# ---- mouse_transmitter_flat ----
Fig. 1: mouse_transmitter_flat, met1 routing
(4 px per um)
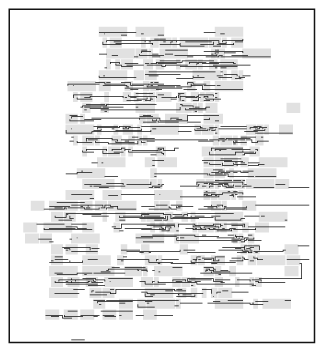

`src/rtl/mouse_transmitter_if.sv`:
```
// rtl/mouse_transmitter_if.sv - host command handshake between a controller and the PS/2 transmitter
interface mouse_transmitter_if;
  logic       SEND_BYTE;
  logic [7:0] BYTE_TO_SEND;
  logic       BUSY;
  logic       BYTE_SENT;
  logic [1:0] ERROR_CODE;

  modport master (
    output SEND_BYTE,
    output BYTE_TO_SEND,
    input  BUSY,
    input  BYTE_SENT,
    input  ERROR_CODE
  );

  modport slave (
    input  SEND_BYTE,
    input  BYTE_TO_SEND,
    output BUSY,
    output BYTE_SENT,
    output ERROR_CODE
  );
endinterface

```
`src/rtl/mouse_transmitter.sv`:
```
// rtl/mouse_transmitter.sv - PS/2 host-to-device byte transmitter with inhibit, start, send, ack and timeout handling
module mouse_transmitter #(
  parameter int INHIBIT_CYCLES     = 12000,
  parameter int START_SETUP_CYCLES = 20,
  parameter int TIMEOUT_CYCLES     = 50000
) (
  input  logic                CLK,
  input  logic                RESET,
  input  logic                CLK_MOUSE_IN,
  input  logic                DATA_MOUSE_IN,
  output logic                CLK_MOUSE_OUT_EN,
  output logic                DATA_MOUSE_OUT_EN,
  mouse_transmitter_if.slave  host
);

  localparam int MAX_A      = (INHIBIT_CYCLES > TIMEOUT_CYCLES) ? INHIBIT_CYCLES : TIMEOUT_CYCLES;
  localparam int MAX_CYCLES = (MAX_A > START_SETUP_CYCLES) ? MAX_A : START_SETUP_CYCLES;
  localparam int CW         = $clog2(MAX_CYCLES + 1);

  typedef enum logic [2:0] {
    IDLE    = 3'd0,
    INHIBIT = 3'd1,
    START   = 3'd2,
    SEND    = 3'd3,
    ACK     = 3'd4,
    DONE    = 3'd5
  } state_t;

  state_t        state_q, state_d;
  logic [CW-1:0] count_q, count_d;
  logic [3:0]    edge_q, edge_d;
  logic [7:0]    byte_q, byte_d;
  logic          parity_q, parity_d;
  logic [1:0]    err_q, err_d;
  logic          clk_en_q, clk_en_d;
  logic          data_en_q, data_en_d;
  logic          byte_sent_q, byte_sent_d;
  logic          busy_q, busy_d;
  logic          clk_reg_q, clk_reg_d;
  logic          falling;

  assign falling = clk_reg_q & ~CLK_MOUSE_IN;

  always_comb begin
    state_d     = state_q;
    count_d     = count_q;
    edge_d      = edge_q;
    byte_d      = byte_q;
    parity_d    = parity_q;
    err_d       = err_q;
    clk_en_d    = clk_en_q;
    data_en_d   = data_en_q;
    byte_sent_d = 1'b0;
    clk_reg_d   = CLK_MOUSE_IN;

    case (state_q)
      IDLE: begin
        clk_en_d  = 1'b0;
        data_en_d = 1'b0;
        if (host.SEND_BYTE) begin
          byte_d   = host.BYTE_TO_SEND;
          parity_d = ~^host.BYTE_TO_SEND;
          err_d    = 2'b00;
          count_d  = '0;
          edge_d   = 4'd0;
          clk_en_d = 1'b1;
          state_d  = INHIBIT;
        end
      end
      INHIBIT: begin
        if (count_q == CW'(INHIBIT_CYCLES - 1)) begin
          count_d   = '0;
          data_en_d = 1'b1;
          state_d   = START;
        end else begin
          count_d = count_q + CW'(1);
        end
      end
      START: begin
        if (count_q == CW'(START_SETUP_CYCLES - 1)) begin
          count_d  = '0;
          clk_en_d = 1'b0;
          state_d  = SEND;
        end else begin
          count_d = count_q + CW'(1);
        end
      end
      SEND: begin
        // Device clock falling edges shift the next bit onto the line: data LSB first, parity, then stop.
        if (falling) begin
          count_d = '0;
          edge_d  = edge_q + 4'd1;
          if (edge_q <= 4'd7) begin
            data_en_d = ~byte_q[edge_q[2:0]];
          end else if (edge_q == 4'd8) begin
            data_en_d = ~parity_q;
          end else begin
            data_en_d = 1'b0;
            state_d   = ACK;
          end
        end else if (count_q == CW'(TIMEOUT_CYCLES - 1)) begin
          err_d[0]    = 1'b1;
          clk_en_d    = 1'b0;
          data_en_d   = 1'b0;
          count_d     = '0;
          byte_sent_d = 1'b1;
          state_d     = DONE;
        end else begin
          count_d = count_q + CW'(1);
        end
      end
      ACK: begin
        if (falling) begin
          err_d[1]    = err_q[1] | DATA_MOUSE_IN;
          count_d     = '0;
          byte_sent_d = 1'b1;
          state_d     = DONE;
        end else if (count_q == CW'(TIMEOUT_CYCLES - 1)) begin
          err_d[0]    = 1'b1;
          clk_en_d    = 1'b0;
          data_en_d   = 1'b0;
          count_d     = '0;
          byte_sent_d = 1'b1;
          state_d     = DONE;
        end else begin
          count_d = count_q + CW'(1);
        end
      end
      DONE: begin
        clk_en_d  = 1'b0;
        data_en_d = 1'b0;
        state_d   = IDLE;
      end
      default: begin
        state_d   = IDLE;
        count_d   = '0;
        edge_d    = 4'd0;
        byte_d    = 8'd0;
        parity_d  = 1'b0;
        err_d     = 2'b00;
        clk_en_d  = 1'b0;
        data_en_d = 1'b0;
      end
    endcase

    busy_d = (state_d != IDLE);
  end

  always_ff @(posedge CLK) begin
    if (!RESET) begin
      state_q     <= IDLE;
      count_q     <= '0;
      edge_q      <= 4'd0;
      byte_q      <= 8'd0;
      parity_q    <= 1'b0;
      err_q       <= 2'b00;
      clk_en_q    <= 1'b0;
      data_en_q   <= 1'b0;
      byte_sent_q <= 1'b0;
      busy_q      <= 1'b0;
      clk_reg_q   <= 1'b0;
    end else begin
      state_q     <= state_d;
      count_q     <= count_d;
      edge_q      <= edge_d;
      byte_q      <= byte_d;
      parity_q    <= parity_d;
      err_q       <= err_d;
      clk_en_q    <= clk_en_d;
      data_en_q   <= data_en_d;
      byte_sent_q <= byte_sent_d;
      busy_q      <= busy_d;
      clk_reg_q   <= clk_reg_d;
    end
  end

  assign CLK_MOUSE_OUT_EN  = clk_en_q;
  assign DATA_MOUSE_OUT_EN = data_en_q;
  assign host.BUSY         = busy_q;
  assign host.BYTE_SENT    = byte_sent_q;
  assign host.ERROR_CODE   = err_q;

endmodule

```
`src/flat_wrapper.sv`:
```
// flat-port wrapper written by rule: the top's interface ports become plain ports
module mouse_transmitter_flat 
#(
  parameter int INHIBIT_CYCLES     = 12000,
  parameter int START_SETUP_CYCLES = 20,
  parameter int TIMEOUT_CYCLES     = 50000
)
  (CLK, RESET, CLK_MOUSE_IN, DATA_MOUSE_IN, CLK_MOUSE_OUT_EN, DATA_MOUSE_OUT_EN, host_SEND_BYTE, host_BYTE_TO_SEND, host_BUSY, host_BYTE_SENT, host_ERROR_CODE);
  mouse_transmitter_if host_i ();
  input  logic CLK;
  input  logic RESET;
  input  logic CLK_MOUSE_IN;
  input  logic DATA_MOUSE_IN;
  output logic CLK_MOUSE_OUT_EN;
  output logic DATA_MOUSE_OUT_EN;
  input wire logic [$bits(host_i.SEND_BYTE)-1:0] host_SEND_BYTE;
  input wire logic [$bits(host_i.BYTE_TO_SEND)-1:0] host_BYTE_TO_SEND;
  output wire logic [$bits(host_i.BUSY)-1:0] host_BUSY;
  output wire logic [$bits(host_i.BYTE_SENT)-1:0] host_BYTE_SENT;
  output wire logic [$bits(host_i.ERROR_CODE)-1:0] host_ERROR_CODE;
  assign host_i.SEND_BYTE = host_SEND_BYTE;
  assign host_i.BYTE_TO_SEND = host_BYTE_TO_SEND;
  assign host_BUSY = host_i.BUSY;
  assign host_BYTE_SENT = host_i.BYTE_SENT;
  assign host_ERROR_CODE = host_i.ERROR_CODE;
  mouse_transmitter #(.INHIBIT_CYCLES(INHIBIT_CYCLES), .START_SETUP_CYCLES(START_SETUP_CYCLES), .TIMEOUT_CYCLES(TIMEOUT_CYCLES)) u_core (.CLK(CLK), .RESET(RESET), .CLK_MOUSE_IN(CLK_MOUSE_IN), .DATA_MOUSE_IN(DATA_MOUSE_IN), .CLK_MOUSE_OUT_EN(CLK_MOUSE_OUT_EN), .DATA_MOUSE_OUT_EN(DATA_MOUSE_OUT_EN), .host(host_i));
endmodule
```
`config.mk`:
```
export PLATFORM = sky130hd
export DESIGN_NAME = mouse_transmitter_flat
export DESIGN_NICKNAME = d
export VERILOG_FILES = /design/src/rtl/mouse_transmitter_if.sv /design/src/rtl/mouse_transmitter.sv /design/src/flat_wrapper.sv
export SDC_FILE = /design/constraint.sdc
export NUM_CORES = 1
export LEC_CHECK = 0
export ABC_CLOCK_PERIOD_IN_PS = 5500
export CAP_MARGIN = 0
export CELL_PAD_IN_SITES_DETAIL_PLACEMENT = 0
export CELL_PAD_IN_SITES_GLOBAL_PLACEMENT = 2
export CORE_ASPECT_RATIO = 1.1
export CORE_MARGIN = 3
export CORE_UTILIZATION = 37
export DETAILED_ROUTE_END_ITERATION = 10
export MAX_ROUTING_LAYER = met4
export PLACE_DENSITY = 0.9
export SYNTH_ARGS = -nofsm -noshare
export SYNTH_HDL_FRONTEND = slang
export SYNTH_SLANG_ARGS = --single-unit
```
`constraint.sdc`:
```
create_clock -name CLK -period 5.5 [get_ports CLK]
set_clock_uncertainty 0.05 [all_clocks]
set_input_delay 1.1 -clock CLK [delete_from_list [all_inputs] [get_ports CLK]]
set_output_delay 1.1 -clock CLK [all_outputs]
set_load 0.05 [all_outputs]
```
# ---- binary_counter_updown_param ----
$ cat src/rtl/binary_counter_updown_param.sv
// Parameterised up/down modulo-MODULUS counter with load, terminal count and wrap pulse.
// Define BINARY_COUNTER_SATURATE_EN to hold at the terminal value instead of wrapping.
module binary_counter_updown_param #(
  parameter int     WIDTH   = 4,
  parameter longint MODULUS = 16
) (
  input  logic             clock,
  input  logic             reset,
  input  logic             enable,
  input  logic             up_down,
  input  logic             load,
  input  logic [WIDTH-1:0] load_value,
  output logic [WIDTH-1:0] q,
  output logic [WIDTH-1:0] qbar,
  output logic             terminal_count,
  output logic             wrap
);

  if (WIDTH < 1 || WIDTH > 32) begin : g_bad_width
    $error("binary_counter_updown_param: WIDTH must be 1..32");
  end
  if (MODULUS < 2 || MODULUS > (longint'(1) << WIDTH)) begin : g_bad_modulus
    $error("binary_counter_updown_param: MODULUS must be 2..2**WIDTH");
  end

  // One extra bit so MODULUS=2**WIDTH is representable and borrow is visible.
  localparam logic [WIDTH:0]   MOD_X = (WIDTH+1)'(MODULUS);
  localparam logic [WIDTH:0]   ONE_X = (WIDTH+1)'(1);
  localparam logic [WIDTH-1:0] MAX_Q = WIDTH'(MODULUS - 1);

  logic [WIDTH:0]   inc_x, dec_x, ld_x;
  logic             at_top, at_bot;
  logic [WIDTH-1:0] q_ld, q_cnt, q_nxt;
  logic             wrap_nxt;

  assign inc_x = {1'b0, q} + ONE_X;
  assign dec_x = {1'b0, q} - ONE_X;
  assign ld_x  = {1'b0, load_value};

  assign at_top = (inc_x == MOD_X);
  assign at_bot = dec_x[WIDTH];

  assign terminal_count = up_down ? at_top : at_bot;
  assign q_ld           = (ld_x < MOD_X) ? load_value : MAX_Q;

`ifdef BINARY_COUNTER_SATURATE_EN
  assign q_cnt = terminal_count ? q : (up_down ? inc_x[WIDTH-1:0] : dec_x[WIDTH-1:0]);
`else
  assign q_cnt = up_down ? (at_top ? '0 : inc_x[WIDTH-1:0])
                         : (at_bot ? MAX_Q : dec_x[WIDTH-1:0]);
`endif

  // An enabled step from the terminal value flags wrap (or saturation).
  always_comb begin
    q_nxt    = q;
    wrap_nxt = 1'b0;
    if (load) begin
      q_nxt = q_ld;
    end else if (enable) begin
      q_nxt    = q_cnt;
      wrap_nxt = terminal_count;
    end
  end

  always_ff @(posedge clock) begin
    if (reset) begin
      q    <= '0;
      wrap <= 1'b0;
    end else begin
      q    <= q_nxt;
      wrap <= wrap_nxt;
    end
  end

  assign qbar = ~q;

endmodule

$ cat config.mk
export PLATFORM = sky130hd
export DESIGN_NAME = binary_counter_updown_param
export DESIGN_NICKNAME = d
export VERILOG_FILES = /design/src/rtl/binary_counter_updown_param.sv
export SDC_FILE = /design/constraint.sdc
export NUM_CORES = 1
export LEC_CHECK = 0
export CAP_MARGIN = 20
export CORE_AREA = 2 2 39 41
export CTS_CLUSTER_DIAMETER = 80
export DETAILED_ROUTE_END_ITERATION = 10
export DIE_AREA = 0 0 41 43
export GPL_TIMING_DRIVEN = 0
export PLACE_DENSITY = 0.7
export SYNTH_ARGS = -nofsm -noshare
export SYNTH_HDL_FRONTEND = slang
export SYNTH_SLANG_ARGS = --single-unit
$ cat constraint.sdc
create_clock -name clock -period 1.9 [get_ports clock]
set_input_delay 0.19 -clock clock [delete_from_list [all_inputs] [get_ports clock]]
set_output_delay 0.19 -clock clock [all_outputs]
set_load 0.05 [all_outputs]
# ---- vga_frame_capture_flat ----
<file path="src/rtl/vga_capture_pkg.sv">
// Shared types and constants for the VGA single-frame grabber.
package vga_capture_pkg;

    typedef enum logic [1:0] {
        StIdle,
        StArm,
        StCapture,
        StDrain
    } cap_state_e;

    localparam int unsigned DROP_W = 16;

    // FIFO entry is {pixel, sof, eol}.
    function automatic int unsigned entry_w(input int unsigned ch_w);
        return 3 * ch_w + 2;
    endfunction

endpackage

</file>
<file path="src/rtl/vga_frame_capture_if.sv">
// Valid/ready pixel stream leaving the frame grabber.
interface vga_frame_capture_if #(
    parameter int unsigned CH_W = 8
) ();
    logic [3*CH_W-1:0] pix_data;
    logic              pix_valid;
    logic              pix_ready;
    logic              pix_sof;
    logic              pix_eol;

    modport master (
        output pix_data, pix_valid, pix_sof, pix_eol,
        input  pix_ready
    );

    modport slave (
        input  pix_data, pix_valid, pix_sof, pix_eol,
        output pix_ready
    );
endinterface

</file>
<file path="src/rtl/vga_capture_fifo.sv">
// Synchronous first-word-fall-through FIFO; DEPTH must be a power of two.
module vga_capture_fifo #(
    parameter int unsigned  WIDTH = 8,
    parameter int unsigned  DEPTH = 16,
    localparam int unsigned AW    = $clog2(DEPTH),
    localparam int unsigned CW    = $clog2(DEPTH + 1)
) (
    input  logic             clk,
    input  logic             rst,
    input  logic             wr_en_i,
    input  logic [WIDTH-1:0] wdata_i,
    input  logic             rd_en_i,
    output logic [WIDTH-1:0] rdata_o,
    output logic             full_o,
    output logic             empty_o,
    output logic [CW-1:0]    count_o
);
    localparam logic [CW-1:0] CntFull = CW'(DEPTH);

    logic [WIDTH-1:0] mem_q [DEPTH];
    logic [AW-1:0]    wptr_q, wptr_d, rptr_q, rptr_d;
    logic [CW-1:0]    cnt_q, cnt_d;
    logic             do_wr, do_rd;

    assign full_o  = (cnt_q == CntFull);
    assign empty_o = (cnt_q == '0);
    assign count_o = cnt_q;
    assign do_rd   = rd_en_i && !empty_o;
    // A write into a full FIFO is accepted only when the head leaves the same cycle.
    assign do_wr   = wr_en_i && (!full_o || do_rd);

    always_comb begin
        wptr_d = wptr_q;
        rptr_d = rptr_q;
        cnt_d  = cnt_q;
        if (do_wr) wptr_d = wptr_q + 1'b1;
        if (do_rd) rptr_d = rptr_q + 1'b1;
        if (do_wr && !do_rd) cnt_d = cnt_q + 1'b1;
        else if (!do_wr && do_rd) cnt_d = cnt_q - 1'b1;
    end

    always_ff @(posedge clk or posedge rst) begin
        if (rst) begin
            wptr_q <= '0;
            rptr_q <= '0;
            cnt_q  <= '0;
        end else begin
            wptr_q <= wptr_d;
            rptr_q <= rptr_d;
            cnt_q  <= cnt_d;
        end
    end

    always_ff @(posedge clk) begin
        if (do_wr) mem_q[wptr_q] <= wdata_i;
    end

    assign rdata_o = empty_o ? '0 : mem_q[rptr_q];

endmodule

</file>
<file path="src/rtl/vga_frame_capture.sv">
// Grabs one active VGA frame into a valid/ready pixel stream with sof/eol markers.
// Define VGA_CAPTURE_CROP_EN to add a rectangular crop window sampled on start_i.
module vga_frame_capture
    import vga_capture_pkg::*;
#(
    parameter int unsigned  H_ACTIVE   = 640,
    parameter int unsigned  V_ACTIVE   = 480,
    parameter int unsigned  CH_W       = 8,
    parameter int unsigned  FIFO_DEPTH = 16,
    parameter bit           VS_POL     = 1'b0,
    localparam int unsigned ColW       = $clog2(H_ACTIVE),
    localparam int unsigned LineW      = $clog2(V_ACTIVE + 1)
) (
    input  logic                        clk,
    input  logic                        rst,
    input  logic                        start_i,
    input  logic                        vsync_i,
    input  logic                        blank_n_i,
    input  logic [3*CH_W-1:0]           rgb_i,
`ifdef VGA_CAPTURE_CROP_EN
    input  logic [ColW-1:0]             crop_x0_i,
    input  logic [ColW-1:0]             crop_x1_i,
    input  logic [$clog2(V_ACTIVE)-1:0] crop_y0_i,
    input  logic [$clog2(V_ACTIVE)-1:0] crop_y1_i,
`endif
    vga_frame_capture_if.master         pix,
    output logic                        busy_o,
    output logic                        done_o,
    output logic                        overflow_o,
    output logic [DROP_W-1:0]           drop_count_o
);
    localparam int unsigned      EntryW  = entry_w(CH_W);
    localparam int unsigned      CntW    = $clog2(FIFO_DEPTH + 1);
    localparam logic [ColW-1:0]  ColLast = ColW'(H_ACTIVE - 1);
    localparam logic [LineW-1:0] LineEnd = LineW'(V_ACTIVE);

    cap_state_e        state_q, state_d;
    logic [ColW-1:0]   col_q, col_d;
    logic [LineW-1:0]  line_q, line_d, line_nxt;
    logic              line_full_q, line_full_d;
    logic              vs_act_q, blank_q;
    logic              busy_q, busy_d, done_q, done_d, overflow_q, overflow_d;
    logic [DROP_W-1:0] drop_q, drop_d;

    logic              vs_act, vs_fall, blank_fall, pop, active;
    logic              in_win, sof, eol, frame_end;
    logic              push_req, fifo_wr, drop;
    logic              fifo_full, fifo_empty;
    logic [CntW-1:0]   fifo_cnt;
    logic [EntryW-1:0] fifo_rdata;

    assign vs_act     = (vsync_i == VS_POL);
    assign vs_fall    = vs_act_q && !vs_act;
    assign blank_fall = blank_q && !blank_n_i;
    assign pop        = !fifo_empty && pix.pix_ready;
    assign line_nxt   = line_q + 1'b1;
    // line_full_q stops col at the last pixel so overlong lines are discarded silently.
    assign active     = (state_q == StCapture) && blank_n_i && !line_full_q;
    assign push_req   = active && in_win;
    assign fifo_wr    = push_req && (!fifo_full || pop);
    assign drop       = push_req && fifo_full && !pop;

`ifdef VGA_CAPTURE_CROP_EN
    logic [ColW-1:0]  x0_q, x1_q;
    logic [LineW-1:0] y0_q, y1_q;

    always_ff @(posedge clk or posedge rst) begin
        if (rst) begin
            x0_q <= '0;
            x1_q <= '0;
            y0_q <= '0;
            y1_q <= '0;
        end else if (state_q == StIdle && start_i) begin
            x0_q <= crop_x0_i;
            x1_q <= crop_x1_i;
            y0_q <= LineW'(crop_y0_i);
            y1_q <= LineW'(crop_y1_i);
        end
    end

    always_comb begin
        in_win    = (col_q >= x0_q) && (col_q <= x1_q) && (line_q >= y0_q) && (line_q <= y1_q);
        sof       = (line_q == y0_q) && (col_q == x0_q);
        eol       = (col_q == x1_q);
        // An empty Y range runs to the natural end of the frame.
        frame_end = (line_nxt == LineEnd) || ((y0_q <= y1_q) && (line_q == y1_q));
    end
`else
    always_comb begin
        in_win    = 1'b1;
        sof       = (line_q == '0) && (col_q == '0);
        eol       = (col_q == ColLast);
        frame_end = (line_nxt == LineEnd);
    end
`endif

    always_comb begin
        state_d     = state_q;
        col_d       = col_q;
        line_d      = line_q;
        line_full_d = line_full_q;
        done_d      = 1'b0;
        overflow_d  = overflow_q;
        drop_d      = drop_q;
        unique case (state_q)
            StIdle: begin
                if (start_i) begin
                    state_d    = StArm;
                    overflow_d = 1'b0;
                    drop_d     = '0;
                end
            end
            StArm: begin
                if (vs_fall) begin
                    state_d     = StCapture;
                    col_d       = '0;
                    line_d      = '0;
                    line_full_d = 1'b0;
                end
            end
            StCapture: begin
                if (active) begin
                    if (col_q == ColLast) line_full_d = 1'b1;
                    else                  col_d       = col_q + 1'b1;
                end
                if (drop) begin
                    overflow_d = 1'b1;
                    if (drop_q != '1) drop_d = drop_q + 1'b1;
                end
                if (blank_fall) begin
                    col_d       = '0;
                    line_full_d = 1'b0;
                    line_d      = line_nxt;
                    if (frame_end) state_d = StDrain;
                end
                if (vs_act) state_d = StDrain;
            end
            StDrain: begin
                if (fifo_empty || (fifo_cnt == CntW'(1) && pop)) begin
                    state_d = StIdle;
                    done_d  = 1'b1;
                end
            end
        endcase
        busy_d = (state_d != StIdle);
    end

    always_ff @(posedge clk or posedge rst) begin
        if (rst) begin
            state_q     <= StIdle;
            col_q       <= '0;
            line_q      <= '0;
            line_full_q <= 1'b0;
            vs_act_q    <= 1'b0;
            blank_q     <= 1'b0;
            busy_q      <= 1'b0;
            done_q      <= 1'b0;
            overflow_q  <= 1'b0;
            drop_q      <= '0;
        end else begin
            state_q     <= state_d;
            col_q       <= col_d;
            line_q      <= line_d;
            line_full_q <= line_full_d;
            vs_act_q    <= vs_act;
            blank_q     <= blank_n_i;
            busy_q      <= busy_d;
            done_q      <= done_d;
            overflow_q  <= overflow_d;
            drop_q      <= drop_d;
        end
    end

    vga_capture_fifo #(
        .WIDTH(EntryW),
        .DEPTH(FIFO_DEPTH)
    ) u_fifo (
        .clk    (clk),
        .rst    (rst),
        .wr_en_i(fifo_wr),
        .wdata_i({rgb_i, sof, eol}),
        .rd_en_i(pop),
        .rdata_o(fifo_rdata),
        .full_o (fifo_full),
        .empty_o(fifo_empty),
        .count_o(fifo_cnt)
    );

    assign pix.pix_valid = !fifo_empty;
    assign pix.pix_data  = fifo_rdata[EntryW-1:2];
    assign pix.pix_sof   = fifo_rdata[1];
    assign pix.pix_eol   = fifo_rdata[0];

    assign busy_o       = busy_q;
    assign done_o       = done_q;
    assign overflow_o   = overflow_q;
    assign drop_count_o = drop_q;

endmodule

</file>
<file path="src/flat_wrapper.sv">
// flat-port wrapper written by rule: the top's interface ports become plain ports
module vga_frame_capture_flat import vga_capture_pkg::*;
#(
    parameter int unsigned  H_ACTIVE   = 640,
    parameter int unsigned  V_ACTIVE   = 480,
    parameter int unsigned  CH_W       = 8,
    parameter int unsigned  FIFO_DEPTH = 16,
    parameter bit           VS_POL     = 1'b0,
    localparam int unsigned ColW       = $clog2(H_ACTIVE),
    localparam int unsigned LineW      = $clog2(V_ACTIVE + 1)
)
  (clk, rst, start_i, vsync_i, blank_n_i, rgb_i, busy_o, done_o, overflow_o, drop_count_o, pix_pix_data, pix_pix_valid, pix_pix_sof, pix_pix_eol, pix_pix_ready);
  vga_frame_capture_if #(.CH_W(CH_W)) pix_i ();
  input  logic clk;
  input  logic rst;
  input  logic start_i;
  input  logic vsync_i;
  input  logic blank_n_i;
  input  logic [3*CH_W-1:0] rgb_i;
  output logic busy_o;
  output logic done_o;
  output logic overflow_o;
  output logic [DROP_W-1:0] drop_count_o;
  output wire logic [$bits(pix_i.pix_data)-1:0] pix_pix_data;
  output wire logic [$bits(pix_i.pix_valid)-1:0] pix_pix_valid;
  output wire logic [$bits(pix_i.pix_sof)-1:0] pix_pix_sof;
  output wire logic [$bits(pix_i.pix_eol)-1:0] pix_pix_eol;
  input wire logic [$bits(pix_i.pix_ready)-1:0] pix_pix_ready;
  assign pix_pix_data = pix_i.pix_data;
  assign pix_pix_valid = pix_i.pix_valid;
  assign pix_pix_sof = pix_i.pix_sof;
  assign pix_pix_eol = pix_i.pix_eol;
  assign pix_i.pix_ready = pix_pix_ready;
  vga_frame_capture #(.H_ACTIVE(H_ACTIVE), .V_ACTIVE(V_ACTIVE), .CH_W(CH_W), .FIFO_DEPTH(FIFO_DEPTH), .VS_POL(VS_POL)) u_core (.clk(clk), .rst(rst), .start_i(start_i), .vsync_i(vsync_i), .blank_n_i(blank_n_i), .rgb_i(rgb_i), .pix(pix_i), .busy_o(busy_o), .done_o(done_o), .overflow_o(overflow_o), .drop_count_o(drop_count_o));
endmodule
</file>
<file path="config.mk">
export PLATFORM = sky130hd
export DESIGN_NAME = vga_frame_capture_flat
export DESIGN_NICKNAME = d
export VERILOG_FILES = /design/src/rtl/vga_capture_pkg.sv /design/src/rtl/vga_frame_capture_if.sv /design/src/rtl/vga_capture_fifo.sv /design/src/rtl/vga_frame_capture.sv /design/src/flat_wrapper.sv
export SDC_FILE = /design/constraint.sdc
export NUM_CORES = 1
export LEC_CHECK = 0
export CAP_MARGIN = 20
export CORE_ASPECT_RATIO = 1.75
export CORE_MARGIN = 4
export CORE_UTILIZATION = 60
export CTS_CLUSTER_DIAMETER = 50
export CTS_CLUSTER_SIZE = 28
export DETAILED_ROUTE_END_ITERATION = 7
export HOLD_SLACK_MARGIN = 0.1
export PLACE_DENSITY_LB_ADDON = 0.12
export SYNTH_ARGS = -nofsm -noshare
export SYNTH_HDL_FRONTEND = slang
export SYNTH_SLANG_ARGS = --single-unit
</file>
<file path="constraint.sdc">
create_clock -name clk -period 3.1 [get_ports clk]
set_clock_uncertainty 0.2 [all_clocks]
set_input_delay 0.465 -clock clk [delete_from_list [all_inputs] [get_ports clk]]
set_output_delay 0.465 -clock clk [all_outputs]
set_load 0.005 [all_outputs]
</file>
# ---- attribute_interpolator ----
`src/rtl/raster_pkg.sv`:
```
// Shared rasteriser definitions: weight fixed-point format, interpolator states, colour type.
// Rounding mode of the interpolator is selected by ATTR_INTERP_ROUND_EN (see interp_mac).
package raster_pkg;

   localparam int WEIGHT_FRAC = 7;
   localparam int WEIGHT_ONE  = 1 << WEIGHT_FRAC;
   localparam int CH_MAX      = 255;

   typedef enum logic [1:0] {
      IDLE,
      MAC,
      DONE
   } state_t;

   typedef struct packed {
      logic [7:0] r;
      logic [7:0] g;
      logic [7:0] b;
   } rgb888_t;

endpackage

```
`src/rtl/interp_mac.sv`:
```
// Shared multiply-accumulate for the attribute interpolator: signed weight x unsigned channel,
// then normalise (truncate, or round half up when ATTR_INTERP_ROUND_EN is defined) and clamp.
module interp_mac
   import raster_pkg::*;
#(
   parameter int WEIGHT_W = 32,
   parameter int CH_W     = 8
) (
   input  logic                clk,
   input  logic                rst,
   input  logic                en,
   input  logic                clr,
   input  logic [WEIGHT_W-1:0] w,
   input  logic [CH_W-1:0]     a,
   output logic [CH_W-1:0]     chan
);

   localparam int PROD_W = WEIGHT_W + CH_W + 1;
   localparam int ACC_W  = WEIGHT_W + CH_W + 3;

   logic signed [PROD_W-1:0] prod;
   logic signed [ACC_W-1:0]  acc_reg;
   logic signed [ACC_W-1:0]  acc_next;
   logic signed [ACC_W-1:0]  norm_in;
   logic signed [ACC_W-1:0]  norm;

   always_comb begin
      // Channel is zero-extended so the product stays signed without losing its top bit.
      prod = PROD_W'($signed(w)) * PROD_W'($signed({1'b0, a}));

      if (clr)
         acc_next = ACC_W'(prod);
      else
         acc_next = acc_reg + ACC_W'(prod);

`ifdef ATTR_INTERP_ROUND_EN
      norm_in = acc_next + ACC_W'(WEIGHT_ONE / 2);
`else
      norm_in = acc_next;
`endif
      norm = norm_in >>> WEIGHT_FRAC;

      if (norm < 0)
         chan = '0;
      else if (norm > ACC_W'(CH_MAX))
         chan = CH_W'(CH_MAX);
      else
         chan = norm[CH_W-1:0];
   end

   always_ff @(posedge clk) begin
      if (rst)
         acc_reg <= '0;
      else if (en)
         acc_reg <= acc_next;
   end

endmodule

```
`src/rtl/attribute_interpolator.sv`:
```
// Barycentric colour interpolator: one shared MAC walks 3 channels x 3 vertices per pixel.
// Build option ATTR_INTERP_ROUND_EN selects round-half-up normalisation instead of truncation.
module attribute_interpolator
   import raster_pkg::*;
#(
   parameter int WEIGHT_W = 32,
   parameter int CH_W     = 8,
   parameter int NUM_CH   = 3
) (
   input  logic                     clk,
   input  logic                     rst,
   input  logic                     in_valid,
   output logic                     in_ready,
   input  logic [WEIGHT_W-1:0]      w0,
   input  logic [WEIGHT_W-1:0]      w1,
   input  logic [WEIGHT_W-1:0]      w2,
   input  logic [NUM_CH*CH_W-1:0]   a0,
   input  logic [NUM_CH*CH_W-1:0]   a1,
   input  logic [NUM_CH*CH_W-1:0]   a2,
   output logic                     out_valid,
   input  logic                     out_ready,
   output logic [NUM_CH*CH_W-1:0]   rgb
);

   localparam int         PIX_W     = NUM_CH * CH_W;
   localparam logic [3:0] LAST_STEP = 4'(3 * NUM_CH - 1);

   state_t              state_reg, state_next;
   logic [3:0]          step_reg, step_next;
   logic [WEIGHT_W-1:0] w_reg [3];
   logic [WEIGHT_W-1:0] w_next [3];
   logic [PIX_W-1:0]    a_reg [3];
   logic [PIX_W-1:0]    a_next [3];
   logic [PIX_W-1:0]    rgb_reg, rgb_next;
   logic                out_valid_reg, out_valid_next;

   logic [1:0]          ch;
   logic [1:0]          v;
   logic [CH_W-1:0]     a_ch [NUM_CH];
   logic [CH_W-1:0]     mac_chan;
   logic                mac_en;

   assign ch = 2'(step_reg / 4'd3);
   assign v  = 2'(step_reg % 4'd3);

   // Channel 0 (R) lives in the most significant byte.
   generate
      for (genvar gi = 0; gi < NUM_CH; gi++) begin : g_ch_sel
         assign a_ch[gi] = a_reg[v][(NUM_CH-1-gi)*CH_W +: CH_W];
      end
   endgenerate

   interp_mac #(
      .WEIGHT_W (WEIGHT_W),
      .CH_W     (CH_W)
   ) u_mac (
      .clk  (clk),
      .rst  (rst),
      .en   (mac_en),
      .clr  (v == 2'd0),
      .w    (w_reg[v]),
      .a    (a_ch[ch]),
      .chan (mac_chan)
   );

   always_comb begin
      state_next     = state_reg;
      step_next      = step_reg;
      w_next         = w_reg;
      a_next         = a_reg;
      rgb_next       = rgb_reg;
      out_valid_next = out_valid_reg;
      mac_en         = 1'b0;

      case (state_reg)
         IDLE: begin
            if (in_valid) begin
               w_next[0]  = w0;
               w_next[1]  = w1;
               w_next[2]  = w2;
               a_next[0]  = a0;
               a_next[1]  = a1;
               a_next[2]  = a2;
               step_next  = '0;
               state_next = MAC;
            end
         end
         MAC: begin
            mac_en = 1'b1;
            if (v == 2'd2)
               rgb_next[(NUM_CH-1-int'(ch))*CH_W +: CH_W] = mac_chan;
            if (step_reg == LAST_STEP) begin
               state_next     = DONE;
               out_valid_next = 1'b1;
            end else begin
               step_next = step_reg + 4'd1;
            end
         end
         DONE: begin
            if (out_ready) begin
               out_valid_next = 1'b0;
               state_next     = IDLE;
            end
         end
         default: state_next = IDLE;
      endcase
   end

   always_ff @(posedge clk) begin
      if (rst) begin
         state_reg     <= IDLE;
         step_reg      <= '0;
         rgb_reg       <= '0;
         out_valid_reg <= 1'b0;
      end else begin
         state_reg     <= state_next;
         step_reg      <= step_next;
         rgb_reg       <= rgb_next;
         out_valid_reg <= out_valid_next;
      end
   end

   // Operand capture needs no reset: it is only read after a fresh accept.
   always_ff @(posedge clk) begin
      w_reg <= w_next;
      a_reg <= a_next;
   end

   assign in_ready  = (state_reg == IDLE);
   assign out_valid = out_valid_reg;
   assign rgb       = rgb_reg;

endmodule

```
`config.mk`:
```
export PLATFORM = sky130hd
export DESIGN_NAME = attribute_interpolator
export DESIGN_NICKNAME = d
export VERILOG_FILES = /design/src/rtl/raster_pkg.sv /design/src/rtl/interp_mac.sv /design/src/rtl/attribute_interpolator.sv
export SDC_FILE = /design/constraint.sdc
export NUM_CORES = 1
export LEC_CHECK = 0
export CAP_MARGIN = 20
export CELL_PAD_IN_SITES_DETAIL_PLACEMENT = 1
export CELL_PAD_IN_SITES_GLOBAL_PLACEMENT = 1
export CORE_MARGIN = 3
export CORE_UTILIZATION = 47
export CTS_BUF_LIST = sky130_fd_sc_hd__clkbuf_4
export CTS_CLUSTER_SIZE = 12
export DETAILED_ROUTE_END_ITERATION = 7
export GPL_TIMING_DRIVEN = 0
export PLACE_DENSITY_LB_ADDON = 0.1
export SYNTH_ARGS = -nofsm -noshare
export SYNTH_HDL_FRONTEND = slang
export SYNTH_HIERARCHICAL = 1
export SYNTH_SLANG_ARGS = --single-unit
```
`constraint.sdc`:
```
create_clock -name clk -period 14.26 [get_ports clk]
set_input_delay 2.852 -clock clk [delete_from_list [all_inputs] [get_ports clk]]
set_output_delay 2.852 -clock clk [all_outputs]
set_load 0.03 [all_outputs]
```

==> gallery <==
Met1 routing.
shot_01.png
(2 px per um)
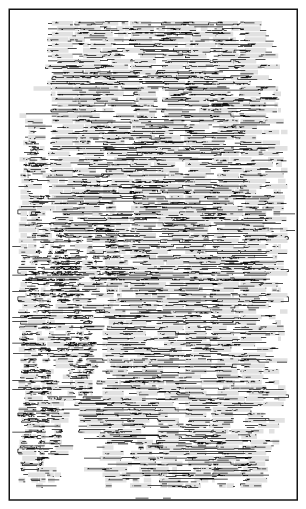
shot_02.png
(8 px per um)
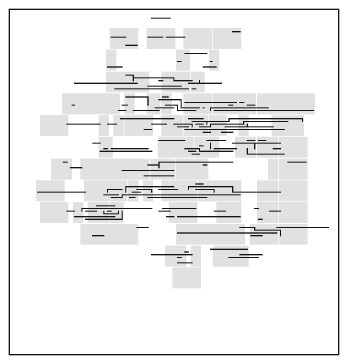
shot_03.png
(1.5 px per um)
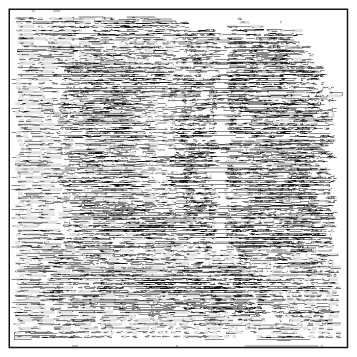
- largest die: shot_03.png
- smallest die: shot_02.png
- shot_03.png = attribute_interpolator
- shot_01.png = vga_frame_capture_flat
- shot_02.png = binary_counter_updown_param

Key to shot_02.png:
longest straight run	14.7 um
wire length on this layer	400 um
main direction	horizontal
nets with wire on the layer	57
share of all routed wire	45%

Fig. 2: attribute_interpolator, the metal 3 layer
(1 px per um)
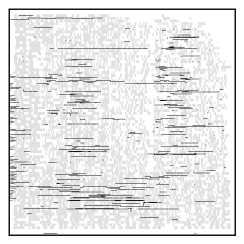
longest straight run	89.7 um
main direction	horizontal
wire length on this layer	3800 um
share of all routed wire	5.1%

==> Changelog: implementation, attribute_interpolator <==
### Physical design

* Die Span Y at 224.5 um
* Setup TNS at 0 ns
* Syn Area/Cell at 9.329 um^2
* Most numerous logic cells after layout: 308 x inv_1, 275 x nand2_1, 199 x fa_1
* CTS resizes at 8
* Setup WS post-layout at 0.7259 ns
* Non-clock inverter total of the final layout at 308
* Final setup fails at 0
* N_diodes at 4
* Status: finished, final reports clean
* Most used cell, CP: clkbuf_1
* Tool Warnings at 29
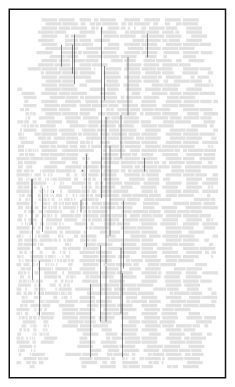
Fig. 3. M4 wires (vga_frame_capture_flat).
(1.5 px per um)
share of all routed wire	2.3%
main direction	vertical
wire length on this layer	963 um
longest straight run	114 um
nets with wire on the layer	16
via count: 10090
Post-Route WL: 42710 um

Fig. 4: vga_frame_capture_flat, track usage over the die
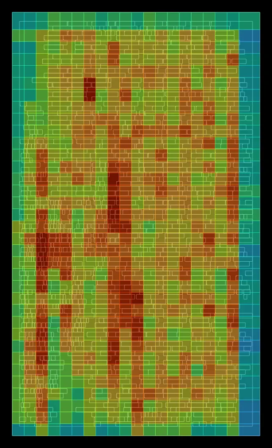
GRT Max-Usage Layer: met2
GR Util met3: 3.131%
Total GRT Usage: 25.09%
met2 usage: 45.02%
post-DR wirelength/cell: 27.38 um

==> Changelog: implementation, vga_frame_capture_flat <==
### Physical design

* Status: finished with violations
* Failing checks: negative setup slack
* Most numerous logic cells after layout: 416 x edfxtp_1, 130 x mux4_2, 53 x dfrtp_1
* Final setup fails at 26
* Dominant register cell: edfxtp_1
* Post-synth ARST share at 11.86%
* Layout cell share with drive strength beyond 1 at 30.33%
* Setup WS post-layout at -0.4386 ns
* Reg area at 0.01390 mm^2
* Most used cell, CP: buf_12
* Crit path capture: pix_pix_data[16]
* Simple Share, Synth at 5.802%
* Gate Area at 0.005092 mm^2
* Non-clock buffer share at 9.221%
* Non-clock inverter total of the final layout at 21
* Synth Area in Adders at 1.239%
* Non-Clock Buffer Count at 179
* Io pins at 76
* CORE AREA at 0.03153 mm^2
* DR top layer: met5
* # nets final at 1195
Fig. 5: mouse_transmitter_flat, ports around the boundary
(6 px per um) Pins as bars across the die edge, other pins in gray.
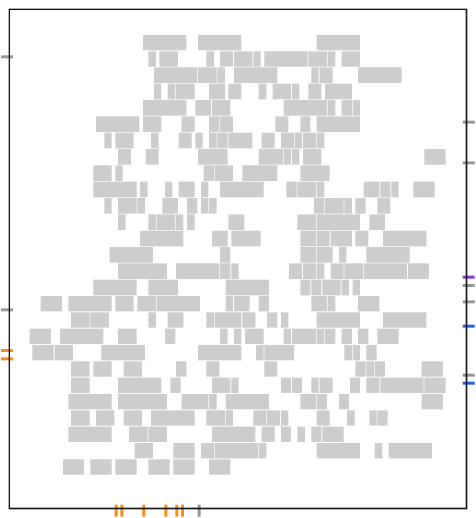
port	color	pins	direction	edge
CLK_MOUSE_OUT_EN	purple	1	output	east
host_ERROR_CODE	blue	2	output	east
host_BYTE_TO_SEND	orange	8	input	6 south, 2 west
number of I/O port buffers: 18
die span in x: 75.96 um

Fig. 6: mouse_transmitter_flat, the metal 3 layer
(3 px per um)
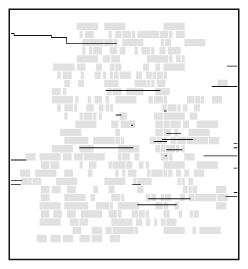
main direction	horizontal
share of all routed wire	3.7%
nets with wire on the layer	18
via count: 1692
Post-Route WL: 4537 um
GR Util met3: 4.013%

## Picture notes: Fig. 1
main direction	horizontal
share of all routed wire	50%
longest straight run	28.1 um

==> Changelog: implementation, mouse_transmitter_flat <==
### Physical design

* WS Path Type: input pin to flip-flop
* Post-synth ARST share at 0%
* Met1 WL at 2246 um
* Grt ovf at 0
* Netlist Area Pre-Place at 0.001992 mm^2
* Clock Sinks at 39
* Worst-Margin Slew at 0.6860 ns
* F_max at 342.0 MHz
* Synth Area in Compound Gates at 16.96%
* P&R area growth vs syn at 15.96%
* Slew Viols, Final at 0
* Placed Instances at 316
* Non-Clock Buffer Count at 18
* Simple Share, Synth at 26.32%
* Max Cap Viol at 0
* Final Hold Vio Count at 0
* Met1 usage at 19.95%
* # nets final at 267
* Worst hold margin at 0.4278 ns
* Status: finished, final reports clean
Fig. 7: binary_counter_updown_param, track usage over the die
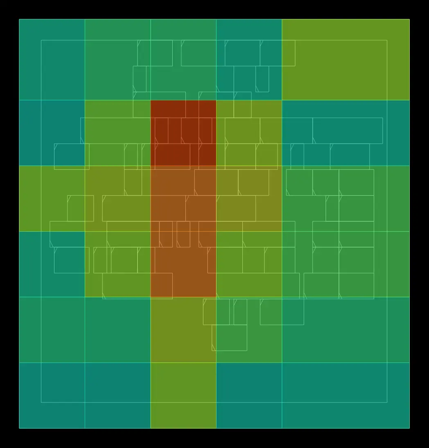
met1 usage: 15.38%
Total GRT Usage: 11.33%

==> Changelog: implementation, binary_counter_updown_param <==
### Physical design

* Post-synth ARST share at 0%
* FP Core Util at 26.85%
* Status: finished, final reports clean
* Yosys Warn Count at 0
* GR Util met3 at 6.283%
* CORE AREA at 0.001384 mm^2
* Die Span Y at 43 um
* Post-DR wirelength/cell at 11.35 um
* Hold_sp: enable
* Non-clock buffer share at 28.18%
* Place WS at -0.3781 ns
* Cell count along the critical path at 5
* Top cells, area: dfxtp_1 27%, ha_1 10%, inv_1 7.1%
* Gate Area at 242.7 um^2
* EDFF count, synth at 0
* Final Cell Area at 599.3 um^2
* Sequential cell area share at 17.95%
* Worst min path class: input pin to flip-flop
* Netlist Area Pre-Place at 371.6 um^2
* Non-filler cells, final at 78
* Post-Route WL at 885 um

# ---- conv_y_wr_seq ----
Fig. 8: conv_y_wr_seq, signal wires on met2
(4 px per um)
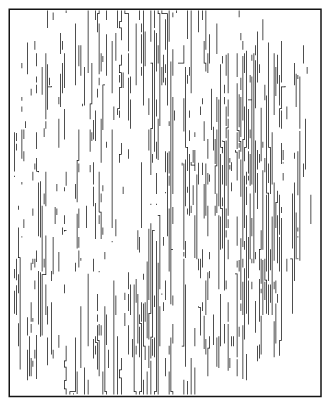

[config.mk]
export PLATFORM = sky130hd
export DESIGN_NAME = conv_y_wr_seq
export DESIGN_NICKNAME = d
export VERILOG_FILES = /design/src/rtl/conv_y_wr_seq.sv
export SDC_FILE = /design/constraint.sdc
export NUM_CORES = 1
export LEC_CHECK = 0
export ABC_AREA = 1
export CAP_MARGIN = 20
export CELL_PAD_IN_SITES_DETAIL_PLACEMENT = 1
export CELL_PAD_IN_SITES_GLOBAL_PLACEMENT = 1
export CORE_ASPECT_RATIO = 1.25
export CORE_UTILIZATION = 31
export CTS_BUF_LIST = sky130_fd_sc_hd__clkbuf_4
export DETAILED_ROUTE_END_ITERATION = 16
export PLACE_DENSITY_LB_ADDON = 0.1
export SETUP_SLACK_MARGIN = 0.5
export SLEW_MARGIN = 5
export SYNTH_ARGS = -nofsm -noshare
export SYNTH_HDL_FRONTEND = slang
export SYNTH_SLANG_ARGS = --single-unit
[constraint.sdc]
create_clock -name clk -period 2.15 [get_ports clk]
set_clock_uncertainty 0.2 [all_clocks]
set_input_delay 0.43 -clock clk [delete_from_list [all_inputs] [get_ports clk]]
set_output_delay 0.43 -clock clk [all_outputs]
set_load 0.01 [all_outputs]
[src/rtl/conv_y_wr_seq.sv]
// rtl/conv_y_wr_seq.sv - memY write-side sequencer for convolution results
module conv_y_wr_seq #(
    parameter int ADDR_W = 6,
    parameter int DATA_W = 32
) (
    input  logic              clk,
    input  logic              rst,
    input  logic              start,
    input  logic [ADDR_W-1:0] len,
    input  logic              clr,
    input  logic [DATA_W-1:0] res_data,
    input  logic              res_valid,
    output logic              res_ready,
    output logic [ADDR_W-1:0] memY_addr,
    output logic [DATA_W-1:0] memY_data,
    output logic              memY_we,
    output logic              busy,
    output logic              done
);

    typedef enum logic [1:0] {IDLE, WRITE, DONE} state_t;

    localparam logic [ADDR_W-1:0] ONE = 1;

    state_t            state;
    logic [ADDR_W-1:0] cnt;
    logic [ADDR_W-1:0] len_q;
    logic              xfer;

    assign res_ready = (state == WRITE) && !clr;
    assign xfer      = res_valid && res_ready;

    always_ff @(posedge clk) begin
        if (rst) begin
            state     <= IDLE;
            cnt       <= '0;
            len_q     <= '0;
            memY_addr <= '0;
            memY_data <= '0;
            memY_we   <= 1'b0;
            done      <= 1'b0;
            busy      <= 1'b0;
        end else if (clr) begin
            // Abort: already-issued writes stay in memY, address/data hold.
            state   <= IDLE;
            cnt     <= '0;
            memY_we <= 1'b0;
            done    <= 1'b0;
            busy    <= 1'b0;
        end else begin
            case (state)
                IDLE: begin
                    memY_we <= 1'b0;
                    done    <= 1'b0;
                    if (start) begin
                        busy <= 1'b1;
                        if (len != '0) begin
                            len_q <= len;
                            cnt   <= '0;
                            state <= WRITE;
                        end else begin
                            state <= DONE;
                            done  <= 1'b1;
                        end
                    end
                end
                WRITE: begin
                    memY_we <= xfer;
                    if (xfer) begin
                        memY_addr <= cnt;
                        memY_data <= res_data;
                        cnt       <= cnt + ONE;
                        // done lands in the same cycle as the final write.
                        if (cnt == len_q - ONE) begin
                            state <= DONE;
                            done  <= 1'b1;
                        end
                    end
                end
                DONE: begin
                    memY_we <= 1'b0;
                    done    <= 1'b0;
                    busy    <= 1'b0;
                    state   <= IDLE;
                end
                default: begin
                    memY_we <= 1'b0;
                    done    <= 1'b0;
                    busy    <= 1'b0;
                    state   <= IDLE;
                end
            endcase
        end
    end

endmodule

# ---- dom_gf4_mul_sched ----
--- config.mk ---
export PLATFORM = sky130hd
export DESIGN_NAME = dom_gf4_mul_sched
export DESIGN_NICKNAME = d
export VERILOG_FILES = /design/src/rtl/dom_gf4_mul_sched.sv
export SDC_FILE = /design/constraint.sdc
export NUM_CORES = 1
export LEC_CHECK = 0
export ABC_AREA = 1
export CORE_MARGIN = 3
export CORE_UTILIZATION = 44
export CTS_BUF_LIST = sky130_fd_sc_hd__clkbuf_2
export DETAILED_ROUTE_END_ITERATION = 10
export PLACE_DENSITY = 0.87
export SYNTH_ARGS = -nofsm -noshare
export SYNTH_HDL_FRONTEND = slang
export SYNTH_SLANG_ARGS = --single-unit
--- constraint.sdc ---
create_clock -name ClkxCI -period 3.2 [get_ports ClkxCI]
set_input_delay 0.32 -clock ClkxCI [delete_from_list [all_inputs] [get_ports ClkxCI]]
set_output_delay 0.32 -clock ClkxCI [all_outputs]
set_load 0.05 [all_outputs]
--- src/rtl/dom_gf4_mul_sched.sv ---
// dom_gf4_mul_sched: round-robin scheduler and randomness manager for one
// shared 2-share DOM GF(4) multiplier (real_dom_shared_mul_gf4).
// Each accepted request is paired with one fresh random word from a 2-entry
// FIFO (Z in the low bits, B above). The operands are issued to the
// multiplier, and the product returns two cycles later tagged with the
// requester index.
// Optional feature macro: DOM_SCHED_RND_CHECK_EN. When it is defined, a pushed
// word that repeats the previous pushed word, or that is all-zero, sets the
// sticky RndErrxSO flag.
module dom_gf4_mul_sched #(
  parameter int SHARES    = 2,
  parameter int REQS      = 4,
  parameter int PIPELINED = 1,
  localparam int RW = 2 * SHARES * (SHARES - 1) + 4 * SHARES,
  localparam int IW = (REQS > 1) ? $clog2(REQS) : 1,
  localparam int DW = 4 * SHARES,
  localparam int ZW = 2 * SHARES * (SHARES - 1)
) (
  input  logic               ClkxCI,
  input  logic               RstxBI,
  input  logic [REQS-1:0]    ReqValidxSI,
  output logic [REQS-1:0]    ReqReadyxSO,
  input  logic [REQS*DW-1:0] ReqXxDI,
  input  logic [REQS*DW-1:0] ReqYxDI,
  input  logic               RndValidxSI,
  output logic               RndReadyxSO,
  input  logic [RW-1:0]      RndxDI,
  output logic [DW-1:0]      MulXxDO,
  output logic [DW-1:0]      MulYxDO,
  output logic [ZW-1:0]      MulZxDO,
  output logic [DW-1:0]      MulBxDO,
  input  logic [DW-1:0]      MulQxDI,
  output logic               RspValidxSO,
  output logic [IW-1:0]      RspIdxDO,
  output logic [DW-1:0]      RspQxDO,
  output logic               RndErrxSO
);

  localparam int unsigned REQSU = REQS;

  // random word FIFO
  logic [RW-1:0] fifoMem [2];
  logic          fifoWrPtr;
  logic          fifoRdPtr;
  logic [1:0]    fifoCnt;
  logic          fifoFull;
  logic          fifoEmpty;
  logic          fifoPush;
  logic          fifoPop;
  logic [RW-1:0] fifoHead;

  // arbitration
  logic [IW-1:0] ptrQ;
  logic [IW-1:0] cand;
  logic [IW-1:0] candIdx;
  logic          candFound;
  logic          slotFree;
  logic          accept;
  logic          issuedQ;
  logic [DW-1:0] opX;
  logic [DW-1:0] opY;

  // tag pipeline
  logic          tagV1;
  logic          tagV2;
  logic [IW-1:0] tagId1;
  logic [IW-1:0] tagId2;

  assign fifoFull    = (fifoCnt == 2'd2);
  assign fifoEmpty   = (fifoCnt == 2'd0);
  assign RndReadyxSO = ~fifoFull;
  assign fifoPush    = RndValidxSI & ~fifoFull;
  assign fifoPop     = accept;
  assign fifoHead    = fifoMem[fifoRdPtr];

  // FIFO storage, pointers and occupancy; a pop never sees the word pushed in the same cycle
  always_ff @(posedge ClkxCI or negedge RstxBI) begin
    if (!RstxBI) begin
      fifoMem[0] <= '0;
      fifoMem[1] <= '0;
      fifoWrPtr  <= 1'b0;
      fifoRdPtr  <= 1'b0;
      fifoCnt    <= '0;
    end else begin
      if (fifoPush) begin
        fifoMem[fifoWrPtr] <= RndxDI;
        fifoWrPtr          <= ~fifoWrPtr;
      end
      if (fifoPop) begin
        fifoRdPtr <= ~fifoRdPtr;
      end
      case ({fifoPush, fifoPop})
        2'b10:   fifoCnt <= fifoCnt + 2'd1;
        2'b01:   fifoCnt <= fifoCnt - 2'd1;
        default: fifoCnt <= fifoCnt;
      endcase
    end
  end

  // the unpipelined multiplier needs a free cycle after every issue
  assign slotFree = (PIPELINED != 0) ? 1'b1 : ~issuedQ;
  assign accept   = candFound & ~fifoEmpty & slotFree;

  // first valid requester at or after the priority pointer, modulo REQS
  always_comb begin
    cand      = '0;
    candIdx   = '0;
    candFound = 1'b0;
    for (int unsigned k = 0; k < REQSU; k++) begin
      cand = IW'((32'(ptrQ) + k) % REQSU);
      if (!candFound && ReqValidxSI[cand]) begin
        candFound = 1'b1;
        candIdx   = cand;
      end
    end
  end

  // one-hot grant, only when the request can actually be issued
  always_comb begin
    ReqReadyxSO = '0;
    if (accept) begin
      ReqReadyxSO[candIdx] = 1'b1;
    end
  end

  // operand select for the winning requester
  always_comb begin
    opX = '0;
    opY = '0;
    for (int unsigned k = 0; k < REQSU; k++) begin
      if (candIdx == IW'(k)) begin
        opX = ReqXxDI[k*DW +: DW];
        opY = ReqYxDI[k*DW +: DW];
      end
    end
  end

  // priority pointer moves just past the last granted requester
  always_ff @(posedge ClkxCI or negedge RstxBI) begin
    if (!RstxBI) begin
      ptrQ <= '0;
    end else if (accept) begin
      ptrQ <= (candIdx == IW'(REQS - 1)) ? '0 : candIdx + IW'(1);
    end
  end

  // issue registers: randomness appears only in issue cycles; X/Y are held one
  // extra cycle in unpipelined mode, since the multiplier reads X again in its second cycle
  always_ff @(posedge ClkxCI or negedge RstxBI) begin
    if (!RstxBI) begin
      MulXxDO <= '0;
      MulYxDO <= '0;
      MulZxDO <= '0;
      MulBxDO <= '0;
      issuedQ <= 1'b0;
    end else begin
      issuedQ <= accept;
      if (accept) begin
        MulXxDO <= opX;
        MulYxDO <= opY;
        MulZxDO <= fifoHead[ZW-1:0];
        MulBxDO <= fifoHead[RW-1:ZW];
      end else begin
        MulZxDO <= '0;
        MulBxDO <= '0;
        if (!((PIPELINED == 0) && issuedQ)) begin
          MulXxDO <= '0;
          MulYxDO <= '0;
        end
      end
    end
  end

  // two-stage (valid, id) tag pipeline matching the multiplier latency
  always_ff @(posedge ClkxCI or negedge RstxBI) begin
    if (!RstxBI) begin
      tagV1  <= 1'b0;
      tagV2  <= 1'b0;
      tagId1 <= '0;
      tagId2 <= '0;
    end else begin
      tagV1  <= accept;
      tagId1 <= accept ? candIdx : '0;
      tagV2  <= tagV1;
      tagId2 <= tagId1;
    end
  end

  assign RspValidxSO = tagV2;
  assign RspIdxDO    = tagId2;
  assign RspQxDO     = tagV2 ? MulQxDI : '0;

`ifdef DOM_SCHED_RND_CHECK_EN
  logic [RW-1:0] prevRndQ;
  logic          havePrevQ;
  logic          rndErrQ;

  // sticky fault on a repeated or all-zero pushed word; scheduling is not affected
  always_ff @(posedge ClkxCI or negedge RstxBI) begin
    if (!RstxBI) begin
      prevRndQ  <= '0;
      havePrevQ <= 1'b0;
      rndErrQ   <= 1'b0;
    end else if (fifoPush) begin
      prevRndQ  <= RndxDI;
      havePrevQ <= 1'b1;
      if ((havePrevQ && (RndxDI == prevRndQ)) || (RndxDI == '0)) begin
        rndErrQ <= 1'b1;
      end
    end
  end

  assign RndErrxSO = rndErrQ;
`else
  assign RndErrxSO = 1'b0;
`endif

endmodule

# ---- display_arbiter ----
$ cat src/rtl/display_arbiter.sv
// Round-robin arbiter that shares a 4-digit 7-segment display between sources A and B.
// One-edge latency from request to grant and data. A requester whose grant is pending waits for the owner's dwell time to expire.
module display_arbiter #(
   parameter int DWELL_CYCLES = 8,
   parameter int CNT_W        = 4,
   parameter bit BLANK_LZ     = 1'b1
) (
   input  logic        i_Clk,
   input  logic        i_Rst,
   input  logic        i_ReqA,
   input  logic [15:0] i_DatosA,
   output logic        o_GntA,
   input  logic        i_ReqB,
   input  logic [15:0] i_DatosB,
   output logic        o_GntB,
   output logic [3:0]  o_Datos1,
   output logic [3:0]  o_Datos2,
   output logic [3:0]  o_Datos3,
   output logic [3:0]  o_Datos4,
   output logic [3:0]  o_Blank,
   output logic [1:0]  o_Owner
);

   typedef enum logic [1:0] {
      IDLE  = 2'b00,
      OWN_A = 2'b01,
      OWN_B = 2'b10
   } state_t;

   localparam logic [CNT_W-1:0] DWELL_MAX = CNT_W'(DWELL_CYCLES - 1);

   state_t           state_q, state_d;
   logic [CNT_W-1:0] cnt_q;
   logic             last_b_q;
   logic             gnt_a_q, gnt_b_q;
   logic [15:0]      datos_q;
   logic [3:0]       blank_q;
   logic [1:0]       owner_q;
   logic             dwell_done;
   logic             entering;
   logic [15:0]      sel_dat;

   function automatic logic [3:0] blank_of(input logic [15:0] v);
      logic z4, z3, z2;
      z4 = (v[15:12] == 4'd0);
      z3 = z4 && (v[11:8] == 4'd0);
      z2 = z3 && (v[7:4] == 4'd0);
      return BLANK_LZ ? {z4, z3, z2, 1'b0} : 4'b0000;
   endfunction

   assign dwell_done = (cnt_q == DWELL_MAX);

   always_comb begin
      state_d = state_q;
      case (state_q)
         IDLE: begin
            if (i_ReqA && i_ReqB)
               state_d = last_b_q ? OWN_A : OWN_B;
            else if (i_ReqA)
               state_d = OWN_A;
            else if (i_ReqB)
               state_d = OWN_B;
         end
         OWN_A: begin
            // Dropping the request always wins over the dwell guard.
            if (!i_ReqA)
               state_d = i_ReqB ? OWN_B : IDLE;
            else if (i_ReqB && dwell_done)
               state_d = OWN_B;
         end
         OWN_B: begin
            if (!i_ReqB)
               state_d = i_ReqA ? OWN_A : IDLE;
            else if (i_ReqA && dwell_done)
               state_d = OWN_A;
         end
         default: state_d = IDLE;
      endcase
   end

   assign entering = (state_d != state_q) && (state_d != IDLE);
   assign sel_dat  = (state_d == OWN_B) ? i_DatosB : i_DatosA;

   always_ff @(posedge i_Clk or negedge i_Rst) begin
      if (!i_Rst) begin
         state_q  <= IDLE;
         cnt_q    <= '0;
         last_b_q <= 1'b1;
         gnt_a_q  <= 1'b0;
         gnt_b_q  <= 1'b0;
         datos_q  <= 16'h0000;
         blank_q  <= 4'b1111;
         owner_q  <= 2'b00;
      end else begin
         state_q <= state_d;
         gnt_a_q <= (state_d == OWN_A);
         gnt_b_q <= (state_d == OWN_B);
         owner_q <= state_d;

         if (entering) begin
            cnt_q    <= '0;
            last_b_q <= (state_d == OWN_B);
         end else if (state_q != IDLE && !dwell_done) begin
            cnt_q <= cnt_q + 1'b1;
         end

         // In IDLE the digits freeze on the last owner's value and are fully blanked.
         if (state_d == IDLE) begin
            blank_q <= 4'b1111;
         end else begin
            datos_q <= sel_dat;
            blank_q <= blank_of(sel_dat);
         end
      end
   end

   assign o_GntA   = gnt_a_q;
   assign o_GntB   = gnt_b_q;
   assign o_Owner  = owner_q;
   assign o_Blank  = blank_q;
   assign o_Datos1 = datos_q[3:0];
   assign o_Datos2 = datos_q[7:4];
   assign o_Datos3 = datos_q[11:8];
   assign o_Datos4 = datos_q[15:12];

endmodule

$ cat config.mk
export PLATFORM = sky130hd
export DESIGN_NAME = display_arbiter
export DESIGN_NICKNAME = d
export VERILOG_FILES = /design/src/rtl/display_arbiter.sv
export SDC_FILE = /design/constraint.sdc
export NUM_CORES = 1
export LEC_CHECK = 0
export CAP_MARGIN = 15
export CORE_UTILIZATION = 40
export CTS_CLUSTER_SIZE = 25
export DETAILED_ROUTE_END_ITERATION = 6
export PLACE_DENSITY = 0.73
export SLEW_MARGIN = 25
export SYNTH_ARGS = -nofsm -noshare
export SYNTH_HDL_FRONTEND = slang
export SYNTH_SLANG_ARGS = --single-unit
$ cat constraint.sdc
create_clock -name i_Clk -period 2.2 [get_ports i_Clk]
set_input_delay 0.44 -clock i_Clk [delete_from_list [all_inputs] [get_ports i_Clk]]
set_output_delay 0.44 -clock i_Clk [all_outputs]
set_load 0.02 [all_outputs]
# ---- seq_divider ----
--- config.mk ---
export PLATFORM = sky130hd
export DESIGN_NAME = seq_divider
export DESIGN_NICKNAME = d
export VERILOG_FILES = /design/src/rtl/seq_divider_pkg.sv /design/src/rtl/seq_divider_div_trial_sub.sv /design/src/rtl/seq_divider.sv
export SDC_FILE = /design/constraint.sdc
export NUM_CORES = 1
export LEC_CHECK = 0
export ABC_AREA = 1
export CORE_MARGIN = 2
export CORE_UTILIZATION = 35
export CTS_CLUSTER_DIAMETER = 100
export DETAILED_ROUTE_END_ITERATION = 8
export GPL_ROUTABILITY_DRIVEN = 0
export HOLD_SLACK_MARGIN = 0.15
export MAX_ROUTING_LAYER = met4
export SLEW_MARGIN = 0
export SYNTH_ARGS = -nofsm -noshare
export SYNTH_HDL_FRONTEND = slang
export SYNTH_SLANG_ARGS = --single-unit
--- constraint.sdc ---
create_clock -name clk -period 4.4 [get_ports clk]
set_clock_uncertainty 0.05 [all_clocks]
set_input_delay 0.88 -clock clk [delete_from_list [all_inputs] [get_ports clk]]
set_output_delay 0.88 -clock clk [all_outputs]
set_load 0.03 [all_outputs]
--- src/rtl/seq_divider_pkg.sv ---
// Shared types and sizing helpers for the sequential restoring divider.
package seq_divider_pkg;

    typedef enum logic [1:0] {
        IDLE = 2'd0,
        RUN  = 2'd1,
        DONE = 2'd2
    } state_t;

    // Iteration counter width: clog2(WIDTH), never less than one bit.
    function automatic int cnt_width(input int width);
        return (width < 2) ? 1 : $clog2(width);
    endfunction

endpackage

--- src/rtl/seq_divider_div_trial_sub.sv ---
// WIDTH+1 bit trial subtractor (a + ~b + 1); the MSB of the result is the borrow.
module div_trial_sub #(
    parameter int WIDTH = 4
) (
    input  logic [WIDTH:0]   i_a,
    input  logic [WIDTH:0]   i_b,
    output logic [WIDTH-1:0] o_diff,
    output logic             o_borrow
);

    logic [WIDTH:0] w_sum;

    assign w_sum    = i_a + ~i_b + {{WIDTH{1'b0}}, 1'b1};
    assign o_diff   = w_sum[WIDTH-1:0];
    assign o_borrow = w_sum[WIDTH];

endmodule

--- src/rtl/seq_divider.sv ---
// Multi-cycle restoring divider, one quotient bit per clock.
// Optional SEQ_DIVIDER_SIGNED_EN adds signed_op for two's complement operands.
module seq_divider
    import seq_divider_pkg::*;
#(
    parameter int WIDTH = 4
) (
    input  logic             clk,
    input  logic             rst_n,
    input  logic             start,
    input  logic [WIDTH-1:0] A,
    input  logic [WIDTH-1:0] B,
`ifdef SEQ_DIVIDER_SIGNED_EN
    input  logic             signed_op,
`endif
    output logic [WIDTH-1:0] Q,
    output logic [WIDTH-1:0] R,
    output logic             busy,
    output logic             done,
    output logic             div_by_zero
);

    localparam int                CNT_W = cnt_width(WIDTH);
    localparam logic [CNT_W-1:0]  LAST  = CNT_W'(WIDTH - 1);

    state_t             r_state;
    logic [CNT_W-1:0]   r_cnt;
    logic [WIDTH-1:0]   r_rem;
    logic [WIDTH-1:0]   r_dvd;
    logic [WIDTH-1:0]   r_dvs;

    logic [WIDTH:0]     w_rem_sh;
    logic [WIDTH-1:0]   w_diff;
    logic               w_borrow;
    logic [WIDTH-1:0]   w_q_iter;
    logic [WIDTH-1:0]   w_r_iter;
    logic [WIDTH-1:0]   w_q_final;
    logic [WIDTH-1:0]   w_r_final;
    logic [WIDTH-1:0]   w_a_mag;
    logic [WIDTH-1:0]   w_b_mag;

    assign w_rem_sh = {r_rem, r_dvd[WIDTH-1]};

    div_trial_sub #(
        .WIDTH (WIDTH)
    ) u_trial (
        .i_a      (w_rem_sh),
        .i_b      ({1'b0, r_dvs}),
        .o_diff   (w_diff),
        .o_borrow (w_borrow)
    );

    assign w_q_iter = {r_dvd[WIDTH-2:0], ~w_borrow};
    assign w_r_iter = w_borrow ? w_rem_sh[WIDTH-1:0] : w_diff;

`ifdef SEQ_DIVIDER_SIGNED_EN
    logic w_a_neg;
    logic w_b_neg;
    logic r_neg_q;
    logic r_neg_r;

    // Divide magnitudes; the most-negative value maps onto itself and reads as 2^(WIDTH-1).
    assign w_a_neg   = signed_op & A[WIDTH-1];
    assign w_b_neg   = signed_op & B[WIDTH-1];
    assign w_a_mag   = w_a_neg ? -A : A;
    assign w_b_mag   = w_b_neg ? -B : B;
    assign w_q_final = r_neg_q ? -w_q_iter : w_q_iter;
    assign w_r_final = r_neg_r ? -w_r_iter : w_r_iter;

    always_ff @(posedge clk or negedge rst_n) begin
        if (!rst_n) begin
            r_neg_q <= 1'b0;
            r_neg_r <= 1'b0;
        end else if (start && r_state != RUN) begin
            r_neg_q <= w_a_neg ^ w_b_neg;
            r_neg_r <= w_a_neg;
        end
    end
`else
    assign w_a_mag   = A;
    assign w_b_mag   = B;
    assign w_q_final = w_q_iter;
    assign w_r_final = w_r_iter;
`endif

    always_ff @(posedge clk or negedge rst_n) begin
        if (!rst_n) begin
            r_state     <= IDLE;
            r_cnt       <= '0;
            r_rem       <= '0;
            r_dvd       <= '0;
            r_dvs       <= '0;
            Q           <= '0;
            R           <= '0;
            busy        <= 1'b0;
            done        <= 1'b0;
            div_by_zero <= 1'b0;
        end else begin
            done <= 1'b0;
            case (r_state)
                IDLE, DONE: begin
                    if (start) begin
                        r_rem       <= '0;
                        r_cnt       <= '0;
                        r_dvd       <= w_a_mag;
                        r_dvs       <= w_b_mag;
                        div_by_zero <= 1'b0;
                        if (B == '0) begin
                            // Zero divisor skips the iterations entirely.
                            r_state     <= DONE;
                            Q           <= '1;
                            R           <= A;
                            done        <= 1'b1;
                            div_by_zero <= 1'b1;
                        end else begin
                            r_state <= RUN;
                            busy    <= 1'b1;
                        end
                    end else begin
                        r_state <= IDLE;
                    end
                end
                RUN: begin
                    r_rem <= w_r_iter;
                    r_dvd <= w_q_iter;
                    if (r_cnt == LAST) begin
                        r_state <= DONE;
                        busy    <= 1'b0;
                        done    <= 1'b1;
                        Q       <= w_q_final;
                        R       <= w_r_final;
                    end else begin
                        r_cnt <= r_cnt + 1'b1;
                    end
                end
                default: begin
                    r_state <= IDLE;
                    busy    <= 1'b0;
                end
            endcase
        end
    end

endmodule
Fig. 9: dom_gf4_mul_sched, met1 routing
(4 px per um)
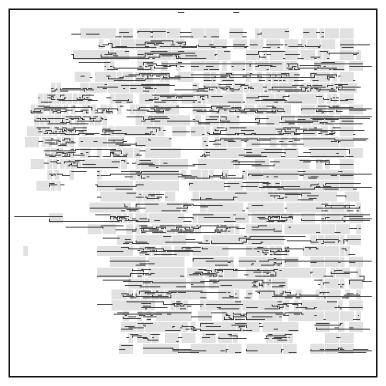
nets with wire on the layer	534
main direction	horizontal
wire length on this layer	3400 um

==> Changelog: implementation, dom_gf4_mul_sched <==
### Physical design

* Status: finished, final reports clean
* R2r worst-path depth at 16
* Cell count along the critical path at 14
* Non-Clock Buffer Count at 147
* Hold_buf cts at 1
* Post-layout util at 68.77%
* Cell type with the largest total area: dfrtp_1
* Slew Viols, Final at 0
* EDFF count, synth at 0
* Final HPWL DP at 7115 um
* Fillers at 509
* Final Hold Vio Count at 0
* Non-filler cells, final at 626
* Simple Share, Synth at 23.02%
* Clock Buffer Count at 11
* Clock Root Buffer: clkbuf_2
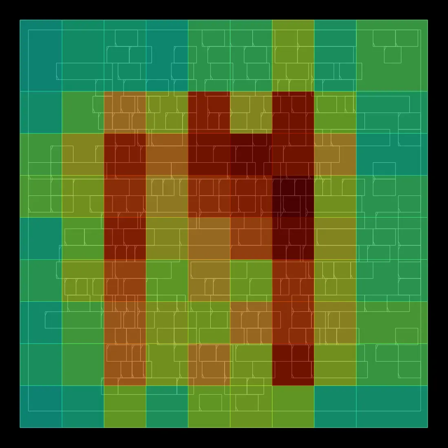
Fig. 10. Track usage over the die (display_arbiter).
met2 usage: 36.11%
post-DR wirelength/cell: 18.29 um

==> Changelog: implementation, display_arbiter <==
### Physical design

* Hold_buf cts at 0
* Setup TNS at 0 ns
* First-pass GRT wire length at 7783 um
* WP data arrival at 2.20 ns
* Final Hold Vio Count at 0
* CP peak stage delay at 0.63 ns
* Syn Area/Cell at 9.973 um^2
* Worst hold margin at 0.5367 ns
* Max Cap Viol at 0
* Critical Path Start Type: flip-flop
* CTS buffer count at 5
* Iteration-0 DRC Markers at 150
* Status: finished, final reports clean
* Gate Area at 858.3 um^2
* # Taps at 50
* Post-synthesis chip area from yosys at 0.001685 mm^2
* Dominant register cell: dfrtp_1
* Post-Synth XOR/XNOR Area at 1.039%
* Unrepaired setup endpoints after global routing: false
* Registers, synthesis at 29
Fig. 11: conv_y_wr_seq, the metal 3 layer
(3 px per um)
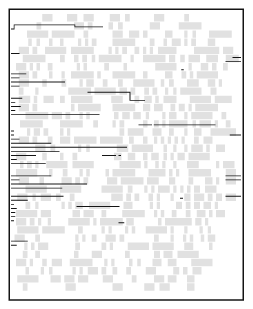
main direction	horizontal
wire length on this layer	377 um
nets with wire on the layer	43
share of all routed wire	5.4%
longest straight run	38.4 um

About Fig. 8:
longest straight run	60.5 um
wire length on this layer	3860 um
main direction	vertical
share of all routed wire	55%
nets with wire on the layer	387
met2 usage: 34.00%
Post-Route WL: 6992 um
via count: 2311

==> Changelog: implementation, conv_y_wr_seq <==
### Physical design

* Die span in x at 77.54 um
* Status: finished, final reports clean
* GRT Max-Usage Layer: met2
* Placed Instances at 467
* Final HPWL DP at 4857 um
* Period Utilization, post-route at 83.85%
* CP peak stage delay at 0.41 ns
* Critical Path Start Type: flip-flop
* Slew HR at 81.60%
* Flops at 55
* Number of I/O port buffers at 84
* Post-synth ARST share at 0%
Fig. 12: seq_divider, met1 routing
(6 px per um)
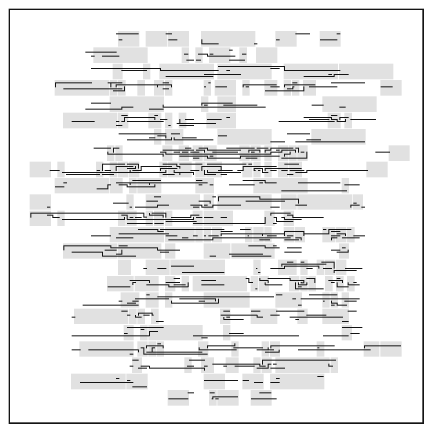
main direction	horizontal
share of all routed wire	48%
nets with wire on the layer	197
via count: 1154
met1 usage: 19.69%
Post-Route WL: 2951 um

==> Changelog: implementation, seq_divider <==
### Physical design

* Yosys cell types at 28
* Flops at 27
* Clock Buffer Count at 3
* Yosys Warn Count at 0
* Die span in x at 68.73 um
* Insertion Delay late pin at 0.27 ns
* Most numerous logic cells after layout: 30 x nand2_1, 27 x dfrtp_1, 26 x inv_1
* DR top layer: met4
* Non-clock buffer share at 12.32%
* Setup WS post-layout at 2.083 ns
* Clk cell area share at 2.620%
* Grt ovf at 0
* Hold Path Sink: Q[2]
* Status: finished, final reports clean
* Most numerous cell in the Yosys netlist: nand2_1
* Num rows at 23
* Most used cell, CP: inv_1
* Crit. End Element: flip-flop
* Met1 WL at 1402 um
* Worst r2r src: r_dvd[3]
* EDFF count, synth at 0
* # Cells Yosys at 169
* Critical Path Start Type: input pin
* Post-synthesis chip area from yosys at 0.001466 mm^2
* Dominant register cell: dfrtp_1
* Cell type with the largest total area: dfrtp_1
* Syn Area/Cell at 8.677 um^2

# ---- cond_unit_pipe ----
Fig. 13: cond_unit_pipe, the metal 3 layer
(4 px per um)
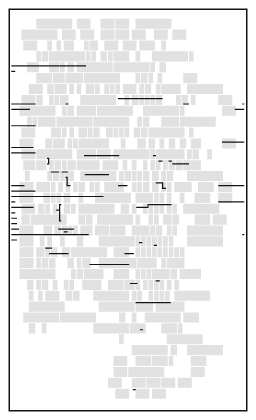

**src/rtl/cond_pkg.sv**
```systemverilog
// Shared encodings for the pipelined condition unit: predicate codes,
// cond/flag bit positions and the predicate selector.
package cond_pkg;

  localparam logic [2:0] PRED_NEVER  = 3'd0;
  localparam logic [2:0] PRED_EQ     = 3'd1;
  localparam logic [2:0] PRED_LT     = 3'd2;
  localparam logic [2:0] PRED_LE     = 3'd3;
  localparam logic [2:0] PRED_ALWAYS = 3'd4;
  localparam logic [2:0] PRED_NE     = 3'd5;
  localparam logic [2:0] PRED_GE     = 3'd6;
  localparam logic [2:0] PRED_GT     = 3'd7;

  localparam int COND_W   = 5;
  localparam int COND_SRC = 3;
  localparam int COND_UNS = 4;

  localparam int FLG_W = 4;
  localparam int FLG_Z = 0;
  localparam int FLG_N = 1;
  localparam int FLG_C = 2;
  localparam int FLG_V = 3;

  function automatic logic pred_eval(input logic [2:0] pred,
                                     input logic       less,
                                     input logic       zero);
    logic res;
    case (pred)
      PRED_NEVER:  res = 1'b0;
      PRED_EQ:     res = zero;
      PRED_LT:     res = less;
      PRED_LE:     res = less | zero;
      PRED_ALWAYS: res = 1'b1;
      PRED_NE:     res = ~zero;
      PRED_GE:     res = ~less;
      PRED_GT:     res = ~less & ~zero;
      default:     res = 1'b0;
    endcase
    return res;
  endfunction

endpackage

```
**src/rtl/cond_flag_eval.sv**
```systemverilog
// Combinational flag/predicate evaluation of A - B' where B' is B or zero.
module cond_flag_eval
  import cond_pkg::*;
#(
  parameter int WIDTH = 8
) (
  input  logic [WIDTH-1:0]  a,
  input  logic [WIDTH-1:0]  b,
  input  logic [COND_W-1:0] cond,
  output logic [FLG_W-1:0]  flags,
  output logic              result
);

  logic [WIDTH-1:0] b_eff_s;
  logic [WIDTH:0]   diff_s;
  logic             less_s;

  // Subtract at WIDTH+1 bits so the top bit is the unsigned borrow; with
  // B' forced to zero both C and V fall out as zero naturally.
  always_comb begin
    b_eff_s = {WIDTH{1'b0}};
    if (cond[COND_SRC]) begin
      b_eff_s = b;
    end else begin
      b_eff_s = {WIDTH{1'b0}};
    end
    diff_s = {1'b0, a} - {1'b0, b_eff_s};
    flags          = {FLG_W{1'b0}};
    flags[FLG_Z]   = (diff_s[WIDTH-1:0] == {WIDTH{1'b0}});
    flags[FLG_N]   = diff_s[WIDTH-1];
    flags[FLG_C]   = diff_s[WIDTH];
    flags[FLG_V]   = (a[WIDTH-1] ^ b_eff_s[WIDTH-1]) & (a[WIDTH-1] ^ diff_s[WIDTH-1]);
    less_s         = cond[COND_UNS] ? flags[FLG_C] : (flags[FLG_N] ^ flags[FLG_V]);
    result         = pred_eval(cond[2:0], less_s, flags[FLG_Z]);
  end

endmodule

```
**src/rtl/cond_unit_pipe.sv**
```systemverilog
// Two-stage valid/ready condition pipeline: operand capture, then flag and
// predicate evaluation, with a saturating count of taken results.
module cond_unit_pipe
  import cond_pkg::*;
#(
  parameter int WIDTH = 8,
  parameter int CNT_W = 16
) (
  input  logic              clk,
  input  logic              rst,
  input  logic              in_valid,
  output logic              in_ready,
  input  logic [COND_W-1:0] cond,
  input  logic [WIDTH-1:0]  a,
  input  logic [WIDTH-1:0]  b,
  output logic              out_valid,
  input  logic              out_ready,
  output logic              result,
  output logic [FLG_W-1:0]  flags,
  input  logic              clr_cnt,
  output logic [CNT_W-1:0]  taken_cnt
);

  logic              s1_valid_q, s1_valid_d;
  logic [WIDTH-1:0]  a_q, a_d, b_q, b_d;
  logic [COND_W-1:0] cond_q, cond_d;
  logic              out_valid_q, out_valid_d;
  logic              result_q, result_d;
  logic [FLG_W-1:0]  flags_q, flags_d;
  logic [CNT_W-1:0]  cnt_q, cnt_d;

  logic              accept_s, s2_load_s, hand_off_s;
  logic              eval_result_s;
  logic [FLG_W-1:0]  eval_flags_s;

  cond_flag_eval #(.WIDTH(WIDTH)) u_eval (
    .a      (a_q),
    .b      (b_q),
    .cond   (cond_q),
    .flags  (eval_flags_s),
    .result (eval_result_s)
  );

  // Handshake: stage 2 refills whenever its slot is empty or being taken.
  assign hand_off_s = out_valid_q & out_ready;
  assign s2_load_s  = s1_valid_q & (~out_valid_q | out_ready);
  assign in_ready   = rst & (~s1_valid_q | s2_load_s);
  assign accept_s   = in_valid & in_ready;

  // Next-state for both pipeline stages and the taken counter.
  always_comb begin
    s1_valid_d  = s1_valid_q;
    a_d         = a_q;
    b_d         = b_q;
    cond_d      = cond_q;
    out_valid_d = out_valid_q;
    result_d    = result_q;
    flags_d     = flags_q;
    cnt_d       = cnt_q;

    if (accept_s) begin
      s1_valid_d = 1'b1;
      a_d        = a;
      b_d        = b;
      cond_d     = cond;
    end else if (s2_load_s) begin
      s1_valid_d = 1'b0;
    end else begin
      s1_valid_d = s1_valid_q;
    end

    if (s2_load_s) begin
      out_valid_d = 1'b1;
      result_d    = eval_result_s;
      flags_d     = eval_flags_s;
    end else if (out_ready) begin
      out_valid_d = 1'b0;
    end else begin
      out_valid_d = out_valid_q;
    end

    if (clr_cnt) begin
      cnt_d = {CNT_W{1'b0}};
    end else if (hand_off_s && result_q && (cnt_q != {CNT_W{1'b1}})) begin
      cnt_d = cnt_q + {{(CNT_W-1){1'b0}}, 1'b1};
    end else begin
      cnt_d = cnt_q;
    end
  end

  // State registers; reset discards anything in flight.
  always_ff @(posedge clk or negedge rst) begin
    if (!rst) begin
      s1_valid_q  <= 1'b0;
      a_q         <= {WIDTH{1'b0}};
      b_q         <= {WIDTH{1'b0}};
      cond_q      <= {COND_W{1'b0}};
      out_valid_q <= 1'b0;
      result_q    <= 1'b0;
      flags_q     <= {FLG_W{1'b0}};
      cnt_q       <= {CNT_W{1'b0}};
    end else begin
      s1_valid_q  <= s1_valid_d;
      a_q         <= a_d;
      b_q         <= b_d;
      cond_q      <= cond_d;
      out_valid_q <= out_valid_d;
      result_q    <= result_d;
      flags_q     <= flags_d;
      cnt_q       <= cnt_d;
    end
  end

  assign out_valid = out_valid_q;
  assign result    = result_q;
  assign flags     = flags_q;
  assign taken_cnt = cnt_q;

endmodule

```
**config.mk**
```make
export PLATFORM = sky130hd
export DESIGN_NAME = cond_unit_pipe
export DESIGN_NICKNAME = d
export VERILOG_FILES = /design/src/rtl/cond_pkg.sv /design/src/rtl/cond_flag_eval.sv /design/src/rtl/cond_unit_pipe.sv
export SDC_FILE = /design/constraint.sdc
export NUM_CORES = 1
export LEC_CHECK = 0
export ABC_AREA = 1
export CAP_MARGIN = 25
export CORE_AREA = 2 2 57 98
export CTS_CLUSTER_DIAMETER = 150
export CTS_CLUSTER_SIZE = 20
export DETAILED_ROUTE_END_ITERATION = 7
export DIE_AREA = 0 0 59 100
export GPL_ROUTABILITY_DRIVEN = 0
export PLACE_DENSITY = 0.86
export SYNTH_ARGS = -nofsm -noshare
export SYNTH_HDL_FRONTEND = slang
export SYNTH_SLANG_ARGS = --single-unit
```
**constraint.sdc**
```tcl
create_clock -name clk -period 3.15 [get_ports clk]
set_input_delay 0.4725 -clock clk [delete_from_list [all_inputs] [get_ports clk]]
set_output_delay 0.4725 -clock clk [all_outputs]
set_load 0.05 [all_outputs]
```
# ---- pc_sequencer_flat ----
`config.mk`:
```
export PLATFORM = sky130hd
export DESIGN_NAME = pc_sequencer_flat
export DESIGN_NICKNAME = d
export VERILOG_FILES = /design/src/rtl/pc_sequencer_pkg.sv /design/src/rtl/pc_sequencer_if.sv /design/src/rtl/pc_sequencer_next_mux.sv /design/src/rtl/pc_sequencer.sv /design/src/flat_wrapper.sv
export SDC_FILE = /design/constraint.sdc
export NUM_CORES = 1
export LEC_CHECK = 0
export CAP_MARGIN = 20
export CELL_PAD_IN_SITES_DETAIL_PLACEMENT = 1
export CELL_PAD_IN_SITES_GLOBAL_PLACEMENT = 1
export CORE_ASPECT_RATIO = 1.2
export CORE_UTILIZATION = 25
export DETAILED_ROUTE_END_ITERATION = 7
export PLACE_DENSITY = 0.83
export SLEW_MARGIN = 20
export SYNTH_ARGS = -nofsm -noshare
export SYNTH_HDL_FRONTEND = slang
export SYNTH_HIERARCHICAL = 1
export SYNTH_SLANG_ARGS = --single-unit
```
`constraint.sdc`:
```
create_clock -name clk -period 2.3 [get_ports clk]
set_input_delay 0.46 -clock clk [delete_from_list [all_inputs] [get_ports clk]]
set_output_delay 0.46 -clock clk [all_outputs]
set_load 0.005 [all_outputs]
```
`src/rtl/pc_sequencer_pkg.sv`:
```
// Shared definitions for the fetch-PC sequencer slice.
//   - Default address map: reset PC, exception entry vector, legal fetch window.
//   - FSM state encoding for the interrupt-wait machine.
//   - CP0 ExcCode values used by the exception logic around this block.
//   - Helper functions for EPC formation and fetch-address legality.
package pc_sequencer_pkg;

    localparam logic [31:0] DEF_RESET_PC   = 32'h0000_3000;
    localparam logic [31:0] DEF_HANDLER_PC = 32'h0000_4180;
    localparam logic [31:0] DEF_IMEM_LO    = 32'h0000_3000;
    localparam logic [31:0] DEF_IMEM_HI    = 32'h0000_4FFC;

    localparam logic [4:0] EXC_INT  = 5'd0;
    localparam logic [4:0] EXC_ADEL = 5'd4;

    typedef enum logic [1:0] {
        ST_RUN      = 2'd0,
        ST_IRQ_WAIT = 2'd1,
        ST_HANDLER  = 2'd2
    } seq_state_e;

    // A delay-slot instruction restarts at its branch, one word earlier.
    function automatic logic [31:0] epc_of(input logic [31:0] pc, input logic bd);
        logic [31:0] v;
        v = bd ? (pc - 32'd4) : pc;
        return {v[31:2], 2'b00};
    endfunction

    function automatic logic fetch_bad(input logic [31:0] pc,
                                       input logic [31:0] lo,
                                       input logic [31:0] hi);
        return (pc[1:0] != 2'b00) || (pc < lo) || (pc > hi);
    endfunction

endpackage

```
`src/rtl/pc_sequencer_if.sv`:
```
// Bundle of all pc_sequencer pipeline-facing signals.
//   master : the surrounding pipeline (drives the *_i signals, observes *_o)
//   slave  : pc_sequencer itself
// Signal names keep the original port names of the sequencer.
interface pc_sequencer_if;

    logic [31:0] pc_cur_i;
    logic [31:0] pc_next_o;
    logic        pc_en_o;
    logic        stall_i;
    logic        d_redirect_i;
    logic [31:0] d_target_i;
    logic        exc_i;
    logic        eret_i;
    logic        m_valid_i;
    logic [31:0] m_pc_i;
    logic        m_bd_i;
    logic [5:0]  hwint_i;
    logic [5:0]  im_i;
    logic        ie_i;
    logic        flush_o;
    logic        trap_o;
    logic [31:0] epc_o;
    logic        exl_o;
    logic        bd_o;
    logic        fetch_adel_o;

    modport master (
        output pc_cur_i, stall_i, d_redirect_i, d_target_i, exc_i, eret_i,
               m_valid_i, m_pc_i, m_bd_i, hwint_i, im_i, ie_i,
        input  pc_next_o, pc_en_o, flush_o, trap_o, epc_o, exl_o, bd_o,
               fetch_adel_o
    );

    modport slave (
        input  pc_cur_i, stall_i, d_redirect_i, d_target_i, exc_i, eret_i,
               m_valid_i, m_pc_i, m_bd_i, hwint_i, im_i, ie_i,
        output pc_next_o, pc_en_o, flush_o, trap_o, epc_o, exl_o, bd_o,
               fetch_adel_o
    );

endinterface

```
`src/rtl/pc_sequencer_next_mux.sv`:
```
// pc_next_mux: purely combinational priority select of the next fetch PC.
// Priority (highest first): reset, take, eret, stall, D-stage redirect,
// sequential (+4, wrapping modulo 2^32).
// Ports:
//   i_reset, i_take, i_eret, i_stall, i_redirect : selection conditions
//   i_target  : D-stage redirect target
//   i_epc     : return address for eret
//   i_pc_cur  : current fetch PC
//   o_pc_next : PC register data input
//   o_pc_en   : PC register write enable
//   o_flush   : flush F/D, D/E, E/M this cycle
module pc_next_mux #(
    parameter logic [31:0] RESET_PC   = 32'h0000_3000,
    parameter logic [31:0] HANDLER_PC = 32'h0000_4180
) (
    input  logic        i_reset,
    input  logic        i_take,
    input  logic        i_eret,
    input  logic        i_stall,
    input  logic        i_redirect,
    input  logic [31:0] i_target,
    input  logic [31:0] i_epc,
    input  logic [31:0] i_pc_cur,
    output logic [31:0] o_pc_next,
    output logic        o_pc_en,
    output logic        o_flush
);

    always_comb begin
        o_pc_next = i_pc_cur + 32'd4;
        o_pc_en   = 1'b1;
        o_flush   = 1'b0;
        if (i_reset) begin
            o_pc_next = RESET_PC;
            o_flush   = 1'b1;
        end else if (i_take) begin
            o_pc_next = HANDLER_PC;
            o_flush   = 1'b1;
        end else if (i_eret) begin
            o_pc_next = i_epc;
            o_flush   = 1'b1;
        end else if (i_stall) begin
            o_pc_next = i_pc_cur;
            o_pc_en   = 1'b0;
        end else if (i_redirect) begin
            o_pc_next = i_target;
        end
    end

endmodule

```
`src/rtl/pc_sequencer.sv`:
```
// pc_sequencer: chooses the next fetch PC each cycle, drives the PC register
// data/enable, decides pipeline flushes, and owns EPC, EXL, BD and the
// interrupt-wait FSM.
// Ports:
//   clk   : clock, rising edge
//   reset : synchronous, active-high
//   bus   : pc_sequencer_if.slave -- PC register, hazard, D-stage and
//           M-stage exception/interrupt signals (see interface file)
module pc_sequencer
    import pc_sequencer_pkg::*;
#(
    parameter logic [31:0] RESET_PC   = DEF_RESET_PC,
    parameter logic [31:0] HANDLER_PC = DEF_HANDLER_PC,
    parameter logic [31:0] IMEM_LO    = DEF_IMEM_LO,
    parameter logic [31:0] IMEM_HI    = DEF_IMEM_HI
) (
    input  logic           clk,
    input  logic           reset,
    pc_sequencer_if.slave  bus
);

    seq_state_e  r_state;
    seq_state_e  w_state_next;
    logic [31:0] r_epc;
    logic        r_exl;
    logic        r_bd;
    logic        w_irq;
    logic        w_take;

    // Interrupts are masked while in the handler; a pending interrupt is only
    // taken against a real instruction in M so EPC points at something valid.
    assign w_irq  = (|(bus.hwint_i & bus.im_i)) & bus.ie_i & ~r_exl;
    assign w_take = bus.exc_i | (w_irq & bus.m_valid_i);

    pc_next_mux #(
        .RESET_PC   (RESET_PC),
        .HANDLER_PC (HANDLER_PC)
    ) u_next_mux (
        .i_reset    (reset),
        .i_take     (w_take),
        .i_eret     (bus.eret_i),
        .i_stall    (bus.stall_i),
        .i_redirect (bus.d_redirect_i),
        .i_target   (bus.d_target_i),
        .i_epc      (r_epc),
        .i_pc_cur   (bus.pc_cur_i),
        .o_pc_next  (bus.pc_next_o),
        .o_pc_en    (bus.pc_en_o),
        .o_flush    (bus.flush_o)
    );

    assign bus.trap_o       = w_take & ~reset;
    assign bus.epc_o        = r_epc;
    assign bus.exl_o        = r_exl;
    assign bus.bd_o         = r_bd;
    assign bus.fetch_adel_o = fetch_bad(bus.pc_cur_i, IMEM_LO, IMEM_HI);

    always_ff @(posedge clk) begin
        if (reset) begin
            r_state <= ST_RUN;
        end else begin
            r_state <= w_state_next;
        end
    end

    always_comb begin
        w_state_next = r_state;
        case (r_state)
            ST_RUN: begin
                if (w_take) begin
                    w_state_next = ST_HANDLER;
                end else if (w_irq && !bus.m_valid_i) begin
                    w_state_next = ST_IRQ_WAIT;
                end
            end
            ST_IRQ_WAIT: begin
                if (w_take) begin
                    w_state_next = ST_HANDLER;
                end else if (!w_irq) begin
                    w_state_next = ST_RUN;
                end
            end
            ST_HANDLER: begin
                // A take in the handler (exception) keeps us here; eret only
                // leaves when it is not itself being flushed by a take.
                if (bus.eret_i && !w_take) begin
                    w_state_next = ST_RUN;
                end
            end
            default: begin
                w_state_next = ST_RUN;
            end
        endcase
    end

    always_ff @(posedge clk) begin
        if (reset) begin
            r_epc <= '0;
            r_bd  <= 1'b0;
            r_exl <= 1'b0;
        end else if (w_take && !r_exl) begin
            r_epc <= epc_of(bus.m_pc_i, bus.m_bd_i);
            r_bd  <= bus.m_bd_i;
            r_exl <= 1'b1;
        end else if (bus.eret_i && !w_take) begin
            r_exl <= 1'b0;
        end
    end

endmodule
```
`src/flat_wrapper.sv`:
```
// flat-port wrapper written by rule: the top's interface ports become plain ports
module pc_sequencer_flat import pc_sequencer_pkg::*;
#(
    parameter logic [31:0] RESET_PC   = DEF_RESET_PC,
    parameter logic [31:0] HANDLER_PC = DEF_HANDLER_PC,
    parameter logic [31:0] IMEM_LO    = DEF_IMEM_LO,
    parameter logic [31:0] IMEM_HI    = DEF_IMEM_HI
)
  (clk, reset, bus_pc_cur_i, bus_stall_i, bus_d_redirect_i, bus_d_target_i, bus_exc_i, bus_eret_i, bus_m_valid_i, bus_m_pc_i, bus_m_bd_i, bus_hwint_i, bus_im_i, bus_ie_i, bus_pc_next_o, bus_pc_en_o, bus_flush_o, bus_trap_o, bus_epc_o, bus_exl_o, bus_bd_o, bus_fetch_adel_o);
  pc_sequencer_if bus_i ();
  input  logic clk;
  input  logic reset;
  input wire logic [$bits(bus_i.pc_cur_i)-1:0] bus_pc_cur_i;
  input wire logic [$bits(bus_i.stall_i)-1:0] bus_stall_i;
  input wire logic [$bits(bus_i.d_redirect_i)-1:0] bus_d_redirect_i;
  input wire logic [$bits(bus_i.d_target_i)-1:0] bus_d_target_i;
  input wire logic [$bits(bus_i.exc_i)-1:0] bus_exc_i;
  input wire logic [$bits(bus_i.eret_i)-1:0] bus_eret_i;
  input wire logic [$bits(bus_i.m_valid_i)-1:0] bus_m_valid_i;
  input wire logic [$bits(bus_i.m_pc_i)-1:0] bus_m_pc_i;
  input wire logic [$bits(bus_i.m_bd_i)-1:0] bus_m_bd_i;
  input wire logic [$bits(bus_i.hwint_i)-1:0] bus_hwint_i;
  input wire logic [$bits(bus_i.im_i)-1:0] bus_im_i;
  input wire logic [$bits(bus_i.ie_i)-1:0] bus_ie_i;
  output wire logic [$bits(bus_i.pc_next_o)-1:0] bus_pc_next_o;
  output wire logic [$bits(bus_i.pc_en_o)-1:0] bus_pc_en_o;
  output wire logic [$bits(bus_i.flush_o)-1:0] bus_flush_o;
  output wire logic [$bits(bus_i.trap_o)-1:0] bus_trap_o;
  output wire logic [$bits(bus_i.epc_o)-1:0] bus_epc_o;
  output wire logic [$bits(bus_i.exl_o)-1:0] bus_exl_o;
  output wire logic [$bits(bus_i.bd_o)-1:0] bus_bd_o;
  output wire logic [$bits(bus_i.fetch_adel_o)-1:0] bus_fetch_adel_o;
  assign bus_i.pc_cur_i = bus_pc_cur_i;
  assign bus_i.stall_i = bus_stall_i;
  assign bus_i.d_redirect_i = bus_d_redirect_i;
  assign bus_i.d_target_i = bus_d_target_i;
  assign bus_i.exc_i = bus_exc_i;
  assign bus_i.eret_i = bus_eret_i;
  assign bus_i.m_valid_i = bus_m_valid_i;
  assign bus_i.m_pc_i = bus_m_pc_i;
  assign bus_i.m_bd_i = bus_m_bd_i;
  assign bus_i.hwint_i = bus_hwint_i;
  assign bus_i.im_i = bus_im_i;
  assign bus_i.ie_i = bus_ie_i;
  assign bus_pc_next_o = bus_i.pc_next_o;
  assign bus_pc_en_o = bus_i.pc_en_o;
  assign bus_flush_o = bus_i.flush_o;
  assign bus_trap_o = bus_i.trap_o;
  assign bus_epc_o = bus_i.epc_o;
  assign bus_exl_o = bus_i.exl_o;
  assign bus_bd_o = bus_i.bd_o;
  assign bus_fetch_adel_o = bus_i.fetch_adel_o;
  pc_sequencer #(.RESET_PC(RESET_PC), .HANDLER_PC(HANDLER_PC), .IMEM_LO(IMEM_LO), .IMEM_HI(IMEM_HI)) u_core (.clk(clk), .reset(reset), .bus(bus_i));
endmodule
```
# ---- ddr5_mc_pwr_sequencer ----
[config.mk]
export PLATFORM = sky130hd
export DESIGN_NAME = ddr5_mc_pwr_sequencer
export DESIGN_NICKNAME = d
export VERILOG_FILES = /design/src/rtl/ddr5_mc_pwr_sequencer.sv
export SDC_FILE = /design/constraint.sdc
export NUM_CORES = 1
export LEC_CHECK = 0
export CORE_ASPECT_RATIO = 1.25
export CORE_MARGIN = 5
export CORE_UTILIZATION = 40
export CTS_CLUSTER_SIZE = 40
export DETAILED_ROUTE_END_ITERATION = 8
export PLACE_DENSITY_LB_ADDON = 0.05
export SLEW_MARGIN = 20
export SYNTH_ARGS = -nofsm -noshare
export SYNTH_HDL_FRONTEND = slang
export SYNTH_SLANG_ARGS = --single-unit
[constraint.sdc]
create_clock -name iClk -period 2.69 [get_ports iClk]
set_input_delay 0.4035 -clock iClk [delete_from_list [all_inputs] [get_ports iClk]]
set_output_delay 0.4035 -clock iClk [all_outputs]
set_load 0.03 [all_outputs]
[src/rtl/ddr5_mc_pwr_sequencer.sv]
// DDR5 per-platform power sequencer: brings memory controllers up one at a
// time (DRAMPWROK enable, wait for DDRIO VR good, stagger), then releases all
// DIMM resets together. Power-down holds DIMM reset before dropping DRAMPWROK.
// DDRIO timeouts and runtime power-good loss are flagged per MC.
//
// Ports:
//   iClk, iRst              clock, async active-high reset
//   iPwrEn                  power-up request (low = power-down)
//   iDimmPwrOK              DIMM main rail good
//   iMcEn                   MC populated mask (latched at sequence start)
//   iPWRGD_DRAMPWRGD_DDRIO  per-MC DDRIO VR power-good
//   oDramPwrOkEn            per-MC DRAMPWROK enable
//   oDimmRstRel             per-MC DIMM reset release (1 = out of reset)
//   oBusy / oDone / oFault  sequencing / all up / fault status
//   oFaultMc                sticky per-MC fault flags
module ddr5_mc_pwr_sequencer #(
    parameter int MC_SIZE      = 4,
    parameter int STAGGER_DLY  = 4,
    parameter int RST_HOLD_DLY = 600,
    parameter int TIMEOUT      = 1000,
    parameter int CNT_W        = 16
) (
    input  logic               iClk,
    input  logic               iRst,
    input  logic               iPwrEn,
    input  logic               iDimmPwrOK,
    input  logic [MC_SIZE-1:0] iMcEn,
    input  logic [MC_SIZE-1:0] iPWRGD_DRAMPWRGD_DDRIO,
    output logic [MC_SIZE-1:0] oDramPwrOkEn,
    output logic [MC_SIZE-1:0] oDimmRstRel,
    output logic               oBusy,
    output logic               oDone,
    output logic               oFault,
    output logic [MC_SIZE-1:0] oFaultMc
);

    localparam int IW = $clog2(MC_SIZE + 1);

    typedef enum logic [2:0] {
        IDLE, SEL, WAIT_IO, STAG, ON, PD_RST, PD_OFF, FAULT
    } state_t;

    state_t             state_q, state_d;
    logic [IW-1:0]      idx_q, idx_d;
    logic [CNT_W-1:0]   timer_q, timer_d;
    logic [MC_SIZE-1:0] mask_q, mask_d;
    logic [MC_SIZE-1:0] pwrok_q, pwrok_d;
    logic [MC_SIZE-1:0] rstrel_q, rstrel_d;
    logic [MC_SIZE-1:0] fmc_q, fmc_d;
    logic               busy_q, busy_d;
    logic               done_q, done_d;
    logic               fault_q, fault_d;

    logic [MC_SIZE-1:0] sel;
    logic [MC_SIZE-1:0] lost;
    logic [CNT_W-1:0]   timer_inc;
    logic               abort;

    // One-hot of the MC being sequenced; all zero once idx reaches MC_SIZE,
    // which keeps every per-MC lookup in range.
    always_comb begin
        sel = '0;
        for (int i = 0; i < MC_SIZE; i++) begin
            sel[i] = (idx_q == IW'(i));
        end
    end

    assign abort     = !iPwrEn || !iDimmPwrOK;
    assign lost      = mask_q & ~iPWRGD_DRAMPWRGD_DDRIO;
    // Saturating increment: the timer never wraps.
    assign timer_inc = (timer_q == '1) ? timer_q : timer_q + CNT_W'(1);

    always_comb begin
        state_d  = state_q;
        idx_d    = idx_q;
        timer_d  = timer_q;
        mask_d   = mask_q;
        pwrok_d  = pwrok_q;
        rstrel_d = rstrel_q;
        fmc_d    = fmc_q;
        done_d   = done_q;
        fault_d  = fault_q;

        unique case (state_q)
            IDLE: begin
                if (iPwrEn && iDimmPwrOK) begin
                    mask_d  = iMcEn;
                    fmc_d   = '0;
                    idx_d   = '0;
                    state_d = SEL;
                end
            end
            SEL: begin
                if (abort) begin
                    state_d = PD_RST;
                end else if (idx_q == IW'(MC_SIZE)) begin
                    rstrel_d = mask_q;
                    done_d   = 1'b1;
                    state_d  = ON;
                end else if ((mask_q & sel) == '0) begin
                    idx_d = idx_q + IW'(1);
                end else begin
                    pwrok_d = pwrok_q | sel;
                    timer_d = '0;
                    state_d = WAIT_IO;
                end
            end
            WAIT_IO: begin
                // Abort beats a same-cycle good; a good beats the timeout.
                if (abort) begin
                    state_d = PD_RST;
                end else if ((iPWRGD_DRAMPWRGD_DDRIO & sel) != '0) begin
                    timer_d = '0;
                    state_d = STAG;
                end else if (timer_q == CNT_W'(TIMEOUT - 1)) begin
                    fmc_d   = fmc_q | sel;
                    state_d = FAULT;
                end else begin
                    timer_d = timer_inc;
                end
            end
            STAG: begin
                if (abort) begin
                    state_d = PD_RST;
                end else if (timer_q >= CNT_W'(STAGGER_DLY - 1)) begin
                    idx_d   = idx_q + IW'(1);
                    state_d = SEL;
                end else begin
                    timer_d = timer_inc;
                end
            end
            ON: begin
                if (lost != '0) begin
                    fmc_d   = fmc_q | lost;
                    state_d = FAULT;
                end else if (abort) begin
                    state_d = PD_RST;
                end
            end
            PD_RST: begin
                if (timer_q >= CNT_W'(RST_HOLD_DLY - 1)) begin
                    state_d = PD_OFF;
                end else begin
                    timer_d = timer_inc;
                end
            end
            PD_OFF: begin
                pwrok_d = '0;
                state_d = IDLE;
            end
            FAULT: begin
                if (!iPwrEn) begin
                    fault_d = 1'b0;
                    state_d = IDLE;
                end
            end
            default: state_d = IDLE;
        endcase

        // Entry actions shared by every path into these states.
        if (state_d == PD_RST && state_q != PD_RST) begin
            rstrel_d = '0;
            done_d   = 1'b0;
            timer_d  = '0;
        end
        if (state_d == FAULT && state_q != FAULT) begin
            pwrok_d  = '0;
            rstrel_d = '0;
            done_d   = 1'b0;
            fault_d  = 1'b1;
        end

        busy_d = !(state_d inside {IDLE, ON, FAULT});
    end

    always_ff @(posedge iClk or posedge iRst) begin
        if (iRst) begin
            state_q  <= IDLE;
            idx_q    <= '0;
            timer_q  <= '0;
            mask_q   <= '0;
            pwrok_q  <= '0;
            rstrel_q <= '0;
            fmc_q    <= '0;
            busy_q   <= 1'b0;
            done_q   <= 1'b0;
            fault_q  <= 1'b0;
        end else begin
            state_q  <= state_d;
            idx_q    <= idx_d;
            timer_q  <= timer_d;
            mask_q   <= mask_d;
            pwrok_q  <= pwrok_d;
            rstrel_q <= rstrel_d;
            fmc_q    <= fmc_d;
            busy_q   <= busy_d;
            done_q   <= done_d;
            fault_q  <= fault_d;
        end
    end

    assign oDramPwrOkEn = pwrok_q;
    assign oDimmRstRel  = rstrel_q;
    assign oBusy        = busy_q;
    assign oDone        = done_q;
    assign oFault       = fault_q;
    assign oFaultMc     = fmc_q;

endmodule

# ---- sbox_scheduler ----
===== src/rtl/aes_pkg.sv =====
// Shared AES constants and encodings for the S-box scheduler.
// Holds FSM state and requester ID types.
package aes_pkg;

  localparam int STATE_W     = 128;
  localparam int WORD_W      = 32;
  localparam int BYTE_W      = 8;
  localparam int STATE_BYTES = 16;
  localparam int WORD_BYTES  = 4;

  typedef enum logic [1:0] {
    IDLE   = 2'd0,
    RUN_ST = 2'd1,
    RUN_KW = 2'd2
  } sched_state_t;

  typedef enum logic {
    REQ_ST = 1'b0,
    REQ_KW = 1'b1
  } req_id_t;

endpackage


===== src/rtl/aes_sbox.sv =====
// Combinational AES forward S-box.
// Computed as GF(2^8) inverse followed by the affine map.
module aes_sbox
  import aes_pkg::*;
(
  input  logic [BYTE_W-1:0] din,
  output logic [BYTE_W-1:0] dout
);

  function automatic logic [7:0] gf_mul(
    input logic [7:0] a,
    input logic [7:0] b
  );
    logic [7:0] p;
    logic [7:0] x;
    p = 8'h00;
    x = a;
    for (int i = 0; i < 8; i++) begin
      if (b[i]) p = p ^ x;
      x = {x[6:0], 1'b0} ^ (x[7] ? 8'h1b : 8'h00);
    end
    return p;
  endfunction

  // inverse as x^254 (maps 0 to 0), then affine transform
  always_comb begin
    logic [7:0] p;
    logic [7:0] r;
    p = din;
    r = 8'h01;
    for (int i = 1; i < 8; i++) begin
      p = gf_mul(p, p);
      r = gf_mul(r, p);
    end
    dout = r
         ^ {r[6:0], r[7]}
         ^ {r[5:0], r[7:6]}
         ^ {r[4:0], r[7:5]}
         ^ {r[3:0], r[7:4]}
         ^ 8'h63;
  end

endmodule


===== src/rtl/sbox_scheduler.sv =====
// Shares NUM_SBOX S-boxes between SubBytes and SubWord.
// Round-robin grant, chunked substitution, registered results.
module sbox_scheduler
  import aes_pkg::*;
#(
  parameter int NUM_SBOX = 4
) (
  input  logic               clk,
  input  logic               rst,
  input  logic               st_req_valid,
  output logic               st_req_ready,
  input  logic [STATE_W-1:0] st_in,
  output logic [STATE_W-1:0] st_out,
  output logic               st_done,
  input  logic               kw_req_valid,
  output logic               kw_req_ready,
  input  logic [WORD_W-1:0]  kw_in,
  output logic [WORD_W-1:0]  kw_out,
  output logic               kw_done,
  output logic               busy
);

  if (!(NUM_SBOX == 1 || NUM_SBOX == 2 ||
        NUM_SBOX == 4)) begin : g_bad_param
    $error("NUM_SBOX must be 1, 2 or 4");
  end

  localparam int ST_CHUNKS = STATE_BYTES / NUM_SBOX;
  localparam int KW_CHUNKS = WORD_BYTES / NUM_SBOX;
  localparam logic [3:0] ST_LAST = 4'(ST_CHUNKS - 1);
  localparam logic [3:0] KW_LAST = 4'(KW_CHUNKS - 1);

  sched_state_t       state_q, state_d;
  req_id_t            last_q, last_d;
  logic [3:0]         cnt_q, cnt_d;
  logic [STATE_W-1:0] work_q, work_d;
  logic [STATE_W-1:0] merged;
  logic               st_fin, kw_fin;

  logic [3:0]        lane_idx [NUM_SBOX];
  logic [BYTE_W-1:0] sb_in    [NUM_SBOX];
  logic [BYTE_W-1:0] sb_out   [NUM_SBOX];

  assign busy = (state_q != IDLE);

  for (genvar k = 0; k < NUM_SBOX; k++) begin : g_lane
    assign lane_idx[k] = 4'(int'(cnt_q) * NUM_SBOX + k);
    assign sb_in[k] = busy ?
      work_q[{lane_idx[k], 3'b000} +: BYTE_W] : '0;
    aes_sbox u_sbox (
      .din  (sb_in[k]),
      .dout (sb_out[k])
    );
  end

  // write the current chunk's substituted bytes back in place
  always_comb begin
    merged = work_q;
    for (int k = 0; k < NUM_SBOX; k++) begin
      merged[{lane_idx[k], 3'b000} +: BYTE_W] = sb_out[k];
    end
  end

  // arbitration, acceptance and chunk sequencing
  always_comb begin
    state_d      = state_q;
    last_d       = last_q;
    cnt_d        = cnt_q;
    work_d       = work_q;
    st_req_ready = 1'b0;
    kw_req_ready = 1'b0;
    st_fin       = 1'b0;
    kw_fin       = 1'b0;
    unique case (state_q)
      IDLE: begin
        st_req_ready = st_req_valid &&
          (!kw_req_valid || last_q == REQ_KW);
        kw_req_ready = kw_req_valid &&
          (!st_req_valid || last_q == REQ_ST);
        if (st_req_ready) begin
          work_d  = st_in;
          cnt_d   = '0;
          last_d  = REQ_ST;
          state_d = RUN_ST;
        end else if (kw_req_ready) begin
          work_d  = {{(STATE_W-WORD_W){1'b0}}, kw_in};
          cnt_d   = '0;
          last_d  = REQ_KW;
          state_d = RUN_KW;
        end
      end
      RUN_ST: begin
        work_d = merged;
        if (cnt_q == ST_LAST) begin
          st_fin  = 1'b1;
          cnt_d   = '0;
          state_d = IDLE;
        end else begin
          cnt_d = cnt_q + 4'd1;
        end
      end
      RUN_KW: begin
        work_d = merged;
        if (cnt_q == KW_LAST) begin
          kw_fin  = 1'b1;
          cnt_d   = '0;
          state_d = IDLE;
        end else begin
          cnt_d = cnt_q + 4'd1;
        end
      end
      default: state_d = IDLE;
    endcase
  end

  // control and working registers
  always_ff @(posedge clk or posedge rst) begin
    if (rst) begin
      state_q <= IDLE;
      last_q  <= REQ_ST;
      cnt_q   <= '0;
      work_q  <= '0;
    end else begin
      state_q <= state_d;
      last_q  <= last_d;
      cnt_q   <= cnt_d;
      work_q  <= work_d;
    end
  end

  // result registers and done pulses
  always_ff @(posedge clk or posedge rst) begin
    if (rst) begin
      st_out  <= '0;
      kw_out  <= '0;
      st_done <= 1'b0;
      kw_done <= 1'b0;
    end else begin
      st_done <= st_fin;
      kw_done <= kw_fin;
      if (st_fin) st_out <= merged;
      if (kw_fin) kw_out <= merged[WORD_W-1:0];
    end
  end

endmodule


===== config.mk =====
export PLATFORM = sky130hd
export DESIGN_NAME = sbox_scheduler
export DESIGN_NICKNAME = d
export VERILOG_FILES = /design/src/rtl/aes_pkg.sv /design/src/rtl/aes_sbox.sv /design/src/rtl/sbox_scheduler.sv
export SDC_FILE = /design/constraint.sdc
export NUM_CORES = 2
export LEC_CHECK = 0
export CORE_UTILIZATION = 40
export DETAILED_ROUTE_END_ITERATION = 8
export PLACE_DENSITY_LB_ADDON = 0.15
export SLEW_MARGIN = 10
export SYNTH_ARGS = -nofsm -noshare
export SYNTH_HDL_FRONTEND = slang
export SYNTH_SLANG_ARGS = --single-unit

===== constraint.sdc =====
create_clock -name clk -period 19.3 [get_ports clk]
set_input_delay 3.86 -clock clk [delete_from_list [all_inputs] [get_ports clk]]
set_output_delay 3.86 -clock clk [all_outputs]
set_load 0.02 [all_outputs]


==> layout pictures side by side <==
Met1 routing.
Plate I
(4 px per um)
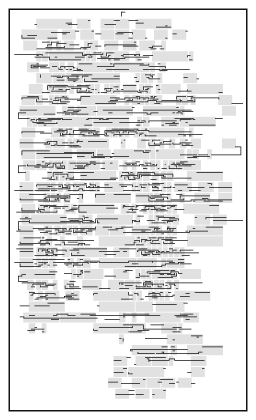
Plate II
(3 px per um)
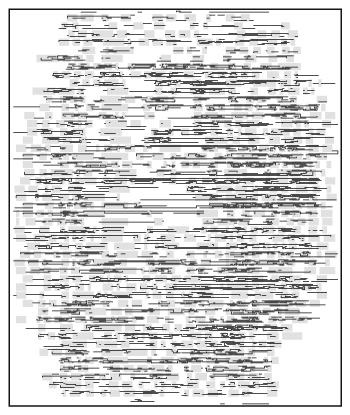
Plate III
(1 px per um)
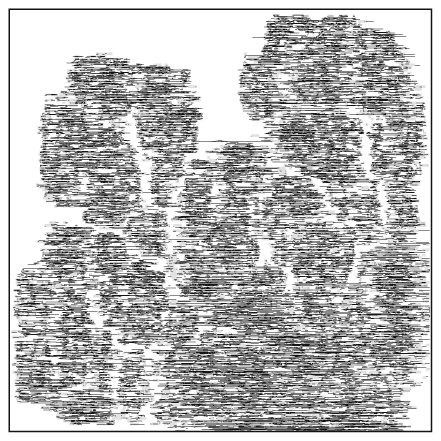
Plate IV
(4 px per um)
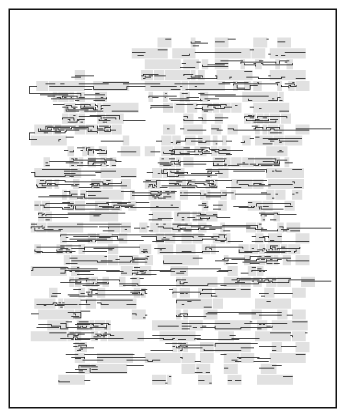
Plate II comes from pc_sequencer_flat.
Plate I comes from cond_unit_pipe.
Plate IV comes from ddr5_mc_pwr_sequencer.
Plate III comes from sbox_scheduler.
- largest die: Plate III
- smallest die: Plate I

Fig. 14: cond_unit_pipe, M4 wires
(4 px per um)
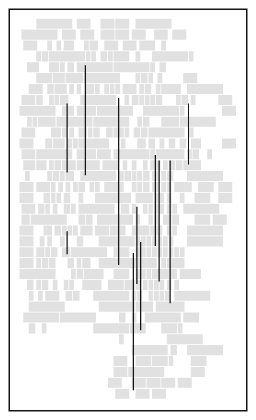
share of all routed wire	4.5%
main direction	vertical
wire length on this layer	269 um
longest straight run	41.5 um
Post-Route WL: 6037 um
via count: 2249

Fig. 15: cond_unit_pipe, track usage over the die
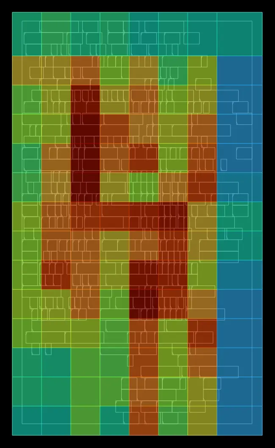
met1 usage: 22.80%
Total GRT Usage: 22.75%

## Picture notes: Fig. 13
nets with wire on the layer	41
share of all routed wire	3.7%
GR Util met3: 4.381%

==> Changelog: implementation, cond_unit_pipe <==
### Physical design

* Status: finished, final reports clean
* Post-route ant nets at 0
* Clk cell area share at 3.017%
* Clock slew at reported path FFs at 0.08 ns
* Met1 WL at 2214 um
* Pre-Repair DR Iteration Count at 4
* Placed Instances at 411
* Registers, synthesis at 44
* Sequential cell area share at 34.52%
* Clock Buffer Count at 7
* Simple Share, Synth at 26.46%
* CP Launch Point: cond_q[3]
* Met3 wire len at 221 um
* Critical Path Start Type: flip-flop
* WS Path Type: flip-flop to flip-flop
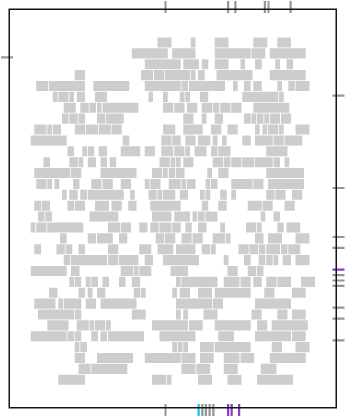
Fig. 16. Ports around the boundary (ddr5_mc_pwr_sequencer).
(4 px per um) Pins as bars across the die edge, other pins in gray.
port	color	pins	direction	edge
iMcEn	purple	4	input	3 south, 1 east
oDone	cyan	1	output	south
all pins by edge	11 east, 9 south, 6 north, 1 west

==> Changelog: implementation, ddr5_mc_pwr_sequencer <==
### Physical design

* # Taps at 85
* Flops at 41
* Setup WS post-layout at -0.2153 ns
* Area-dominant class: multi-input combinational cells
* Pre-Repair DR Iteration Count at 5
* Post-DR wirelength/cell at 15.51 um
* Clock Root Buffer: clkbuf_8
* Reg-to-reg endpoint: timer_q[13]
* CP peak stage delay at 0.53 ns
* Final setup fails at 22
* Failing checks: negative setup slack
* Status: finished with violations
* Multi-input gates at 226
* Post-synth ARST share at 100.0%
* Layout cell share with drive strength beyond 1 at 23.55%
* Total GRT Usage at 18.13%
* Netlist Area Pre-Place at 0.002549 mm^2
* Pin count of the biggest net entering global routing at 23
Fig. 17: pc_sequencer_flat, track usage over the die
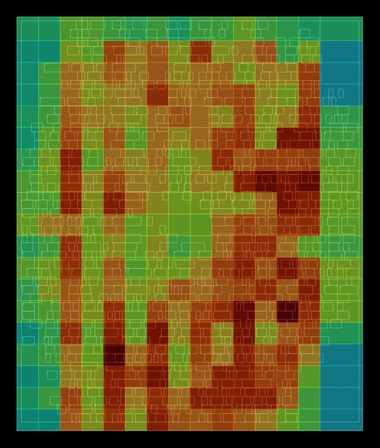
Total GRT Usage: 27.60%
met2 usage: 50.76%
met1 usage: 30.97%
post-DR wirelength/cell: 21.34 um

==> Changelog: implementation, pc_sequencer_flat <==
### Physical design

* Reg-to-reg endpoint: u_core/bus.epc_o[22]
* Non-Clock Buffer Count at 345
* Status: finished with violations
* Iteration-0 DRC Markers at 224
* Placed Area at 0.006334 mm^2
* Final setup fails at 32
* Unrepaired setup endpoints after global routing: true
* N_diodes at 1
* Failing checks: negative setup slack
* Pin count of the biggest net entering global routing at 42
* Registers, synthesis at 32
* Post-Route WL at 20740 um
* Area-dominant class: multi-input combinational cells
* Setup WS post-layout at -0.2598 ns
Fig. 18: sbox_scheduler, M4 wires
(1 px per um)
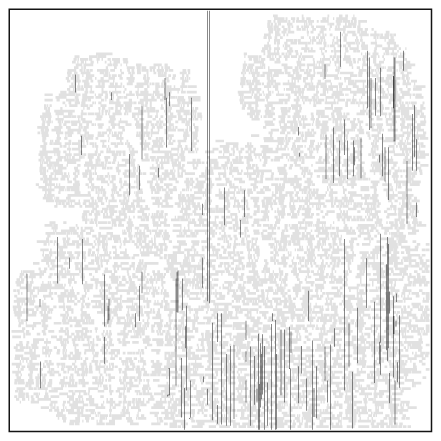
wire length on this layer	6430 um
main direction	vertical
nets with wire on the layer	119
Post-Route WL: 241400 um
via count: 66200

==> Changelog: implementation, sbox_scheduler <==
### Physical design

* Status: finished, final reports clean
* Die Span Y at 420.7 um
* # nets final at 9357
* Non-filler cells, final at 11520
* Global placement routability congestion at 0.9169
* Unrepaired setup endpoints after global routing: true
* CP Launch Point: cnt_q[1]
* N_diodes at 6
* Pre-Repair DR Iteration Count at 8
* Dominant register cell: dfrtp_1
* Insertion Delay late pin at 0.60 ns
* Worst hold margin at 0.4736 ns
* Synth logic family: XOR/XNOR gates
* Cell type with the largest total area: xnor2_1
* Simple Share, Synth at 19.46%
* Area-dominant class: multi-input combinational cells
* Clock Root Buffer: clkbuf_16
* Deepest clock path buffer count at 3
* Max Cap Viol at 0


## Gallery

Track usage over the die.
picture 1
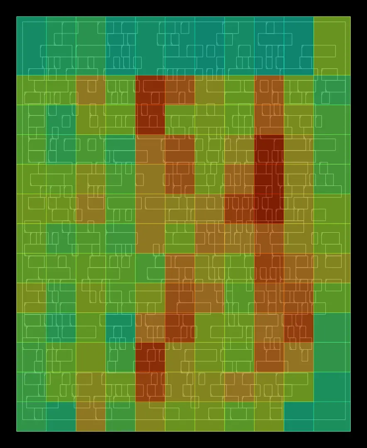
picture 2
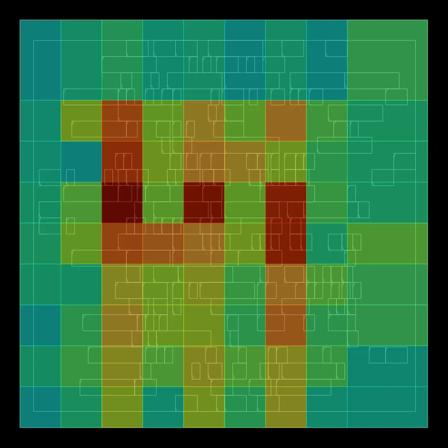
picture 3
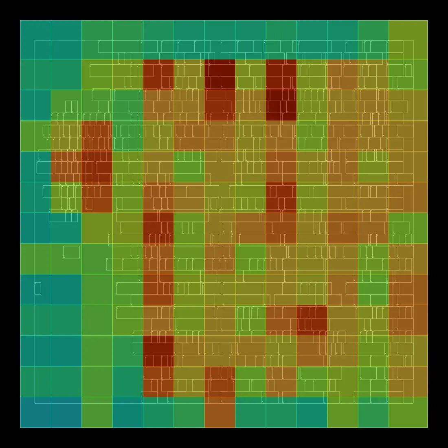
picture 4
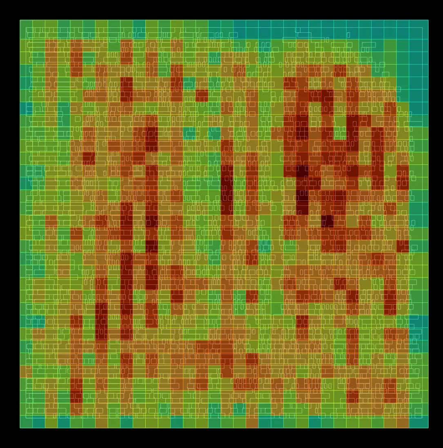
picture 5
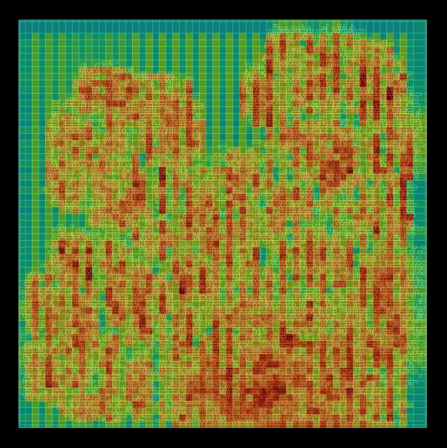
picture 6
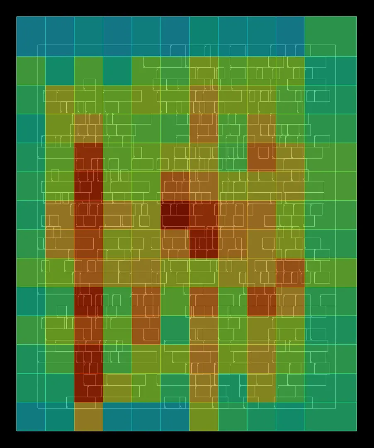
| from | picture |
|---|---|
| dom_gf4_mul_sched | picture 3 |
| conv_y_wr_seq | picture 1 |
| seq_divider | picture 2 |
| sbox_scheduler | picture 5 |
| ddr5_mc_pwr_sequencer | picture 6 |
| attribute_interpolator | picture 4 |


==> screenshots <==
Ports around the boundary.
panel A
(6 px per um) Pins as bars across the die edge, other pins in gray.
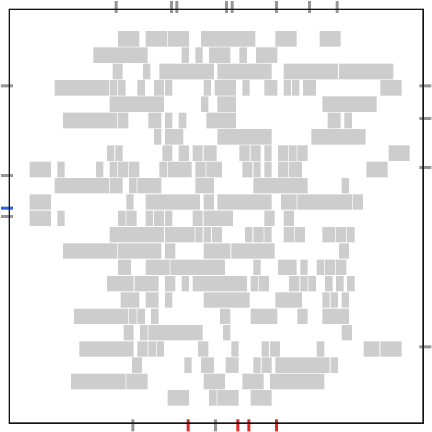
panel B
(4 px per um) Pins as bars across the die edge, other pins in gray.
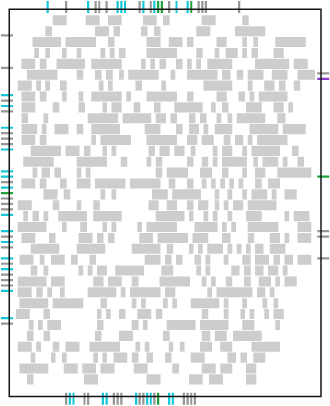
panel C
(12 px per um) Pins as bars across the die edge, other pins in gray.
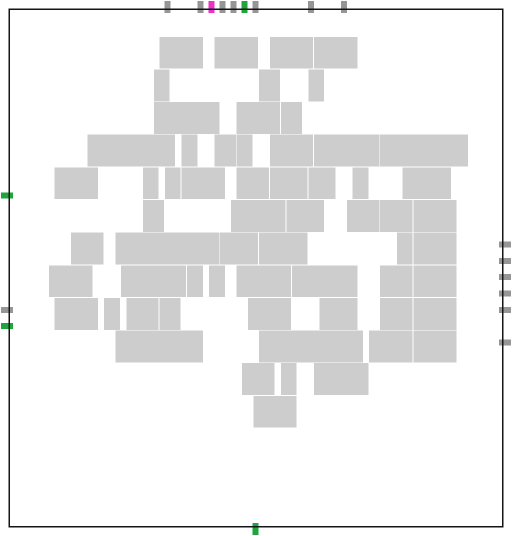
- largest die: panel B
- smallest die: panel C
| picture | from |
|---|---|
| panel A | seq_divider |
| panel C | binary_counter_updown_param |
| panel B | conv_y_wr_seq |

